==================== spi_mst
### src/rtl/spi_mst.sv
// rtl/spi_mst.sv - SPI register-access master, 24-bit CRC-protected frames with one-frame-delayed response
module spi_mst #(
  parameter int GAP_CYC = 20
) (
  input  logic       i_spi_sclk,
  input  logic       i_rst_n,
  input  logic       i_req,
  output logic       o_rdy,
  input  logic       i_wr,
  input  logic [6:0] i_addr,
  input  logic [7:0] i_wdata,
  output logic       o_spi_sclk,
  output logic       o_spi_csb,
  output logic       o_spi_mosi,
  input  logic       i_spi_miso,
  output logic       o_rsp_vld,
  output logic       o_rsp_status,
  output logic [6:0] o_rsp_addr,
  output logic [7:0] o_rsp_data,
  output logic       o_rsp_crc_err
);

  localparam int            GW       = $clog2(GAP_CYC + 1);
  localparam logic [GW-1:0] GAP_LAST = GW'(GAP_CYC - 1);

  typedef enum logic [2:0] {IDLE, SETUP, SHIFT, HOLD, GAP} state_t;

  state_t        state;
  state_t        state_nxt;
  logic [23:0]   tx_sr;
  logic [23:0]   rx_sr;
  logic [4:0]    bit_cnt;
  logic [GW-1:0] gap_cnt;
  logic          prev_frame;
  logic          gate;
  logic          frame_act;
  logic [7:0]    tx_data;
  logic [23:0]   tx_frame;

  // CRC-8, polynomial x^8+x^2+x+1, zero init, MSB first over 16 bits, unrolled into parallel logic
  function automatic logic [7:0] crc16to8_parallel(input logic [15:0] d);
    logic [7:0] c;
    logic       fb;
    c = 8'h00;
    for (int i = 15; i >= 0; i--) begin
      fb = c[7] ^ d[i];
      c  = {c[6:0], 1'b0} ^ (fb ? 8'h07 : 8'h00);
    end
    return c;
  endfunction

  assign tx_data   = i_wr ? i_wdata : 8'h00;
  assign tx_frame  = {i_wr, i_addr, tx_data, crc16to8_parallel({i_wr, i_addr, tx_data})};
  assign o_rdy     = (state == IDLE);
  assign frame_act = (state == SETUP) || (state == SHIFT) || (state == HOLD);
  // gate only changes while i_spi_sclk is low, so the AND cannot glitch
  assign o_spi_sclk = i_spi_sclk & gate;

  // state register
  always_ff @(posedge i_spi_sclk or negedge i_rst_n) begin
    if (!i_rst_n) state <= IDLE;
    else          state <= state_nxt;
  end

  // next-state: one setup cycle, 24 shift cycles, one hold cycle for the last miso bit, then the gap
  always_comb begin
    state_nxt = state;
    case (state)
      IDLE:    if (i_req) state_nxt = SETUP;
      SETUP:   state_nxt = SHIFT;
      SHIFT:   if (bit_cnt == 5'd23) state_nxt = HOLD;
      HOLD:    state_nxt = GAP;
      GAP:     if (gap_cnt == GAP_LAST) state_nxt = IDLE;
      default: state_nxt = IDLE;
    endcase
  end

  // frame shifting, miso capture and counters; last tx bit is held through the final gated cycle
  always_ff @(posedge i_spi_sclk or negedge i_rst_n) begin
    if (!i_rst_n) begin
      tx_sr   <= '0;
      rx_sr   <= '0;
      bit_cnt <= '0;
      gap_cnt <= '0;
    end else begin
      if (state == IDLE && i_req)
        tx_sr <= tx_frame;
      else if (state == SHIFT && bit_cnt != 5'd23)
        tx_sr <= {tx_sr[22:0], 1'b0};

      if ((state == SHIFT && bit_cnt != 5'd0) || state == HOLD)
        rx_sr <= {rx_sr[22:0], i_spi_miso};

      if (state == SETUP)      bit_cnt <= '0;
      else if (state == SHIFT) bit_cnt <= bit_cnt + 5'd1;

      if (state == HOLD)     gap_cnt <= '0;
      else if (state == GAP) gap_cnt <= gap_cnt + 1'b1;
    end
  end

  // response decode on the first gap cycle; the first frame after reset has nothing to answer for
  always_ff @(posedge i_spi_sclk or negedge i_rst_n) begin
    if (!i_rst_n) begin
      o_rsp_vld     <= 1'b0;
      o_rsp_status  <= 1'b0;
      o_rsp_addr    <= '0;
      o_rsp_data    <= '0;
      o_rsp_crc_err <= 1'b0;
      prev_frame    <= 1'b0;
    end else begin
      o_rsp_vld <= 1'b0;
      if (state == GAP && gap_cnt == '0) begin
        prev_frame <= 1'b1;
        if (prev_frame) begin
          o_rsp_vld     <= 1'b1;
          o_rsp_status  <= rx_sr[23];
          o_rsp_addr    <= rx_sr[22:16];
          o_rsp_data    <= rx_sr[15:8];
          o_rsp_crc_err <= (crc16to8_parallel(rx_sr[23:8]) != rx_sr[7:0]);
        end
      end
    end
  end

  // pin retiming on the falling edge so the slave sees stable data at each gated rising edge
  always_ff @(negedge i_spi_sclk or negedge i_rst_n) begin
    if (!i_rst_n) begin
      o_spi_csb  <= 1'b1;
      o_spi_mosi <= 1'b0;
      gate       <= 1'b0;
    end else begin
      o_spi_csb  <= !frame_act;
      o_spi_mosi <= frame_act ? tx_sr[23] : 1'b0;
      gate       <= (state == SHIFT);
    end
  end

endmodule

### config.mk
export PLATFORM = sky130hd
export DESIGN_NAME = spi_mst
export DESIGN_NICKNAME = d
export VERILOG_FILES = /design/src/rtl/spi_mst.sv
export SDC_FILE = /design/constraint.sdc
export NUM_CORES = 1
export LEC_CHECK = 0
export ABC_AREA = 1
export CAP_MARGIN = 20
export CORE_ASPECT_RATIO = 0.7
export CORE_MARGIN = 2
export CORE_UTILIZATION = 55
export CTS_BUF_LIST = sky130_fd_sc_hd__clkbuf_4 sky130_fd_sc_hd__clkbuf_8
export CTS_CLUSTER_DIAMETER = 200
export DETAILED_ROUTE_END_ITERATION = 12
export GPL_TIMING_DRIVEN = 1
export HOLD_SLACK_MARGIN = 0.08
export PLACE_DENSITY_LB_ADDON = 0.3
export SLEW_MARGIN = 0
export SYNTH_ARGS = -nofsm -noshare
export SYNTH_HDL_FRONTEND = slang
export SYNTH_SLANG_ARGS = --single-unit
### constraint.sdc
create_clock -name i_spi_sclk -period 2.6 [get_ports i_spi_sclk]
set_clock_uncertainty 0.2 [all_clocks]
set_input_delay 0.26 -clock i_spi_sclk [delete_from_list [all_inputs] [get_ports i_spi_sclk]]
set_output_delay 0.26 -clock i_spi_sclk [all_outputs]
set_load 0.02 [all_outputs]
==================== udi_issue_seq
`src/rtl/udi_issue_seq.sv`:
```
// UDI issue sequencer: issues one command at a time to a UDI responder through
// an IDLE/EXEC/MEM pipeline and queues each result in a first-word-fall-through FIFO.
module udi_issue_seq #(
  parameter int          RSP_DEPTH     = 4,
  parameter int          STALL_TIMEOUT = 16,
  parameter logic [5:0]  MAJ_OP        = 6'd28
) (
  input  logic        UDI_gclk,
  input  logic        UDI_greset,
  // command side
  input  logic        cmd_valid,
  output logic        cmd_ready,
  input  logic [5:0]  cmd_funct,
  input  logic [4:0]  cmd_rd,
  input  logic [31:0] cmd_rs,
  input  logic [31:0] cmd_rt,
  input  logic        cmd_kill,
  input  logic        cfg_endianb,
  input  logic        cfg_kd_mode,
  // UDI responder side
  output logic [31:0] UDI_ir_e,
  output logic [31:0] UDI_rs_e,
  output logic [31:0] UDI_rt_e,
  output logic        UDI_irvalid_e,
  output logic        UDI_start_e,
  output logic        UDI_run_m,
  output logic        UDI_kill_m,
  output logic        UDI_endianb_e,
  output logic        UDI_kd_mode_e,
  input  logic [31:0] UDI_rd_m,
  input  logic [4:0]  UDI_wrreg_e,
  input  logic        UDI_ri_e,
  input  logic        UDI_stall_m,
  input  logic        UDI_present,
  // response side
  output logic        rsp_valid,
  input  logic        rsp_ready,
  output logic [31:0] rsp_data,
  output logic [4:0]  rsp_wrreg,
  output logic [1:0]  rsp_status,
  output logic        busy
);

  localparam int PTR_W   = (RSP_DEPTH > 1) ? $clog2(RSP_DEPTH) : 1;
  localparam int CNT_W   = $clog2(RSP_DEPTH + 1);
  localparam int STALL_W = $clog2(STALL_TIMEOUT + 1);
  localparam int ENT_W   = 32 + 5 + 2;

  localparam logic [CNT_W-1:0]   FIFO_FULL  = CNT_W'(RSP_DEPTH);
  localparam logic [STALL_W-1:0] STALL_LAST = STALL_W'(STALL_TIMEOUT - 1);

  localparam logic [1:0] ST_OK     = 2'b00;
  localparam logic [1:0] ST_RI     = 2'b01;
  localparam logic [1:0] ST_KILLED = 2'b10;
  localparam logic [1:0] ST_TMO    = 2'b11;

  typedef enum logic [1:0] {
    IDLE = 2'd0,
    EXEC = 2'd1,
    MEM  = 2'd2
  } state_t;

  state_t             state_reg, state_next;
  logic [STALL_W-1:0] stall_cnt_reg, stall_cnt_next;
  logic [31:0]        ir_reg, rs_reg, rt_reg;
  logic [4:0]         wrreg_reg;

  logic [ENT_W-1:0]   fifo_mem [RSP_DEPTH];
  logic [PTR_W-1:0]   wr_ptr_reg, rd_ptr_reg;
  logic [CNT_W-1:0]   count_reg;

  logic               cmd_fire;
  logic               push, pop;
  logic [ENT_W-1:0]   push_entry;
  logic               kill_m;
  logic [ENT_W-1:0]   head_entry;

  // Ready is gated by reset directly so it stays low for the whole reset window.
  assign cmd_ready = !UDI_greset && (state_reg == IDLE) &&
                     (count_reg < FIFO_FULL) && UDI_present;
  assign cmd_fire  = cmd_valid && cmd_ready;

  assign busy          = (state_reg != IDLE);
  assign UDI_irvalid_e = (state_reg == EXEC);
  assign UDI_start_e   = (state_reg == EXEC);
  assign UDI_run_m     = (state_reg == MEM);
  assign UDI_kill_m    = kill_m;
  assign UDI_endianb_e = cfg_endianb;
  assign UDI_kd_mode_e = cfg_kd_mode;
  assign UDI_ir_e      = ir_reg;
  assign UDI_rs_e      = rs_reg;
  assign UDI_rt_e      = rt_reg;

  always_ff @(posedge UDI_gclk or posedge UDI_greset) begin
    if (UDI_greset) begin
      state_reg     <= IDLE;
      stall_cnt_reg <= '0;
    end else begin
      state_reg     <= state_next;
      stall_cnt_reg <= stall_cnt_next;
    end
  end

  // Kill outranks completion, and completion outranks the stall timeout.
  always_comb begin
    state_next     = state_reg;
    stall_cnt_next = stall_cnt_reg;
    push           = 1'b0;
    push_entry     = '0;
    kill_m         = 1'b0;
    case (state_reg)
      IDLE: begin
        if (cmd_fire) state_next = EXEC;
      end
      EXEC: begin
        stall_cnt_next = '0;
        if (UDI_ri_e) begin
          push       = 1'b1;
          push_entry = {32'd0, UDI_wrreg_e, ST_RI};
          state_next = IDLE;
        end else begin
          state_next = MEM;
        end
      end
      MEM: begin
        if (cmd_kill) begin
          kill_m     = 1'b1;
          push       = 1'b1;
          push_entry = {32'd0, wrreg_reg, ST_KILLED};
          state_next = IDLE;
        end else if (!UDI_stall_m) begin
          push       = 1'b1;
          push_entry = {UDI_rd_m, wrreg_reg, ST_OK};
          state_next = IDLE;
        end else if (stall_cnt_reg >= STALL_LAST) begin
          kill_m         = 1'b1;
          push           = 1'b1;
          push_entry     = {32'd0, wrreg_reg, ST_TMO};
          stall_cnt_next = stall_cnt_reg + 1'b1;
          state_next     = IDLE;
        end else begin
          stall_cnt_next = stall_cnt_reg + 1'b1;
        end
      end
      default: state_next = IDLE;
    endcase
  end

  always_ff @(posedge UDI_gclk or posedge UDI_greset) begin
    if (UDI_greset) begin
      ir_reg    <= '0;
      rs_reg    <= '0;
      rt_reg    <= '0;
      wrreg_reg <= '0;
    end else begin
      if (cmd_fire) begin
        ir_reg <= {MAJ_OP, 5'd0, 5'd0, cmd_rd, 5'd0, cmd_funct};
        rs_reg <= cmd_rs;
        rt_reg <= cmd_rt;
      end
      if (state_reg == EXEC) wrreg_reg <= UDI_wrreg_e;
    end
  end

  // Response FIFO: small distributed storage so the head is visible combinationally.
  assign rsp_valid = (count_reg != '0);
  assign pop       = rsp_valid && rsp_ready;

  always_ff @(posedge UDI_gclk) begin
    if (push) fifo_mem[wr_ptr_reg] <= push_entry;
  end

  always_ff @(posedge UDI_gclk or posedge UDI_greset) begin
    if (UDI_greset) begin
      wr_ptr_reg <= '0;
      rd_ptr_reg <= '0;
      count_reg  <= '0;
    end else begin
      if (push) wr_ptr_reg <= wr_ptr_reg + 1'b1;
      if (pop)  rd_ptr_reg <= rd_ptr_reg + 1'b1;
      case ({push, pop})
        2'b10:   count_reg <= count_reg + 1'b1;
        2'b01:   count_reg <= count_reg - 1'b1;
        default: count_reg <= count_reg;
      endcase
    end
  end

  assign head_entry = fifo_mem[rd_ptr_reg];
  assign rsp_data   = head_entry[ENT_W-1:7];
  assign rsp_wrreg  = head_entry[6:2];
  assign rsp_status = head_entry[1:0];

endmodule

```
`config.mk`:
```
export PLATFORM = sky130hd
export DESIGN_NAME = udi_issue_seq
export DESIGN_NICKNAME = d
export VERILOG_FILES = /design/src/rtl/udi_issue_seq.sv
export SDC_FILE = /design/constraint.sdc
export NUM_CORES = 1
export LEC_CHECK = 0
export CORE_MARGIN = 2
export CORE_UTILIZATION = 25
export CTS_BUF_LIST = sky130_fd_sc_hd__clkbuf_8
export DETAILED_ROUTE_END_ITERATION = 7
export GPL_ROUTABILITY_DRIVEN = 0
export PLACE_DENSITY_LB_ADDON = 0.2
export SYNTH_ARGS = -nofsm -noshare
export SYNTH_HDL_FRONTEND = slang
export SYNTH_SLANG_ARGS = --single-unit
```
`constraint.sdc`:
```
create_clock -name UDI_gclk -period 6.1 [get_ports UDI_gclk]
set_input_delay 1.83 -clock UDI_gclk [delete_from_list [all_inputs] [get_ports UDI_gclk]]
set_output_delay 1.83 -clock UDI_gclk [all_outputs]
set_load 0.005 [all_outputs]
```
==================== instruction_assembler_flat
--- src/rtl/isa_pkg.sv ---
// Shared definitions for the 8-bit instruction format.
// Used by the assembler, the packer and the matching splitter.
package isa_pkg;
  localparam int OPCODE_W = 3;
  localparam int AUX_W    = 3;
  localparam int OPC_LSB  = 0;
  localparam int RT_BIT   = 3;
  localparam int RS_BIT   = 4;
  localparam int AUX_LSB  = 5;
  localparam int INST_W   = 8;

  typedef enum logic [1:0] {IDLE, RUN, DRAIN} state_t;
endpackage

--- src/rtl/instruction_assembler_if.sv ---
// Field-tuple input and memory write port of the instruction assembler.
// The master modport is the assembler; the slave modport is the feeder/memory side.
interface instruction_assembler_if import isa_pkg::*; #(parameter int ADDR_W = 8);
  logic                in_valid;
  logic                in_ready;
  logic [OPCODE_W-1:0] in_opcode;
  logic                in_rt;
  logic                in_rs;
  logic [AUX_W-1:0]    in_aux;
  logic                mem_valid;
  logic                mem_ready;
  logic [ADDR_W-1:0]   mem_addr;
  logic [INST_W-1:0]   mem_wdata;

  modport master (
    input  in_valid, in_opcode, in_rt, in_rs, in_aux, mem_ready,
    output in_ready, mem_valid, mem_addr, mem_wdata
  );

  modport slave (
    output in_valid, in_opcode, in_rt, in_rs, in_aux, mem_ready,
    input  in_ready, mem_valid, mem_addr, mem_wdata
  );
endinterface

--- src/rtl/instruction_packer.sv ---
// Combinational field packer: the exact inverse of the instruction splitter.
module instruction_packer import isa_pkg::*; (
  input  logic [OPCODE_W-1:0] opcode,
  input  logic                rt,
  input  logic                rs,
  input  logic [AUX_W-1:0]    aux,
  output logic [INST_W-1:0]   word
);
  always_comb begin
    word                        = '0;
    word[OPC_LSB +: OPCODE_W]   = opcode;
    word[RT_BIT]                = rt;
    word[RS_BIT]                = rs;
    word[AUX_LSB +: AUX_W]      = aux;
  end
endmodule

--- src/rtl/instruction_assembler.sv ---
// Program loader: packs field tuples and writes them to sequential memory addresses
// through a single-entry write register.
module instruction_assembler import isa_pkg::*; #(
  parameter int ADDR_W = 8
) (
  input  logic                    clk,
  input  logic                    rst_n,
  input  logic                    start,
  input  logic                    abort,
  input  logic [ADDR_W-1:0]       base_addr,
  input  logic [ADDR_W:0]         count,
  instruction_assembler_if.master bus,
  output logic                    busy,
  output logic                    done,
  output logic                    wrap_err
);
  state_t              state, state_next;
  logic [ADDR_W-1:0]   addr;
  logic [ADDR_W:0]     remaining;
  logic                mem_valid_q;
  logic [ADDR_W-1:0]   mem_addr_q;
  logic [INST_W-1:0]   mem_wdata_q;
  logic [INST_W-1:0]   packed_word;
  logic                done_q;
  logic                wrap_err_q;
  logic                in_ready_c;
  logic                accept;
  logic                launch;
  logic                done_next;
  logic                last_tuple;

  instruction_packer u_packer (
    .opcode (bus.in_opcode),
    .rt     (bus.in_rt),
    .rs     (bus.in_rs),
    .aux    (bus.in_aux),
    .word   (packed_word)
  );

  assign in_ready_c = (state == RUN) && (!mem_valid_q || bus.mem_ready);
  assign accept     = bus.in_valid && in_ready_c;
  assign launch     = (state == IDLE) && start && !abort && (count != '0);
  assign last_tuple = (remaining == (ADDR_W+1)'(1));

  always_ff @(posedge clk or negedge rst_n) begin
    if (!rst_n) state <= IDLE;
    else        state <= state_next;
  end

  // Abort beats everything, including a same-cycle start or accept.
  always_comb begin
    state_next = state;
    done_next  = 1'b0;
    unique case (state)
      IDLE: begin
        if (start && !abort) begin
          if (count != '0) state_next = RUN;
          else             done_next  = 1'b1;
        end
      end
      RUN: begin
        if (abort)                        state_next = IDLE;
        else if (accept && last_tuple)    state_next = DRAIN;
      end
      DRAIN: begin
        if (abort) begin
          state_next = IDLE;
        end else if (!mem_valid_q || bus.mem_ready) begin
          state_next = IDLE;
          done_next  = 1'b1;
        end
      end
      default: state_next = IDLE;
    endcase
  end

  // Write register only reloads on accept, so a stalled write holds address and data.
  always_ff @(posedge clk or negedge rst_n) begin
    if (!rst_n) begin
      addr        <= '0;
      remaining   <= '0;
      mem_valid_q <= 1'b0;
      mem_addr_q  <= '0;
      mem_wdata_q <= '0;
      done_q      <= 1'b0;
      wrap_err_q  <= 1'b0;
    end else begin
      done_q <= done_next;
      if (launch) begin
        addr       <= base_addr;
        remaining  <= count;
        wrap_err_q <= 1'b0;
      end
      if (abort && state != IDLE) begin
        mem_valid_q <= 1'b0;
      end else if (accept) begin
        mem_valid_q <= 1'b1;
        mem_addr_q  <= addr;
        mem_wdata_q <= packed_word;
        addr        <= addr + ADDR_W'(1);
        remaining   <= remaining - (ADDR_W+1)'(1);
        if (addr == '1 && !last_tuple) wrap_err_q <= 1'b1;
      end else if (bus.mem_ready) begin
        mem_valid_q <= 1'b0;
      end
    end
  end

  assign bus.in_ready  = in_ready_c;
  assign bus.mem_valid = mem_valid_q;
  assign bus.mem_addr  = mem_addr_q;
  assign bus.mem_wdata = mem_wdata_q;
  assign busy          = (state != IDLE);
  assign done          = done_q;
  assign wrap_err      = wrap_err_q;
endmodule

--- src/flat_wrapper.sv ---
// flat-port wrapper written by rule: the top's interface ports become plain ports
module instruction_assembler_flat import isa_pkg::*;
#(
  parameter int ADDR_W = 8
)
  (clk, rst_n, start, abort, base_addr, count, busy, done, wrap_err, bus_in_valid, bus_in_opcode, bus_in_rt, bus_in_rs, bus_in_aux, bus_mem_ready, bus_in_ready, bus_mem_valid, bus_mem_addr, bus_mem_wdata);
  instruction_assembler_if #(.ADDR_W(ADDR_W)) bus_i ();
  input  logic clk;
  input  logic rst_n;
  input  logic start;
  input  logic abort;
  input  logic [ADDR_W-1:0] base_addr;
  input  logic [ADDR_W:0] count;
  output logic busy;
  output logic done;
  output logic wrap_err;
  input wire logic [$bits(bus_i.in_valid)-1:0] bus_in_valid;
  input wire logic [$bits(bus_i.in_opcode)-1:0] bus_in_opcode;
  input wire logic [$bits(bus_i.in_rt)-1:0] bus_in_rt;
  input wire logic [$bits(bus_i.in_rs)-1:0] bus_in_rs;
  input wire logic [$bits(bus_i.in_aux)-1:0] bus_in_aux;
  input wire logic [$bits(bus_i.mem_ready)-1:0] bus_mem_ready;
  output wire logic [$bits(bus_i.in_ready)-1:0] bus_in_ready;
  output wire logic [$bits(bus_i.mem_valid)-1:0] bus_mem_valid;
  output wire logic [$bits(bus_i.mem_addr)-1:0] bus_mem_addr;
  output wire logic [$bits(bus_i.mem_wdata)-1:0] bus_mem_wdata;
  assign bus_i.in_valid = bus_in_valid;
  assign bus_i.in_opcode = bus_in_opcode;
  assign bus_i.in_rt = bus_in_rt;
  assign bus_i.in_rs = bus_in_rs;
  assign bus_i.in_aux = bus_in_aux;
  assign bus_i.mem_ready = bus_mem_ready;
  assign bus_in_ready = bus_i.in_ready;
  assign bus_mem_valid = bus_i.mem_valid;
  assign bus_mem_addr = bus_i.mem_addr;
  assign bus_mem_wdata = bus_i.mem_wdata;
  instruction_assembler #(.ADDR_W(ADDR_W)) u_core (.clk(clk), .rst_n(rst_n), .start(start), .abort(abort), .base_addr(base_addr), .count(count), .bus(bus_i), .busy(busy), .done(done), .wrap_err(wrap_err));
endmodule
--- config.mk ---
export PLATFORM = sky130hd
export DESIGN_NAME = instruction_assembler_flat
export DESIGN_NICKNAME = d
export VERILOG_FILES = /design/src/rtl/isa_pkg.sv /design/src/rtl/instruction_assembler_if.sv /design/src/rtl/instruction_packer.sv /design/src/rtl/instruction_assembler.sv /design/src/flat_wrapper.sv
export SDC_FILE = /design/constraint.sdc
export NUM_CORES = 1
export LEC_CHECK = 0
export CAP_MARGIN = 10
export CORE_ASPECT_RATIO = 1.1
export CORE_UTILIZATION = 48
export CTS_CLUSTER_DIAMETER = 60
export DETAILED_ROUTE_END_ITERATION = 6
export PLACE_DENSITY = 0.9
export SETUP_SLACK_MARGIN = 0.5
export SYNTH_ARGS = -nofsm -noshare
export SYNTH_HDL_FRONTEND = slang
export SYNTH_SLANG_ARGS = --single-unit
--- constraint.sdc ---
create_clock -name clk -period 2.3 [get_ports clk]
set_input_delay 0.345 -clock clk [delete_from_list [all_inputs] [get_ports clk]]
set_output_delay 0.345 -clock clk [all_outputs]
set_load 0.02 [all_outputs]
==================== pipeline_hazard_unit
`src/rtl/pipeline_hazard_unit.sv`:
```
// -----------------------------------------------------------------------------
// pipeline_hazard_unit
//
// Hazard and forwarding controller for the in-order RV32 pipeline. It sits
// beside decode and keeps a private scoreboard of the destinations that are
// in flight in the stages downstream of decode (slot0 = EX, slot1 = MEM,
// slot2 = WB, ...). From that scoreboard, the FSM state and the decode fields,
// it produces the front-end stall, the flush/bubble controls and the
// per-operand forwarding selects.
//
// Handshake / control semantics (single description for every control here):
//   stall_o      : PC and fetch/decode register keep their value this cycle.
//   flush_fd_o   : fetch/decode register is cleared at the next edge.
//   bubble_de_o  : decode/execute register loads a bubble at the next edge.
//   ex_hold_o    : EX keeps its current (multi-cycle) instruction.
//   All controls are combinational and apply to the upcoming rising edge.
//
// Ports:
//   clk_i, reset_i          clock, asynchronous active-high reset
//   id_*                    decode-stage instruction fields
//   ex_branch_taken_i       EX redirects the PC this cycle
//   stall_o, flush_fd_o,
//   bubble_de_o, ex_hold_o  pipeline control outputs
//   fwd_rs1_sel_o,
//   fwd_rs2_sel_o           0 = register file, k = result from slot k-1
//   state_o                 FSM state for debug (00 RUN, 01 MUL_WAIT)
// -----------------------------------------------------------------------------
module pipeline_hazard_unit #(
    parameter int NUM_FWD_STAGES = 3,
    parameter int REG_ADDR_W     = 5,
    parameter int MUL_LATENCY    = 3,
    parameter int SEL_W          = 3
) (
    input  logic                  clk_i,
    input  logic                  reset_i,
    input  logic                  id_valid_i,
    input  logic [REG_ADDR_W-1:0] id_rs1_i,
    input  logic [REG_ADDR_W-1:0] id_rs2_i,
    input  logic                  id_rs1_used_i,
    input  logic                  id_rs2_used_i,
    input  logic [REG_ADDR_W-1:0] id_rd_i,
    input  logic                  id_reg_write_i,
    input  logic                  id_is_load_i,
    input  logic                  id_is_mul_i,
    input  logic                  ex_branch_taken_i,
    output logic                  stall_o,
    output logic                  flush_fd_o,
    output logic                  bubble_de_o,
    output logic                  ex_hold_o,
    output logic [SEL_W-1:0]      fwd_rs1_sel_o,
    output logic [SEL_W-1:0]      fwd_rs2_sel_o,
    output logic [1:0]            state_o
);

    typedef enum logic [1:0] {
        RUN      = 2'b00,
        MUL_WAIT = 2'b01
    } state_t;

    typedef struct packed {
        logic                  valid;
        logic [REG_ADDR_W-1:0] rd;
        logic                  reg_write;
        logic                  is_load;
    } sb_entry_t;

    localparam sb_entry_t BUBBLE = sb_entry_t'('0);

    state_t     state_q, state_d;
    logic [3:0] cnt_q, cnt_d;
    sb_entry_t  sb_q [NUM_FWD_STAGES];
    sb_entry_t  sb_d [NUM_FWD_STAGES];

    logic [SEL_W-1:0] rs1_sel;
    logic [SEL_W-1:0] rs2_sel;
    logic             rs1_from_ex;
    logic             rs2_from_ex;
    logic             load_use;

    // ------------------------------------------------------------------
    // Forwarding match. Scanning from the oldest slot down to slot0 lets
    // the youngest producer overwrite older matches.
    // ------------------------------------------------------------------
    always_comb begin
        rs1_sel = '0;
        rs2_sel = '0;
        for (int k = NUM_FWD_STAGES - 1; k >= 0; k--) begin
            if (sb_q[k].valid && sb_q[k].reg_write && id_rs1_used_i &&
                id_rs1_i != '0 && sb_q[k].rd == id_rs1_i) begin
                rs1_sel = SEL_W'(k + 1);
            end
            if (sb_q[k].valid && sb_q[k].reg_write && id_rs2_used_i &&
                id_rs2_i != '0 && sb_q[k].rd == id_rs2_i) begin
                rs2_sel = SEL_W'(k + 1);
            end
        end
        rs1_from_ex = (rs1_sel == SEL_W'(1));
        rs2_from_ex = (rs2_sel == SEL_W'(1));
        load_use    = id_valid_i && sb_q[0].is_load && (rs1_from_ex || rs2_from_ex);
    end

    // ------------------------------------------------------------------
    // Next state, scoreboard update and control outputs.
    // ------------------------------------------------------------------
    always_comb begin
        state_d       = state_q;
        cnt_d         = cnt_q;
        stall_o       = 1'b0;
        flush_fd_o    = 1'b0;
        bubble_de_o   = 1'b0;
        ex_hold_o     = 1'b0;
        fwd_rs1_sel_o = '0;
        fwd_rs2_sel_o = '0;

        for (int k = 0; k < NUM_FWD_STAGES; k++) begin
            sb_d[k] = sb_q[k];
        end
        // Default shift of the downstream slots; slot0 is decided below.
        for (int k = 1; k < NUM_FWD_STAGES; k++) begin
            sb_d[k] = sb_q[k-1];
        end

        if (id_valid_i) begin
            fwd_rs1_sel_o = rs1_sel;
            fwd_rs2_sel_o = rs2_sel;
        end

        unique case (state_q)
            MUL_WAIT: begin
                stall_o   = 1'b1;
                ex_hold_o = 1'b1;
                // The MUL in EX has no result yet, so slot0 is never a source.
                if (rs1_from_ex) fwd_rs1_sel_o = '0;
                if (rs2_from_ex) fwd_rs2_sel_o = '0;
                // EX keeps the MUL; MEM receives nothing.
                sb_d[0] = sb_q[0];
                sb_d[1] = BUBBLE;
                if (cnt_q <= 4'd1) begin
                    state_d = RUN;
                    cnt_d   = 4'd0;
                end else begin
                    cnt_d = cnt_q - 4'd1;
                end
            end
            RUN: begin
                if (ex_branch_taken_i) begin
                    // Redirect wins over a load-use stall: the ID instruction is dead.
                    flush_fd_o  = 1'b1;
                    bubble_de_o = 1'b1;
                    sb_d[0]     = BUBBLE;
                end else if (load_use) begin
                    stall_o     = 1'b1;
                    bubble_de_o = 1'b1;
                    sb_d[0]     = BUBBLE;
                end else begin
                    sb_d[0].valid     = id_valid_i;
                    sb_d[0].rd        = id_rd_i;
                    sb_d[0].reg_write = id_reg_write_i;
                    sb_d[0].is_load   = id_is_load_i;
                    if (id_valid_i && id_is_mul_i && MUL_LATENCY > 1) begin
                        state_d = MUL_WAIT;
                        cnt_d   = 4'(MUL_LATENCY - 1);
                    end
                end
            end
            default: begin
                state_d = RUN;
                cnt_d   = 4'd0;
            end
        endcase

        // Reset has top priority on the combinational outputs too.
        if (reset_i) begin
            stall_o       = 1'b0;
            flush_fd_o    = 1'b0;
            bubble_de_o   = 1'b0;
            ex_hold_o     = 1'b0;
            fwd_rs1_sel_o = '0;
            fwd_rs2_sel_o = '0;
        end
    end

    always_ff @(posedge clk_i or posedge reset_i) begin
        if (reset_i) begin
            state_q <= RUN;
            cnt_q   <= 4'd0;
            for (int k = 0; k < NUM_FWD_STAGES; k++) begin
                sb_q[k] <= BUBBLE;
            end
        end else begin
            state_q <= state_d;
            cnt_q   <= cnt_d;
            for (int k = 0; k < NUM_FWD_STAGES; k++) begin
                sb_q[k] <= sb_d[k];
            end
        end
    end

    assign state_o = state_q;

endmodule

```
`config.mk`:
```
export PLATFORM = sky130hd
export DESIGN_NAME = pipeline_hazard_unit
export DESIGN_NICKNAME = d
export VERILOG_FILES = /design/src/rtl/pipeline_hazard_unit.sv
export SDC_FILE = /design/constraint.sdc
export NUM_CORES = 1
export LEC_CHECK = 0
export CORE_ASPECT_RATIO = 0.8
export CORE_MARGIN = 3
export CORE_UTILIZATION = 40
export CTS_CLUSTER_DIAMETER = 120
export CTS_CLUSTER_SIZE = 28
export DETAILED_ROUTE_END_ITERATION = 8
export HOLD_SLACK_MARGIN = 0.02
export PLACE_DENSITY = 0.71
export SLEW_MARGIN = 20
export SYNTH_ARGS = -nofsm -noshare
export SYNTH_HDL_FRONTEND = slang
export SYNTH_SLANG_ARGS = --single-unit
```
`constraint.sdc`:
```
create_clock -name clk_i -period 2.21 [get_ports clk_i]
set_clock_uncertainty 0.1 [all_clocks]
set_input_delay 0.442 -clock clk_i [delete_from_list [all_inputs] [get_ports clk_i]]
set_output_delay 0.442 -clock clk_i [all_outputs]
set_load 0.05 [all_outputs]
```

==> gallery <==
Routed clock nets over the placement.
Plate I
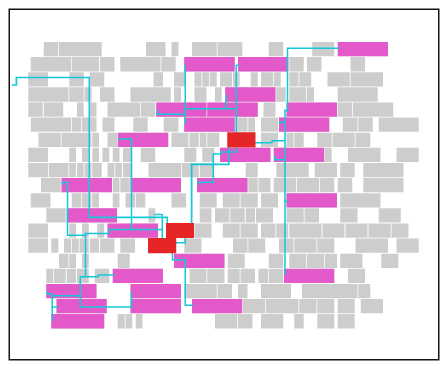
Plate II
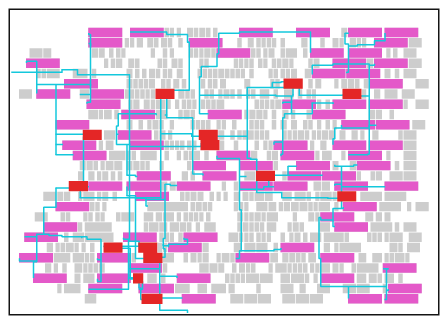
Plate III
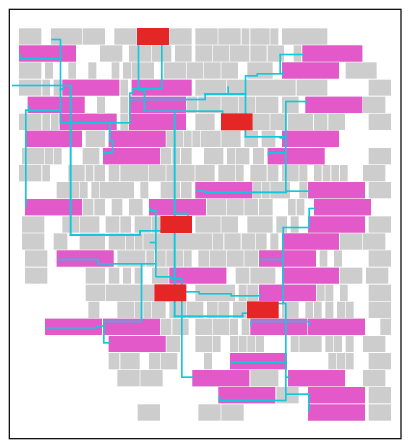
Plate IV
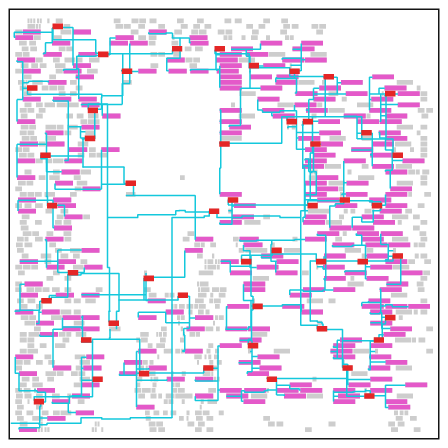
- most sequential cells: Plate IV
- fewest sequential cells: Plate I
Plate II is spi_mst.
Plate I is pipeline_hazard_unit.
Plate IV is udi_issue_seq.
Plate III is instruction_assembler_flat.

**udi_issue_seq: sequential cells grouped by signal name**

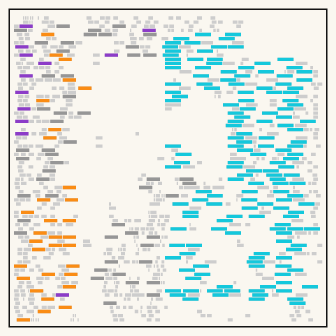
orange -> `UDI_rt_e`  # placed flops 32, where a vertical strip on the left
cyan -> `fifo_mem`  # placed flops 156
purple -> `UDI_ir_e`  # placed flops 12
not colored = 51

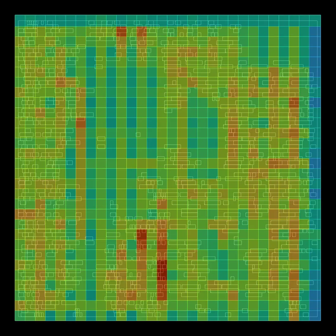
**Above:** udi_issue_seq (track usage over the die).
Final Util: 35.0%
Wirelength per Cell: 18.5 µm
met2 usage: 18.6%
gr usage total: 12.1%

==> impl_metrics.env, udi_issue_seq <==
# source this file to load flow results
export IMPL_seq_area_share_pct=49.4
export IMPL_worst_pin_slew_ns=1.14
export IMPL_met3_wirelength_um=2940
export IMPL_whs_ns=0.500
export IMPL_synthXorXnorAreaFrac_pct=0.590
export IMPL_grt_pass1_vias=6709
export IMPL_ys_sh_mux_pct=18.8
export IMPL_dpl_cell_area_um2=13300
export IMPL_cts_hold_buf=0
export IMPL_p_int_mw=4.44
export IMPL_buffers=255
export IMPL_finalSetupTns_ns=0
export IMPL_route_detailed_drc=0
export IMPL_powerComb_mw=2.01
export IMPL_syn_avg_cell_area_um2=18.1
export IMPL_synth_seq_cells=251
export IMPL_ff_count=251
export IMPL_met1_usage_pct=14.5
export IMPL_rsz0062_at_grt="no"
export IMPL_yosysUniqueCellTypes=54
export IMPL_power_density_nw_per_um2=428
export IMPL_seq_power_share_pct=39.5
export IMPL_worst_path_buf_inv=2
export IMPL_n_fill_cell=3985
export IMPL_via_per_inst=4.20
export IMPL_p_comb_share_pct=32.8
export IMPL_ys_chip_area_um2=10400
export IMPL_dr_wl_met2_um=11800
export IMPL_warnings=31
export IMPL_synth_cells=575
export IMPL_cp_startpoint="UDI_stall_m"
export IMPL_postCtsSetupBuffers=0
export IMPL_antenna_cells=0
export IMPL_outcome="finished clean"
export IMPL_largest_reg_flops=156
export IMPL_yosys_cell_count_top_type="edfxtp_1"
export IMPL_crit_fanout=9
export IMPL_async_flop_share_pct=37.8
export IMPL_busiest_layer="met2"
export IMPL_hpwlAfterDp_um=16700
export IMPL_finalCritPeriodShare_pct=85.1
export IMPL_fp_util_pct=25.4
export IMPL_switching_share_pct=27.6
export IMPL_ys_top_cells_by_count="edfxtp_1 (156), dfrtp_1 (95), mux2_2 (41)"
export IMPL_inverters_excl_clock=12
export IMPL_grt_max_degree=71
export IMPL_finalHoldViolCount=0
export IMPL_topCombFamilyByArea="multiplexers"
export IMPL_drtAntennaViolNets=0
export IMPL_max_cap_viol_count=0
export IMPL_die_h_um=208
export IMPL_crit_cells=4
## udi_issue_seq: placed cells by master, fill, tap and decap left out, types with 7 or more instances in the layout
| cell | count |
|---|---|
| clkbuf_8 | 55 |
| and3_1 | 7 |
| a21oi_1 | 7 |
| edfxtp_1 | 156 |
| and2_1 | 32 |
| mux4_2 | 39 |
| dfrtp_1 | 93 |
| mux2_4 | 39 |
| nand2_1 | 11 |
| buf_4 | 12 |
| mux2_2 | 41 |
| conb_1 | 18 |
| clkinv_2 | 7 |
| inv_1 | 25 |
| ha_1 | 10 |
| clkdlybuf4s50_1 | 243 |
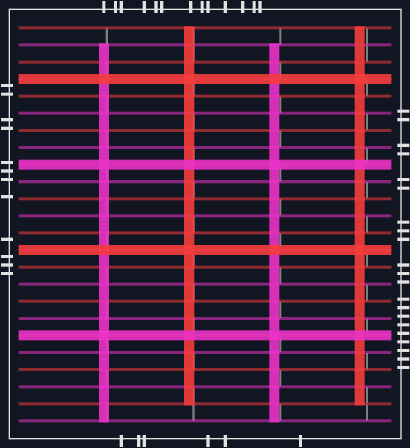
**Above:** instruction_assembler_flat (power grid).
Pins as bars on the die edge. Tap cells in gray.
red -> VDD
magenta -> VSS
met5 straps = 4
met1 rails = 24
rows = 23
die width: 62.1 µm
Core Area: 3710 µm²
Die Y: 68.1 µm
Worst VDD drop: 0.493 mV

==> impl_metrics.env, instruction_assembler_flat <==
# source this file to load flow results
export IMPL_clock_power_share_pct=29.9
export IMPL_n_tap_cell=50
export IMPL_placed_cells=313
export IMPL_rr_endpoint="u_core.remaining[3]"
export IMPL_drt_iter0_markers=151
export IMPL_logic_gate_count=157
export IMPL_synth_cells=209
export IMPL_yosys_cell_count_top_type="nand2_1"
export IMPL_num_nets_final=316
export IMPL_arrival_ns=2.01
export IMPL_hpwlAfterDp_um=3280
export IMPL_utilization_pct=75.9
export IMPL_cp_slowest_cell="or4b_4"
export IMPL_cts_root_buf="clkbuf_8"
export IMPL_outcome="finished clean"
export IMPL_whs_ns=0.137
export IMPL_cts_hold_buf=0
export IMPL_drtPass1Iterations=4
export IMPL_ys_sh_aoi_pct=15.7
export IMPL_hold_class="input pin to asynchronous set/reset pin"
export IMPL_warnings=30
export IMPL_postSynthSeqShare_pct=49.8
export IMPL_finalHoldViolCount=0
export IMPL_power_density_nw_per_um2=843
export IMPL_post_route_min_period_ns=1.83
export IMPL_finalCritPeriodShare_pct=79.6
export IMPL_fin_ws_ns=0.469
export IMPL_powerComb_mw=0.701
export IMPL_cp_end_kind="flop"
export IMPL_postCtsSetupBuffers=9
export IMPL_worst_path_buf_inv=0
export IMPL_clk_latency_ns=0.29
export IMPL_cts_tree="done"
export IMPL_clock_sinks=38
export IMPL_grt_pass1_vias=1822
export IMPL_grt_pass1_wl_um=8830
export IMPL_syn_nets=243
export IMPL_met1_usage_pct=33.6
-- instruction_assembler_flat: flip-flops by register name (all words and copies together), names as in the netlist --
signal / count
u_core.addr: 8
u_core.bus.mem_addr: 8
u_core.bus.mem_valid: 1
u_core.remaining: 9
u_core.state: 2
u_core.wrap_err: 1
u_core.done: 1
u_core.bus.mem_wdata: 8
-- instruction_assembler_flat: kinds of logic after synthesis --
| family | count (synthesis) |
|---|---|
| xor+xnor | 2 |
| simple gates | 112 |
| compound gates | 39 |
| buf+inv | 15 |
| fa+ha+maj | 3 |
| flops | 38 |
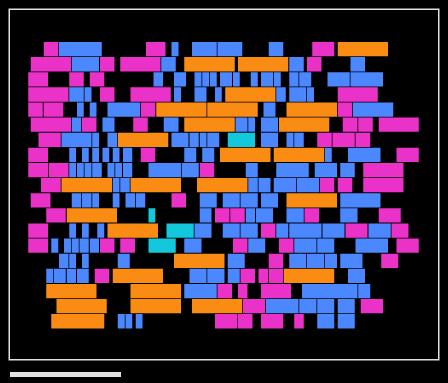
**Above:** pipeline_hazard_unit (placed cells, one color a class).
The bar under the picture is 20 µm long.
orange -> sequential cells  # cells 27, share of their area 27%
blue -> combinational and other logic  # cells 146, share of their area 43%
magenta -> remaining buffers and delay cells  # cells 71, share of their area 28%
cyan -> clock drivers and dummy loads  # cells 4, share of their area 1.8%

==> impl_metrics.env, pipeline_hazard_unit <==
# source this file to load flow results
export IMPL_use_met2_pct=30.8
export IMPL_inverters_excl_clock=5
export IMPL_cts_buffer_depth=2
export IMPL_max_stage_delay_ns=0.53
export IMPL_met1_usage_pct=26.7
export IMPL_synthXorXnorAreaFrac_pct=16.3
export IMPL_fmax_mhz=366
export IMPL_yosysTopAreaCell="dfrtp_1"
export IMPL_rr_endpoint="sb_q[19]"
export IMPL_yosys_cell_count_top_type="dfrtp_1"
export IMPL_cp_common_cell="or4_4"
export IMPL_placed_cells=292
export IMPL_cts_resized=57
export IMPL_slew_headroom_pct=59.5
export IMPL_chipArea_um2=4830
export IMPL_final_seq_area_um2=677
export IMPL_finalSetupViolCount=6
export IMPL_clock_sinks=27
export IMPL_combGateArea_um2=1060
export IMPL_switching_share_pct=39.0
export IMPL_syn_area_um2=1610
export IMPL_crit_family="simple AND/OR/NAND/NOR gates"
export IMPL_fa_ha_area_share_pct=1.55
export IMPL_num_nets_final=275
export IMPL_synth_seq_cells=27
export IMPL_syn_avg_cell_area_um2=9.01
export IMPL_p_int_mw=1.37
export IMPL_antenna_found_initial=0
export IMPL_required_ns=1.67
export IMPL_grt_met3_usage_pct=3.89
export IMPL_n_tap_cell=52
export IMPL_yosysTopAreaCellShare_pct=41.9
export IMPL_fin_ws_ns=-0.524
export IMPL_critPathCapture="fwd_rs1_sel_o[0]"
export IMPL_yosysUniqueCellTypes=34
export IMPL_outcome="finished, violations left"
export IMPL_clk_power_mw=0.277
export IMPL_max_cap_viol_count=0
export IMPL_clk_latency_ns=0.27
export IMPL_ys_top_cells_by_count="dfrtp_1 (27), xnor2_1 (26), nand2_1 (22)"
export IMPL_violations="setup timing"
export IMPL_power_density_nw_per_um2=866
## pipeline_hazard_unit: cells in the final DEF, fill, tap and decap left out, drive strengths merged, types with 6 or more instances in the layout
master	count
nor2b	8
clkdlybuf4s50	11
nand2	22
o21ai	13
dfrtp	27
a21oi	9
nand4	6
nor2	14
or4	6
buf	55
xnor2	26
## pipeline_hazard_unit: routing by layer
layer	routed length (µm)	part of all wire, %
met1	2100	48
met5	0	0
met2	2030	47
met4	38	0.87
met3	179	4.1
## pipeline_hazard_unit: flip-flops by register name (all words and copies together), names as in the netlist
name	cells
sb_q	15
sb_d	7
cnt_q	4
state_o	1
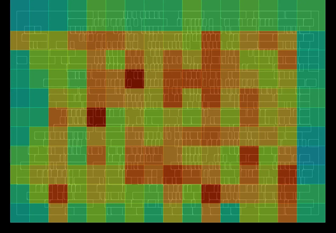
**Above:** spi_mst (track usage over the die).
gr usage total: 25.1%
GR peak layer: met1
Final Util: 67.5%
Wirelength per Cell: 13.6 µm
GR Util met3: 6.27%

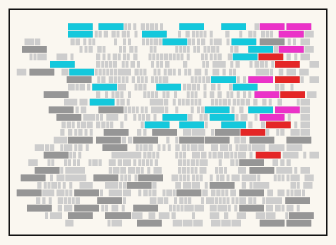
**Above:** spi_mst (sequential cells grouped by signal name).
magenta -> `o_rsp_data`  # placed flops 8
red -> `o_rsp_addr`  # placed flops 7
cyan -> `rx_sr`  # placed flops 24
not colored = 44
fraction of area in registers: 38.5%
Seq group: 1.96 mW

==> impl_metrics.env, spi_mst <==
# source this file to load flow results
export IMPL_finalSetupViolCount=4
export IMPL_pre_cts_slack_ns=-0.248
export IMPL_outcome="finished, violations left"
export IMPL_worst_r2r_cell_count=9
export IMPL_worst_path_buf_inv=1
export IMPL_combGateArea_um2=2120
export IMPL_fin_area_um2=5400
export IMPL_max_cap_viol_count=0
export IMPL_yosys_cells=626
export IMPL_postCtsSetupBuffers=0
export IMPL_postRouteWirelength_um=10600
export IMPL_crit_fanout=1
export IMPL_met1_usage_pct=37.1
export IMPL_worst_pin_slew_ns=0.754
export IMPL_ff_count=83
export IMPL_drive_above_1_share_pct=9.28
export IMPL_hold_path_startpoint="i_wdata[7]"
export IMPL_yosysUniqueCellTypes=38
export IMPL_finalSetupTns_ns=-0.644
export IMPL_worstSetupPathType="flop to output pin"
export IMPL_syn_avg_cell_area_um2=7.40
export IMPL_ys_top_cells_by_count="nand2_1 (224), inv_1 (86), dfrtp_1 (80)"
export IMPL_cts_resized=18
export IMPL_synth_seq_cells=83
export IMPL_finalHoldViolCount=0
export IMPL_largest_cell_class="logic gates"
export IMPL_start_kind="flop"
export IMPL_inverters_excl_clock=95
export IMPL_power_top_consumer="combinational logic"
export IMPL_grt_max_degree=51
export IMPL_largest_registers="rx_sr: 24 flops, tx_sr: 24 flops, o_rsp_data: 8 flops"
export IMPL_rr_endpoint="tx_sr[6]"
export IMPL_die_w_um=114
export IMPL_antenna_found_initial=0
export IMPL_ys_sh_aoi_pct=11.5
export IMPL_violations="setup timing"
export IMPL_fp_util_pct=57.9
export IMPL_comb_share_pct=39.2
export IMPL_clk_latency_ns=0.47
export IMPL_max_stage_delay_ns=0.51
export IMPL_num_io_pins=42
export IMPL_ys_chip_area_um2=4630
export IMPL_topCombFamilyByArea="simple AND/OR/NAND/NOR gates"
export IMPL_fin_ws_ns=-0.293
export IMPL_warnings=33
export IMPL_critPathCapture="o_spi_csb"
export IMPL_path_cells="buf_6"
export IMPL_syn_nets=650
export IMPL_drtAntennaViolNets=0
export IMPL_area_growth_pct=16.6
export IMPL_ys_sh_mux_pct=0.243
export IMPL_met3_wirelength_um=844
export IMPL_cp_startpoint="o_spi_csb"
export IMPL_dr_wl_met2_um=4500
export IMPL_edf_count=0
export IMPL_clock_power_share_pct=19.6
export IMPL_cp_end_kind="output pin"
export IMPL_antenna_cells=0
## spi_mst: cell usage in the layout, fill, tap and decap left out, drive strengths merged, types with 4 or more instances in the layout
| cell type | instances |
|---|---|
| a21oi | 13 |
| buf | 11 |
| clkbuf | 12 |
| clkdlybuf4s50 | 37 |
| dfrtp | 80 |
| ha | 4 |
| inv | 99 |
| nand2 | 230 |
| nand3 | 45 |
| nor2 | 32 |
| o211ai | 5 |
| o21ai | 51 |
| o221ai | 5 |
| o22ai | 9 |
| xor2 | 15 |

==================== alu_share_arbiter
**alu_share_arbiter: sequential cells grouped by signal name**

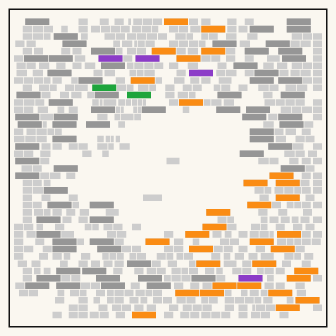

[src/rtl/alu_share_arbiter.sv]
`default_nettype none
// ============================================================================
// Module   : alu_share_arbiter
// Purpose  : Round-robin sharing of one combinational ALU between NUM_REQ
//            requesters; latch, execute one cycle, hold tagged response.
// Options  : ALU_ARB_ILLEGAL_OP_EN - flag ops outside AND/OR/ADD/SUB as errors
// Revision : 1.0 - initial release
// ============================================================================
module alu_share_arbiter #(
    parameter int NUM_REQ = 2,
    parameter int ID_W    = 1,
    parameter int XLEN    = 32
) (
    input  logic                    clk,
    input  logic                    rst,
    input  logic [NUM_REQ-1:0]      req_valid_i,
    output logic [NUM_REQ-1:0]      req_ready_o,
    input  logic [4*NUM_REQ-1:0]    req_op_i,
    input  logic [XLEN*NUM_REQ-1:0] req_a_i,
    input  logic [XLEN*NUM_REQ-1:0] req_b_i,
    output logic                    rsp_valid_o,
    input  logic                    rsp_ready_i,
    output logic [ID_W-1:0]         rsp_id_o,
    output logic [XLEN-1:0]         rsp_data_o,
    output logic                    rsp_zero_o,
    output logic                    rsp_err_o,
    output logic [3:0]              alu_op_o,
    output logic [XLEN-1:0]         alu_a_o,
    output logic [XLEN-1:0]         alu_b_o,
    input  logic [XLEN-1:0]         alu_c_i,
    input  logic                    alu_zero_i
);

    typedef enum logic [1:0] {
        S_IDLE = 2'd0,
        S_EXEC = 2'd1,
        S_RESP = 2'd2
    } state_t;

    localparam logic [ID_W-1:0] c_last_id = ID_W'(NUM_REQ - 1);

    state_t            r_state;
    logic [ID_W-1:0]   r_rr_ptr;
    logic [3:0]        r_op;
    logic [XLEN-1:0]   r_a;
    logic [XLEN-1:0]   r_b;
    logic [ID_W-1:0]   r_id;
    logic              r_rsp_valid;
    logic [ID_W-1:0]   r_rsp_id;
    logic [XLEN-1:0]   r_rsp_data;
    logic              r_rsp_zero;

    logic              w_gnt_found;
    logic [ID_W-1:0]   w_gnt_id;
    logic              w_accept;
    logic [3:0]        w_sel_op;
    logic [XLEN-1:0]   w_sel_a;
    logic [XLEN-1:0]   w_sel_b;

    // First pass covers requesters at/after the pointer, second pass wraps around.
    always_comb begin
        w_gnt_found = 1'b0;
        w_gnt_id    = '0;
        for (int k = 0; k < NUM_REQ; k++) begin
            if (!w_gnt_found && req_valid_i[k] && (ID_W'(k) >= r_rr_ptr)) begin
                w_gnt_found = 1'b1;
                w_gnt_id    = ID_W'(k);
            end
        end
        for (int k = 0; k < NUM_REQ; k++) begin
            if (!w_gnt_found && req_valid_i[k]) begin
                w_gnt_found = 1'b1;
                w_gnt_id    = ID_W'(k);
            end
        end
    end

    assign w_accept = (r_state == S_IDLE) && w_gnt_found && !rst;

    always_comb begin
        req_ready_o = '0;
        w_sel_op    = '0;
        w_sel_a     = '0;
        w_sel_b     = '0;
        for (int k = 0; k < NUM_REQ; k++) begin
            req_ready_o[k] = w_accept && (w_gnt_id == ID_W'(k));
            if (w_gnt_id == ID_W'(k)) begin
                w_sel_op = req_op_i[4*k +: 4];
                w_sel_a  = req_a_i[XLEN*k +: XLEN];
                w_sel_b  = req_b_i[XLEN*k +: XLEN];
            end
        end
    end

`ifdef ALU_ARB_ILLEGAL_OP_EN
    logic r_rsp_err;
    logic w_op_illegal;
    assign w_op_illegal = (r_op != 4'b0000) && (r_op != 4'b0001) &&
                          (r_op != 4'b0010) && (r_op != 4'b0110);
    assign rsp_err_o    = r_rsp_err;
`else
    assign rsp_err_o    = 1'b0;
`endif

    always_ff @(posedge clk or posedge rst) begin
        if (rst) begin
            r_state     <= S_IDLE;
            r_rr_ptr    <= '0;
            r_op        <= '0;
            r_a         <= '0;
            r_b         <= '0;
            r_id        <= '0;
            r_rsp_valid <= 1'b0;
            r_rsp_id    <= '0;
            r_rsp_data  <= '0;
            r_rsp_zero  <= 1'b0;
`ifdef ALU_ARB_ILLEGAL_OP_EN
            r_rsp_err   <= 1'b0;
`endif
        end else begin
            case (r_state)
                S_IDLE: begin
                    if (w_gnt_found) begin
                        r_op    <= w_sel_op;
                        r_a     <= w_sel_a;
                        r_b     <= w_sel_b;
                        r_id    <= w_gnt_id;
                        r_state <= S_EXEC;
                    end
                end
                S_EXEC: begin
                    r_rsp_id    <= r_id;
                    r_rsp_valid <= 1'b1;
                    r_state     <= S_RESP;
`ifdef ALU_ARB_ILLEGAL_OP_EN
                    r_rsp_data  <= w_op_illegal ? '0 : alu_c_i;
                    r_rsp_zero  <= w_op_illegal ? 1'b0 : alu_zero_i;
                    r_rsp_err   <= w_op_illegal;
`else
                    r_rsp_data  <= alu_c_i;
                    r_rsp_zero  <= alu_zero_i;
`endif
                end
                S_RESP: begin
                    // Pointer moves past the requester just served, only on handshake.
                    if (rsp_ready_i) begin
                        r_rsp_valid <= 1'b0;
                        r_state     <= S_IDLE;
                        r_rr_ptr    <= (r_rsp_id == c_last_id) ? '0 : r_rsp_id + ID_W'(1);
                    end
                end
                default: r_state <= S_IDLE;
            endcase
        end
    end

    assign alu_op_o    = r_op;
    assign alu_a_o     = r_a;
    assign alu_b_o     = r_b;
    assign rsp_valid_o = r_rsp_valid;
    assign rsp_id_o    = r_rsp_id;
    assign rsp_data_o  = r_rsp_data;
    assign rsp_zero_o  = r_rsp_zero;

endmodule
`default_nettype wire
[config.mk]
export PLATFORM = sky130hd
export DESIGN_NAME = alu_share_arbiter
export DESIGN_NICKNAME = d
export VERILOG_FILES = /design/src/rtl/alu_share_arbiter.sv
export SDC_FILE = /design/constraint.sdc
export NUM_CORES = 1
export LEC_CHECK = 0
export CORE_UTILIZATION = 35
export CTS_BUF_LIST = sky130_fd_sc_hd__clkbuf_8
export CTS_CLUSTER_DIAMETER = 200
export DETAILED_ROUTE_END_ITERATION = 8
export PLACE_DENSITY = 0.82
export SLEW_MARGIN = 20
export SYNTH_ARGS = -nofsm -noshare
export SYNTH_HDL_FRONTEND = slang
export SYNTH_SLANG_ARGS = --single-unit
[constraint.sdc]
create_clock -name clk -period 3.32 [get_ports clk]
set_clock_uncertainty 0.05 [all_clocks]
set_input_delay 0.664 -clock clk [delete_from_list [all_inputs] [get_ports clk]]
set_output_delay 0.664 -clock clk [all_outputs]
set_load 0.01 [all_outputs]
==================== lcd_hd44780_ctrl
### config.mk
export PLATFORM = sky130hd
export DESIGN_NAME = lcd_hd44780_ctrl
export DESIGN_NICKNAME = d
export VERILOG_FILES = /design/src/rtl/lcd_hd44780_ctrl.sv
export SDC_FILE = /design/constraint.sdc
export NUM_CORES = 1
export LEC_CHECK = 0
export ABC_AREA = 0
export CAP_MARGIN = 20
export CORE_UTILIZATION = 37
export DETAILED_ROUTE_END_ITERATION = 12
export HOLD_SLACK_MARGIN = 0.15
export PLACE_DENSITY = 0.52
export SYNTH_ARGS = -nofsm -noshare
export SYNTH_HDL_FRONTEND = slang
export SYNTH_SLANG_ARGS = --single-unit
### constraint.sdc
create_clock -name clk_i -period 6.4 [get_ports clk_i]
set_input_delay 0.64 -clock clk_i [delete_from_list [all_inputs] [get_ports clk_i]]
set_output_delay 0.64 -clock clk_i [all_outputs]
set_load 0.03 [all_outputs]
### src/rtl/lcd_hd44780_ctrl.sv
// HD44780 8-bit write-only character LCD writer: timed power-on init, then one
// "label + digits" frame at line 1, column 0 for every digit vector accepted.
module lcd_hd44780_ctrl #(
   parameter int               NUM_DIGITS     = 5,
   parameter int               LABEL_LEN      = 9,
   parameter logic [8*15-1:0]  LABEL          = "NHOM 14: ",
   parameter bit               HEX_EN         = 1'b0,
   parameter bit               BLANK_LZ       = 1'b0,
   parameter int               POWERON_CYC    = 2000000,
   parameter int               E_PULSE_CYC    = 25,
   parameter int               CMD_WAIT_CYC   = 2500,
   parameter int               CLEAR_WAIT_CYC = 100000
) (
   input  logic                    clk_i,
   input  logic                    rst_i,
   input  logic [4*NUM_DIGITS-1:0] digits_i,
   input  logic                    upd_valid_i,
   output logic                    upd_ready_o,
   output logic                    init_done_o,
   output logic                    busy_o,
   output logic                    lcd_e,
   output logic                    lcd_rs,
   output logic                    lcd_rw,
   output logic [7:0]              lcd_data
);

   typedef enum logic [2:0] {
      ST_PWR_WAIT,
      ST_INIT,
      ST_IDLE,
      ST_ADDR,
      ST_LABEL,
      ST_DIGITS
   } state_t;

   typedef enum logic [1:0] {
      PH_SETUP,
      PH_PULSE,
      PH_HOLD
   } phase_t;

   state_t                  state_reg;
   phase_t                  phase_reg;
   logic [31:0]             cnt_reg;
   logic [3:0]              idx_reg;
   logic [4*NUM_DIGITS-1:0] digits_reg;
   logic                    lcd_e_reg;
   logic                    lcd_rs_reg;
   logic [7:0]              lcd_data_reg;
   logic                    upd_ready_reg;
   logic                    init_done_reg;
   logic                    busy_reg;

   logic [7:0]              label_arr [16];
   logic [7:0]              dig_char  [16];
   logic [NUM_DIGITS-1:0]   blank_mask;
   logic                    lz_run;
   logic [3:0]              idx_next;
   logic [3:0]              dsel_top;
   logic [3:0]              dsel_next;
   logic [31:0]             hold_last;

   function automatic logic [7:0] init_cmd(input logic [1:0] i);
      logic [7:0] c;
      case (i)
         2'd0:    c = 8'h38;
         2'd1:    c = 8'h0C;
         2'd2:    c = 8'h06;
         default: c = 8'h01;
      endcase
      return c;
   endfunction

   // Label characters as a flat table; leftmost character sits in the
   // most significant byte of the LABEL_LEN-byte packed constant.
   genvar gi;
   for (gi = 0; gi < 16; gi++) begin : g_label
      if (gi < LABEL_LEN) begin : g_used
         assign label_arr[gi] = LABEL[8*(LABEL_LEN-1-gi) +: 8];
      end else begin : g_unused
         assign label_arr[gi] = 8'h20;
      end
   end

   // A digit is blanked while every digit from it up to the top is zero;
   // digit 0 is excluded so an all-zero vector still shows one '0'.
   always_comb begin
      lz_run     = 1'b1;
      blank_mask = '0;
      for (int i = NUM_DIGITS - 1; i >= 1; i--) begin
         lz_run        = lz_run && (digits_reg[4*i +: 4] == 4'd0);
         blank_mask[i] = BLANK_LZ && lz_run;
      end
   end

   for (gi = 0; gi < 16; gi++) begin : g_digit
      if (gi < NUM_DIGITS) begin : g_used
         logic [3:0] dval;
         assign dval = digits_reg[4*gi +: 4];
         assign dig_char[gi] = blank_mask[gi]  ? 8'h20 :
                               (dval < 4'd10)  ? (8'h30 + {4'h0, dval}) :
                               HEX_EN          ? (8'h37 + {4'h0, dval}) :
                                                 8'h3F;
      end else begin : g_unused
         assign dig_char[gi] = 8'h20;
      end
   end

   assign idx_next  = idx_reg + 4'd1;
   assign dsel_top  = 4'(NUM_DIGITS - 1);
   assign dsel_next = dsel_top - idx_next;
   assign hold_last = (!lcd_rs_reg && lcd_data_reg == 8'h01) ? 32'(CLEAR_WAIT_CYC - 1)
                                                              : 32'(CMD_WAIT_CYC - 1);

   // The byte-sending states share one SETUP/PULSE/HOLD sequencer; when HOLD
   // expires, the current state decides the next byte and loads it straight
   // into SETUP so rs/data only ever change while lcd_e is low.
   always_ff @(posedge clk_i) begin
      if (rst_i) begin
         state_reg     <= ST_PWR_WAIT;
         phase_reg     <= PH_SETUP;
         cnt_reg       <= '0;
         idx_reg       <= '0;
         digits_reg    <= '0;
         lcd_e_reg     <= 1'b0;
         lcd_rs_reg    <= 1'b0;
         lcd_data_reg  <= 8'h00;
         upd_ready_reg <= 1'b0;
         init_done_reg <= 1'b0;
         busy_reg      <= 1'b1;
      end else begin
         case (state_reg)
            ST_PWR_WAIT: begin
               if (cnt_reg >= 32'(POWERON_CYC - 1)) begin
                  cnt_reg      <= '0;
                  idx_reg      <= '0;
                  state_reg    <= ST_INIT;
                  phase_reg    <= PH_SETUP;
                  lcd_rs_reg   <= 1'b0;
                  lcd_data_reg <= init_cmd(2'd0);
               end else begin
                  cnt_reg <= cnt_reg + 32'd1;
               end
            end

            ST_IDLE: begin
               if (upd_valid_i && upd_ready_reg) begin
                  digits_reg    <= digits_i;
                  upd_ready_reg <= 1'b0;
                  busy_reg      <= 1'b1;
                  state_reg     <= ST_ADDR;
                  phase_reg     <= PH_SETUP;
                  cnt_reg       <= '0;
                  idx_reg       <= '0;
                  lcd_rs_reg    <= 1'b0;
                  lcd_data_reg  <= 8'h80;
               end
            end

            default: begin
               case (phase_reg)
                  PH_SETUP: begin
                     lcd_e_reg <= 1'b1;
                     phase_reg <= PH_PULSE;
                     cnt_reg   <= '0;
                  end

                  PH_PULSE: begin
                     if (cnt_reg >= 32'(E_PULSE_CYC - 1)) begin
                        lcd_e_reg <= 1'b0;
                        phase_reg <= PH_HOLD;
                        cnt_reg   <= '0;
                     end else begin
                        cnt_reg <= cnt_reg + 32'd1;
                     end
                  end

                  default: begin
                     if (cnt_reg >= hold_last) begin
                        cnt_reg   <= '0;
                        phase_reg <= PH_SETUP;
                        case (state_reg)
                           ST_INIT: begin
                              if (idx_reg == 4'd3) begin
                                 state_reg     <= ST_IDLE;
                                 init_done_reg <= 1'b1;
                                 upd_ready_reg <= 1'b1;
                                 busy_reg      <= 1'b0;
                              end else begin
                                 idx_reg      <= idx_next;
                                 lcd_data_reg <= init_cmd(idx_next[1:0]);
                              end
                           end

                           ST_ADDR: begin
                              idx_reg    <= '0;
                              lcd_rs_reg <= 1'b1;
                              if (LABEL_LEN > 0) begin
                                 state_reg    <= ST_LABEL;
                                 lcd_data_reg <= label_arr[0];
                              end else begin
                                 state_reg    <= ST_DIGITS;
                                 lcd_data_reg <= dig_char[dsel_top];
                              end
                           end

                           ST_LABEL: begin
                              if (idx_reg == 4'(LABEL_LEN - 1)) begin
                                 state_reg    <= ST_DIGITS;
                                 idx_reg      <= '0;
                                 lcd_data_reg <= dig_char[dsel_top];
                              end else begin
                                 idx_reg      <= idx_next;
                                 lcd_data_reg <= label_arr[idx_next];
                              end
                           end

                           ST_DIGITS: begin
                              if (idx_reg == 4'(NUM_DIGITS - 1)) begin
                                 state_reg     <= ST_IDLE;
                                 upd_ready_reg <= 1'b1;
                                 busy_reg      <= 1'b0;
                              end else begin
                                 idx_reg      <= idx_next;
                                 lcd_data_reg <= dig_char[dsel_next];
                              end
                           end

                           default: state_reg <= ST_PWR_WAIT;
                        endcase
                     end else begin
                        cnt_reg <= cnt_reg + 32'd1;
                     end
                  end
               endcase
            end
         endcase
      end
   end

   assign upd_ready_o = upd_ready_reg;
   assign init_done_o = init_done_reg;
   assign busy_o      = busy_reg;
   assign lcd_e       = lcd_e_reg;
   assign lcd_rs      = lcd_rs_reg;
   assign lcd_rw      = 1'b0;
   assign lcd_data    = lcd_data_reg;

endmodule

==================== shift_reg_sipo_rx
### src/rtl/shift_reg_sipo_rx.sv
// ---------------------------------------------------------------------------
// shift_reg_sipo_rx
//
// Serial-in parallel-out receiver. This is the far end of the PISO shift
// register link. It takes one serial bit on each clock where shift_en is high,
// MSB first. Each completed WIDTH-bit word goes into a one-entry holding
// register, which the consumer reads through a valid/ready handshake.
//
// Ports:
//   clk           rising-edge clock
//   rst_n         asynchronous active-low reset
//   shift_en      data_in carries a valid serial bit this cycle
//   data_in       serial data, MSB of each word first
//   frame_start   abandons any partial word (resynchronisation point)
//   data_out      holding register contents, meaningful while data_valid=1
//   data_valid    holding register full
//   data_ready    consumer accepts data_out on an edge where data_valid=1
//   overrun       sticky flag: a completed word was dropped
//   clear_overrun synchronous clear of overrun
//   busy          partial word in progress (bit counter nonzero)
// ---------------------------------------------------------------------------
module shift_reg_sipo_rx #(
  parameter int WIDTH = 4
) (
  input  logic             clk,
  input  logic             rst_n,
  input  logic             shift_en,
  input  logic             data_in,
  input  logic             frame_start,
  output logic [WIDTH-1:0] data_out,
  output logic             data_valid,
  input  logic             data_ready,
  output logic             overrun,
  input  logic             clear_overrun,
  output logic             busy
);

  localparam int CW = $clog2(WIDTH + 1);
  localparam logic [CW-1:0] LAST_BIT = CW'(WIDTH - 1);

  logic [WIDTH-1:0] sreg;
  logic [CW-1:0]    cnt;
  logic [WIDTH-1:0] word;
  logic             word_done;
  logic             can_load;

  // The assembled word includes the bit being sampled on this edge, so a
  // completed word can go to the holding register on the same edge as its
  // last bit.
  assign word      = {sreg[WIDTH-2:0], data_in};
  // frame_start always overrides completion, so the word is not delivered.
  assign word_done = shift_en && !frame_start && (cnt == LAST_BIT);
  // The holding register is free if it is empty, or if it is being drained
  // on this same edge.
  assign can_load  = !data_valid || data_ready;

  assign busy = (cnt != '0);

  // Shift register and bit counter.
  always_ff @(posedge clk or negedge rst_n) begin
    if (!rst_n) begin
      sreg <= '0;
      cnt  <= '0;
    end else if (frame_start) begin
      if (shift_en) begin
        sreg <= {{(WIDTH-1){1'b0}}, data_in};
        cnt  <= CW'(1);
      end else begin
        sreg <= '0;
        cnt  <= '0;
      end
    end else if (shift_en) begin
      sreg <= word;
      if (cnt == LAST_BIT) begin
        cnt <= '0;
      end else begin
        cnt <= cnt + CW'(1);
      end
    end
  end

  // Holding register with a valid/ready handshake. A new word replaces a word
  // that is consumed on the same edge. If the consumer is stalled, the new
  // word is dropped and the held word is kept.
  always_ff @(posedge clk or negedge rst_n) begin
    if (!rst_n) begin
      data_out   <= '0;
      data_valid <= 1'b0;
    end else if (word_done && can_load) begin
      data_out   <= word;
      data_valid <= 1'b1;
    end else if (data_valid && data_ready) begin
      data_valid <= 1'b0;
    end
  end

  // Sticky overrun flag. Setting it wins over a clear on the same edge, so a
  // drop is never lost.
  always_ff @(posedge clk or negedge rst_n) begin
    if (!rst_n) begin
      overrun <= 1'b0;
    end else if (word_done && !can_load) begin
      overrun <= 1'b1;
    end else if (clear_overrun) begin
      overrun <= 1'b0;
    end
  end

endmodule

### config.mk
export PLATFORM = sky130hd
export DESIGN_NAME = shift_reg_sipo_rx
export DESIGN_NICKNAME = d
export VERILOG_FILES = /design/src/rtl/shift_reg_sipo_rx.sv
export SDC_FILE = /design/constraint.sdc
export NUM_CORES = 1
export LEC_CHECK = 0
export CORE_AREA = 8 8 45 47
export CTS_CLUSTER_DIAMETER = 30
export DETAILED_ROUTE_END_ITERATION = 12
export DIE_AREA = 0 0 53 55
export HOLD_SLACK_MARGIN = 0.05
export PLACE_DENSITY = 0.75
export SLEW_MARGIN = 20
export SYNTH_ARGS = -nofsm -noshare
export SYNTH_HDL_FRONTEND = slang
export SYNTH_SLANG_ARGS = --single-unit
### constraint.sdc
create_clock -name clk -period 2.76 [get_ports clk]
set_clock_uncertainty 0.2 [all_clocks]
set_input_delay 0.552 -clock clk [delete_from_list [all_inputs] [get_ports clk]]
set_output_delay 0.552 -clock clk [all_outputs]
set_load 0.01 [all_outputs]
==================== seg_scan_controller
$ cat src/rtl/seg_scan_controller.sv
// Multiplexed 4-digit 7-seg scan; outputs registered (1 clk after slot timer), value swap only at frame end.
// Backpressure: wr_ready drops while a value is pending and returns the cycle after the frame boundary applies it.
module seg_scan_controller #(
    parameter int NUM_DIGITS   = 4,
    parameter int PRESCALE     = 50000,
    parameter int BLANK_CYCLES = 500,
    parameter int LZ_BLANK     = 1
) (
    input  logic                    clk,
    input  logic                    rst,
    input  logic                    wr_valid,
    input  logic [4*NUM_DIGITS-1:0] wr_data,
    output logic                    wr_ready,
    output logic [3:0]              digit,
    output logic [NUM_DIGITS-1:0]   an,
    output logic                    frame_done
);

    localparam int CNT_W = (PRESCALE > 1) ? $clog2(PRESCALE) : 1;
    localparam int IDX_W = (NUM_DIGITS > 1) ? $clog2(NUM_DIGITS) : 1;
    localparam logic [CNT_W-1:0] LAST_CNT   = CNT_W'(PRESCALE - 1);
    localparam logic [CNT_W-1:0] BLANK_LAST = CNT_W'(BLANK_CYCLES - 1);
    localparam logic [IDX_W-1:0] LAST_IDX   = IDX_W'(NUM_DIGITS - 1);

    localparam logic [0:0] ST_BLANK = 1'b0;
    localparam logic [0:0] ST_ON    = 1'b1;

    logic [CNT_W-1:0]        slot_q, slot_d;
    logic [IDX_W-1:0]        idx_q, idx_d;
    logic [0:0]              state_q, state_d;
    logic [4*NUM_DIGITS-1:0] active_q, active_d;
    logic [4*NUM_DIGITS-1:0] pend_q, pend_d;
    logic                    pend_vld_q, pend_vld_d;
    logic [NUM_DIGITS-1:0]   an_q, an_d;
    logic [3:0]              digit_q, digit_d;
    logic                    fd_q, fd_d;

    logic                    last_slot;
    logic                    boundary;
    logic                    wr_fire;
    logic                    zero_run;
    logic [3:0]              nib;
    logic [3:0]              sel_nib;

    always_comb begin
        last_slot = (slot_q == LAST_CNT);
        boundary  = last_slot && (idx_q == LAST_IDX);
        wr_fire   = wr_valid && !pend_vld_q;

        slot_d = last_slot ? '0 : slot_q + CNT_W'(1);
        idx_d  = idx_q;
        if (last_slot) begin
            idx_d = (idx_q == LAST_IDX) ? '0 : idx_q + IDX_W'(1);
        end

        state_d = state_q;
        if (slot_q == BLANK_LAST) begin
            state_d = ST_ON;
        end else if (last_slot) begin
            state_d = ST_BLANK;
        end

        active_d   = active_q;
        pend_d     = pend_q;
        pend_vld_d = pend_vld_q;
        if (boundary && pend_vld_q) begin
            active_d   = pend_q;
            pend_vld_d = 1'b0;
        end
        if (wr_fire) begin
            pend_d     = wr_data;
            pend_vld_d = 1'b1;
        end

        // Walk from the most significant digit down; zero_run stays set while every nibble so far is 0.
        zero_run = 1'b1;
        nib      = 4'h0;
        sel_nib  = 4'hF;
        for (int i = NUM_DIGITS - 1; i >= 0; i--) begin
            nib      = active_q[4*i +: 4];
            zero_run = zero_run && (nib == 4'h0);
            if (idx_d == IDX_W'(i)) begin
                sel_nib = (zero_run && (i != 0) && (LZ_BLANK != 0)) ? 4'hF : nib;
            end
        end

        an_d    = '1;
        digit_d = 4'hF;
        if (state_d == ST_ON) begin
            an_d    = ~(NUM_DIGITS'(1) << idx_d);
            digit_d = sel_nib;
        end

        fd_d = (slot_d == LAST_CNT) && (idx_d == LAST_IDX);
    end

    always_ff @(posedge clk) begin
        if (rst) begin
            slot_q     <= '0;
            idx_q      <= '0;
            state_q    <= ST_BLANK;
            active_q   <= '0;
            pend_q     <= '0;
            pend_vld_q <= 1'b0;
            an_q       <= '1;
            digit_q    <= 4'hF;
            fd_q       <= 1'b0;
        end else begin
            slot_q     <= slot_d;
            idx_q      <= idx_d;
            state_q    <= state_d;
            active_q   <= active_d;
            pend_q     <= pend_d;
            pend_vld_q <= pend_vld_d;
            an_q       <= an_d;
            digit_q    <= digit_d;
            fd_q       <= fd_d;
        end
    end

    assign wr_ready   = ~pend_vld_q;
    assign an         = an_q;
    assign digit      = digit_q;
    assign frame_done = fd_q;

endmodule

$ cat config.mk
export PLATFORM = sky130hd
export DESIGN_NAME = seg_scan_controller
export DESIGN_NICKNAME = d
export VERILOG_FILES = /design/src/rtl/seg_scan_controller.sv
export SDC_FILE = /design/constraint.sdc
export NUM_CORES = 1
export LEC_CHECK = 0
export CAP_MARGIN = 15
export CORE_MARGIN = 4
export CORE_UTILIZATION = 50
export CTS_CLUSTER_DIAMETER = 150
export DETAILED_ROUTE_END_ITERATION = 8
export PLACE_DENSITY_LB_ADDON = 0.25
export REMOVE_ABC_BUFFERS = 1
export SYNTH_ARGS = -nofsm -noshare
export SYNTH_HDL_FRONTEND = slang
export SYNTH_SLANG_ARGS = --single-unit
$ cat constraint.sdc
create_clock -name clk -period 2.5 [get_ports clk]
set_input_delay 0.5 -clock clk [delete_from_list [all_inputs] [get_ports clk]]
set_output_delay 0.5 -clock clk [all_outputs]
set_load 0.005 [all_outputs]
**seg_scan_controller: routed clock nets over the placement**

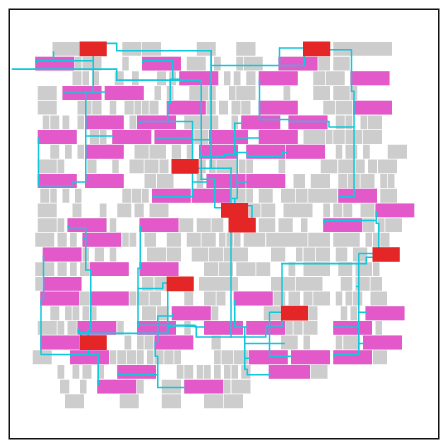
magenta -> flip-flops  # count 61
red -> clock drivers  # count 9
cyan -> clock wires  # length 770 µm
flops lie = all over the die
routed clock nets = 10
P_clk: 0.905 mW
Insertion Delay late pin: 0.34 ns

==> impl_metrics.env, seg_scan_controller <==
# source this file to load flow results
export IMPL_cp_common_cell="or4b_4"
export IMPL_ys_chip_area_um2=2540
export IMPL_yosysTopAreaCellShare_pct=48.1
export IMPL_chipArea_um2=6290
export IMPL_power_top_consumer="registers"
export IMPL_core_area_um2=4820
export IMPL_cts_buffer_depth=2
export IMPL_p_comb_share_pct=4.9
export IMPL_hold_class="flop to flop"
export IMPL_switching_share_pct=22.3
export IMPL_max_stage_delay_ns=0.51
export IMPL_worst_pin_slew_ns=0.571
export IMPL_busiest_layer="met2"
export IMPL_bufAreaShareNonClock_pct=13.4
export IMPL_worst_r2r_cell_count=5
export IMPL_power_density_nw_per_um2=619
export IMPL_cts_tree="done"
export IMPL_route_detailed_drc=0
export IMPL_met3_wirelength_um=251
export IMPL_clock_area_share_pct=6.48
export IMPL_postRouteWirelength_um=5590
export IMPL_outcome="finished clean"
export IMPL_r2r_start="slot_q[1]"
export IMPL_grt_pass1_vias=2077
export IMPL_finalSetupTns_ns=0
export IMPL_grt_pass1_wl_um=9400
export IMPL_met1_usage_pct=21.3
export IMPL_wire_per_inst_um=13.2
export IMPL_via_per_inst=5.24
export IMPL_clkbuf_count=11
export IMPL_crit_fanout=3
export IMPL_yosys_cells=306
## seg_scan_controller: state kept, by name, summed over array words and instances (netlist names)
name and cells:
state_q 1, idx_q 2, an 4, slot_q 16, pend_q 16, active_q 16
pend_vld_q 1, digit 4, frame_done 1
## seg_scan_controller: repair_timing
action                                  in CTS  in global routing
buffers inserted                             0                  2
gates resized                                0                  6
endpoints found under the setup margin       0                  2
## seg_scan_controller: worst min-delay path, delay by kind of cell (launching register included)
family / cells / cell delay [ns]
compound gates: 1 / 0.05
flops: 1 / 0.31
simple gates: 1 / 0.05
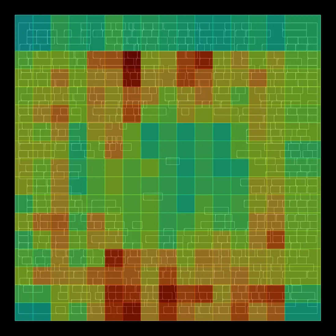
**Above:** alu_share_arbiter (track usage over the die).
Wirelength per Cell: 18.9 µm
gr usage total: 21.0%
met1 usage: 23.4%

About 'sequential cells grouped by signal name' of alu_share_arbiter:
purple -> `alu_op_o`  # placed flops 4
green -> `r_state`  # placed flops 2
orange -> `alu_a_o`  # placed flops 32
not colored = 69
Seq group: 2.32 mW
Final Util: 60.1%
fraction of area in registers: 34.9%
storage element area: 2680 µm²

==> impl_metrics.env, alu_share_arbiter <==
# source this file to load flow results
export IMPL_outcome="finished clean"
export IMPL_syn_area_um2=4650
export IMPL_num_io_pins=280
export IMPL_yosysTopAreaCell="dfrtp_1"
export IMPL_portBuffers=278
export IMPL_n_fill_cell=1010
export IMPL_max_stage_delay_ns=0.55
export IMPL_finalMaxSlewViolations=0
export IMPL_die_h_um=117
export IMPL_antenna_cells=0
export IMPL_synth_seq_cells=107
export IMPL_antenna_found_initial=0
export IMPL_yosys_cells=336
export IMPL_hold_class="flop to flop"
export IMPL_synth_cells=336
export IMPL_core_area_um2=12800
export IMPL_finalHoldViolCount=0
export IMPL_grt_overflow=0
export IMPL_grt_met3_usage_pct=8.60
export IMPL_via_per_inst=5.23
export IMPL_ys_sh_mux_pct=8.23
export IMPL_chipArea_um2=13700
export IMPL_drtAntennaViolNets=0
export IMPL_postSynthSeqShare_pct=57.6
export IMPL_die_w_um=117
export IMPL_ff_count=107
export IMPL_rsz0062_at_grt="no"
export IMPL_seq_power_share_pct=34.7
export IMPL_power_density_nw_per_um2=872
export IMPL_fa_ha_area_share_pct=0
export IMPL_worst_path_buf_inv=2
export IMPL_grt_pass1_vias=4202
export IMPL_ys_sh_aoi_pct=26.7
export IMPL_lay_top_cells="clkdlybuf4s50_1 (278), dfrtp_1 (107), o21a_1 (47)"
export IMPL_route_detailed_drc=0
export IMPL_n_tap_cell=172
export IMPL_cp_startpoint="req_valid_i[0]"
export IMPL_topRoutingLayerUsed="met4"
export IMPL_power_top_consumer="combinational logic"
export IMPL_p_int_mw=4.42
-- alu_share_arbiter: state kept, by name, summed over array words and instances, names as in the netlist --
name	count
r_rr_ptr	1
alu_a_o	32
alu_op_o	4
r_id	1
alu_b_o	32
rsp_data_o	32
rsp_id_o	1
rsp_zero_o	1
r_state	2
rsp_valid_o	1
-- alu_share_arbiter: per-stage QoR --
step	instance area, µm²	setup slack, ns	cells	utilization (%)
after floorplan	4650	1.32	336	-
after global placement	7500	0.509	759	58.7
after global routing	7670	0.412	775	60.1
final	7670	0.516	775	60.1
after CTS	7670	0.511	775	60.1
after detailed placement	7500	0.509	759	58.7
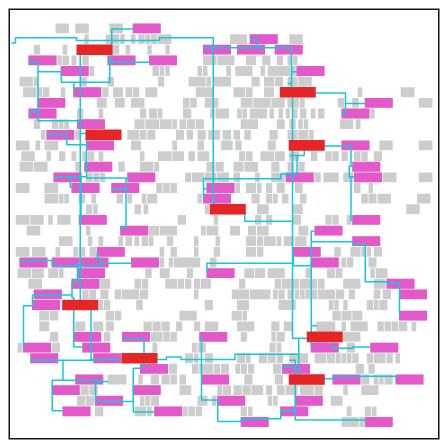
**Above:** lcd_hd44780_ctrl (routed clock nets over the placement).
cyan -> clock wires  # length 1080 µm
red -> clock drivers  # count 9
magenta -> flip-flops  # count 74
flops lie = all over the die

==> impl_metrics.env, lcd_hd44780_ctrl <==
# source this file to load flow results
export IMPL_outcome="finished clean"
export IMPL_wire_per_inst_um=16.1
export IMPL_hold_path_startpoint="cnt_reg[26]"
export IMPL_crit_cells=12
export IMPL_drtAntennaViolNets=0
export IMPL_pre_cts_slack_ns=3.05
export IMPL_cts_buffers=9
export IMPL_fp_util_pct=38.7
export IMPL_htree_levels=3
export IMPL_required_ns=6.64
export IMPL_worst_path_buf_inv=2
export IMPL_ys_sh_mux_pct=1.88
export IMPL_grt_max_degree=58
export IMPL_ys_chip_area_um2=4270
export IMPL_largest_cell_class="logic gates"
export IMPL_cts_buffer_depth=2
export IMPL_fa_ha_area_share_pct=6.15
export IMPL_num_io_pins=37
export IMPL_yosysUniqueCellTypes=66
export IMPL_finalSetupViolCount=0
export IMPL_hold_class="flop to flop"
export IMPL_clkbuf_count=12
export IMPL_topCombFamilyByArea="AND-OR/OR-AND gates"
export IMPL_grt_pass1_vias=3657
export IMPL_syn_area_um2=4270
export IMPL_cts_resized=0
export IMPL_inverters_excl_clock=19
export IMPL_max_cap_viol_count=0
export IMPL_cp_end_kind="flop"
export IMPL_post_route_min_period_ns=3.42
export IMPL_vias=4123
export IMPL_syn_avg_cell_area_um2=7.71
export IMPL_finalSetupTns_ns=0
export IMPL_fin_ws_ns=2.98
export IMPL_use_met2_pct=29.1
export IMPL_synth_seq_cells=74
export IMPL_n_fill_cell=1110
export IMPL_utilization_pct=45.3
export IMPL_grt_pass1_wl_um=18900
export IMPL_grt_met3_usage_pct=3.68
export IMPL_dr_wl_met2_um=4750
export IMPL_drive_above_1_share_pct=6.24
export IMPL_min_to="cnt_reg[26]"
export IMPL_async_flop_share_pct=0
==> lcd_hd44780_ctrl: Yosys cell counts (8+ instances only) <==
| cell | count |
|---|---|
| nand2_1 | 78 |
| dfxtp_1 | 74 |
| a21oi_1 | 54 |
| nor2_1 | 37 |
| nand3_1 | 28 |
| clkbuf_1 | 27 |
| o21ai_0 | 27 |
| a31oi_1 | 23 |
| ha_1 | 21 |
| inv_1 | 18 |
| nor3_1 | 17 |
| nand4_1 | 11 |
| and2_1 | 10 |
| a211oi_1 | 8 |
| mux2i_1 | 8 |
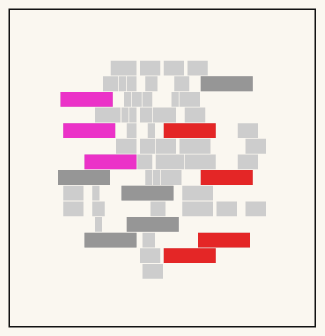
**Above:** shift_reg_sipo_rx (sequential cells grouped by signal name).
magenta -> `cnt`  # placed flops 3
red -> `data_out`  # placed flops 4
not colored = 5

==> impl_metrics.env, shift_reg_sipo_rx <==
# source this file to load flow results
export IMPL_syn_avg_cell_area_um2=12.5
export IMPL_yosys_warnings=0
export IMPL_path_cells="inv_1, ha_1, nand2b_1, clkdlybuf4s50_1"
export IMPL_finalHoldViolCount=0
export IMPL_inverters_excl_clock=4
export IMPL_worst_r2r_cell_count=4
export IMPL_warnings=27
export IMPL_max_cap_viol_count=0
export IMPL_worst_path_buf_inv=2
export IMPL_busiest_layer="met2"
export IMPL_required_ns=2.01
export IMPL_ff_count=12
export IMPL_utilization_pct=52.1
export IMPL_r2r_start="cnt[0]"
export IMPL_route_detailed_drc=0
export IMPL_hold_path_startpoint="data_out[0]"
export IMPL_area_growth_pct=30.6
export IMPL_grt_max_degree=13
export IMPL_seq_area_share_pct=41.7
export IMPL_postRouteWirelength_um=1040
export IMPL_cts_root_buf="clkbuf_4"
export IMPL_fp_util_pct=39.9
export IMPL_clk_power_mw=0.106
export IMPL_n_tap_cell=16
export IMPL_reg2reg_setup_slack_ns=0.94
export IMPL_worst_pin_slew_ns=0.523
export IMPL_cts_buffers=3
export IMPL_ys_chip_area_um2=552
export IMPL_die_h_um=55
export IMPL_topCombFamilyByArea="simple AND/OR/NAND/NOR gates"
export IMPL_pre_cts_slack_ns=0.399
export IMPL_outcome="finished clean"
export IMPL_via_per_inst=5.09
export IMPL_cts_buffer_depth=2
export IMPL_drt_iter0_markers=6
export IMPL_min_to="data_out[0]"
export IMPL_num_rows=14
export IMPL_power_switching_mw=0.0965
export IMPL_vias=387
export IMPL_logic_gate_count=27
export IMPL_crit_cells=4
export IMPL_ys_sh_aoi_pct=5.67
export IMPL_final_seq_area_um2=300
export IMPL_seq_power_share_pct=51.6
export IMPL_postCtsSetupBuffers=0
export IMPL_yosys_cells=44
export IMPL_synth_cells=44
export IMPL_cts_resized=0
export IMPL_drive_above_1_share_pct=21.7
export IMPL_routabilityCongestion=0.803
export IMPL_antenna_found_initial=0
export IMPL_cts_hold_buf=0
export IMPL_grt_usage_pct=8.69
export IMPL_fin_ws_ns=0.510
export IMPL_grt_overflow=0
export IMPL_buffers=14
export IMPL_synth_seq_cells=12
-- shift_reg_sipo_rx: cell usage after synthesis --
master	number
a21oi_1	2
dfrtp_1	12
o21ai_0	1
or3_2	1
and3b_2	1
nand3_1	1
mux2i_1	2
mux2_4	4
nand2_1	3
nand2_4	1
or4b_4	1
nand2b_1	3
buf_6	1
nor2_1	3
inv_1	4
o22ai_1	1
ha_1	2
a22o_2	1
-- shift_reg_sipo_rx: flip-flops by register name, summed over array words and instances, names as in the netlist --
signal	flops
cnt	3
data_out	4
data_valid	1
overrun	1
sreg	3

==> gallery <==
Placed cells, one color a class.
The bar under the picture is 20 µm long.
picture 1
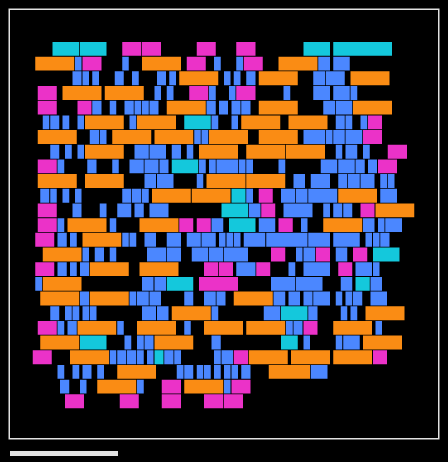
picture 2
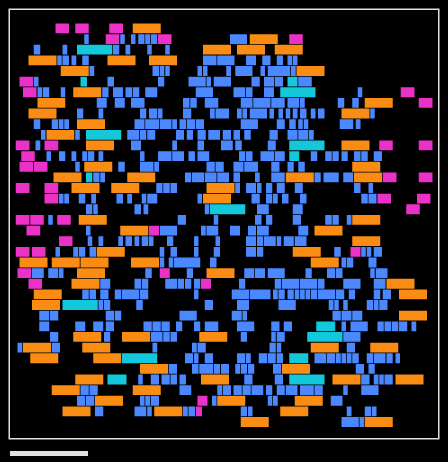
picture 3
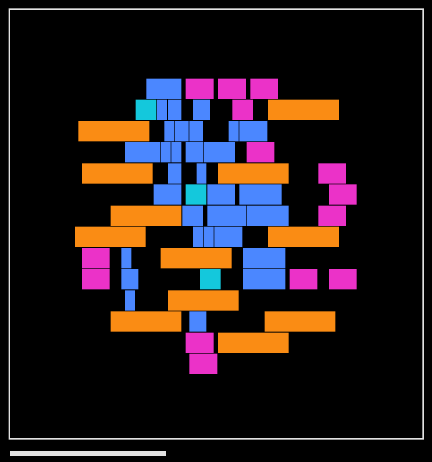
picture 4
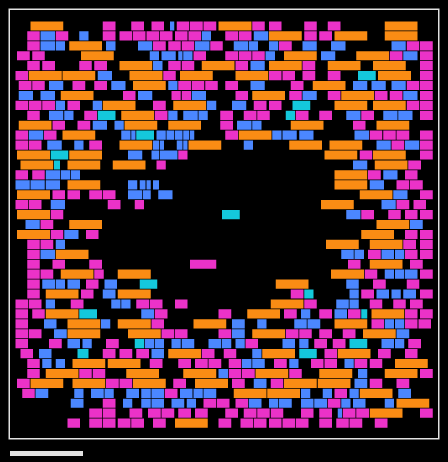
lcd_hd44780_ctrl is picture 2.
alu_share_arbiter is picture 4.
seg_scan_controller is picture 1.
shift_reg_sipo_rx is picture 3.

Key to picture 2:
cyan -> clock drivers and dummy loads  # cells 16, share of their area 6.1%
orange -> sequential cells  # cells 74, share of their area 31%
blue -> combinational and other logic  # cells 447, share of their area 55%
magenta -> remaining buffers and delay cells  # cells 40, share of their area 7.9%



==> screenshots <==
Power grid.
Pins as bars on the die edge. Tap cells in gray.
image #1
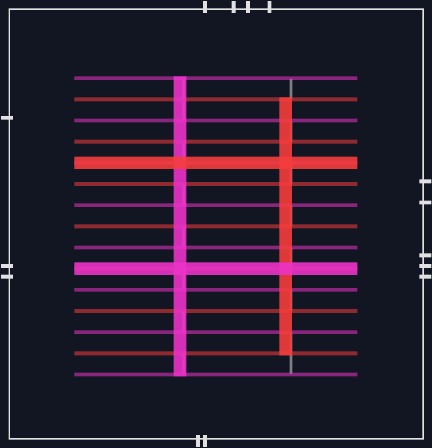
image #2
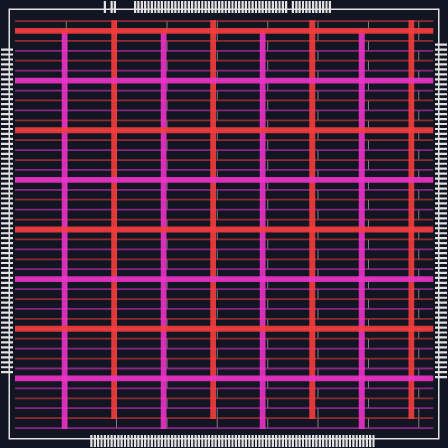
image #3
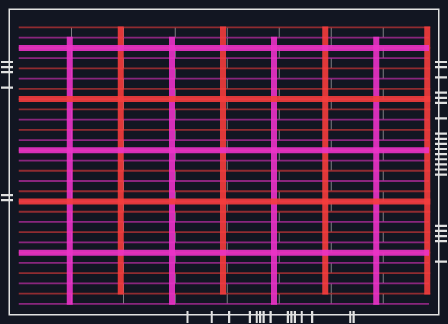
image #4
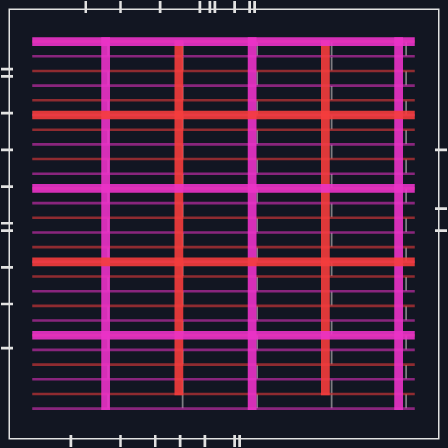
image #5
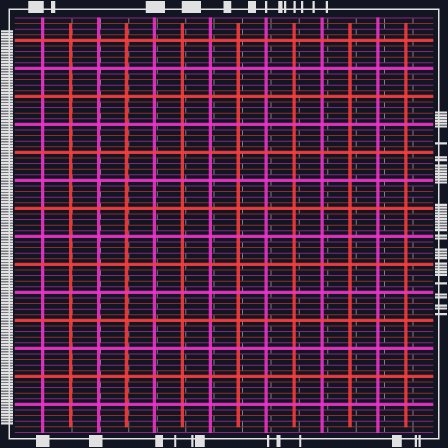
image #6
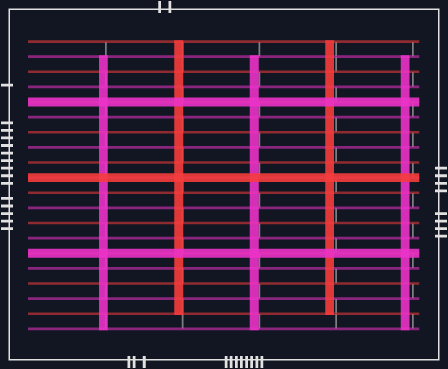
pipeline_hazard_unit is image #6.
shift_reg_sipo_rx is image #1.
udi_issue_seq is image #5.
spi_mst is image #3.
alu_share_arbiter is image #2.
seg_scan_controller is image #4.

Key to image #6:
red -> VDD
magenta -> VSS
met4 straps = 5
rows = 19
met5 straps = 3
met1 rails = 20


## Gallery

Sequential cells grouped by signal name.
(a)
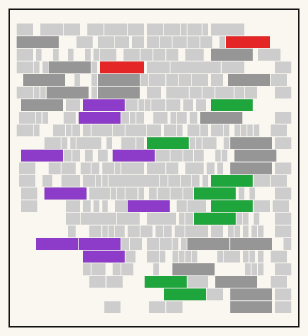
(b)
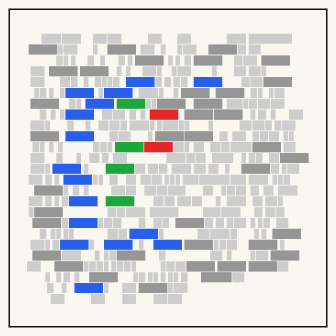
(c)
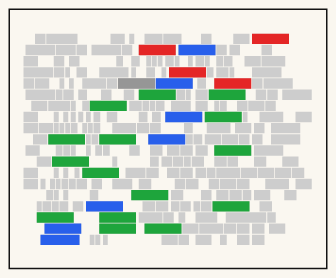
(d)
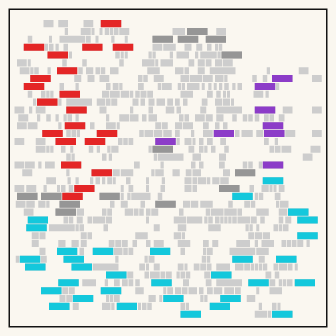
| from | picture |
|---|---|
| pipeline_hazard_unit | (c) |
| lcd_hd44780_ctrl | (d) |
| instruction_assembler_flat | (a) |
| seg_scan_controller | (b) |
Of these, most cells: (d)

Power figures rest on the tool's default switching activity, not on a simulated workload.
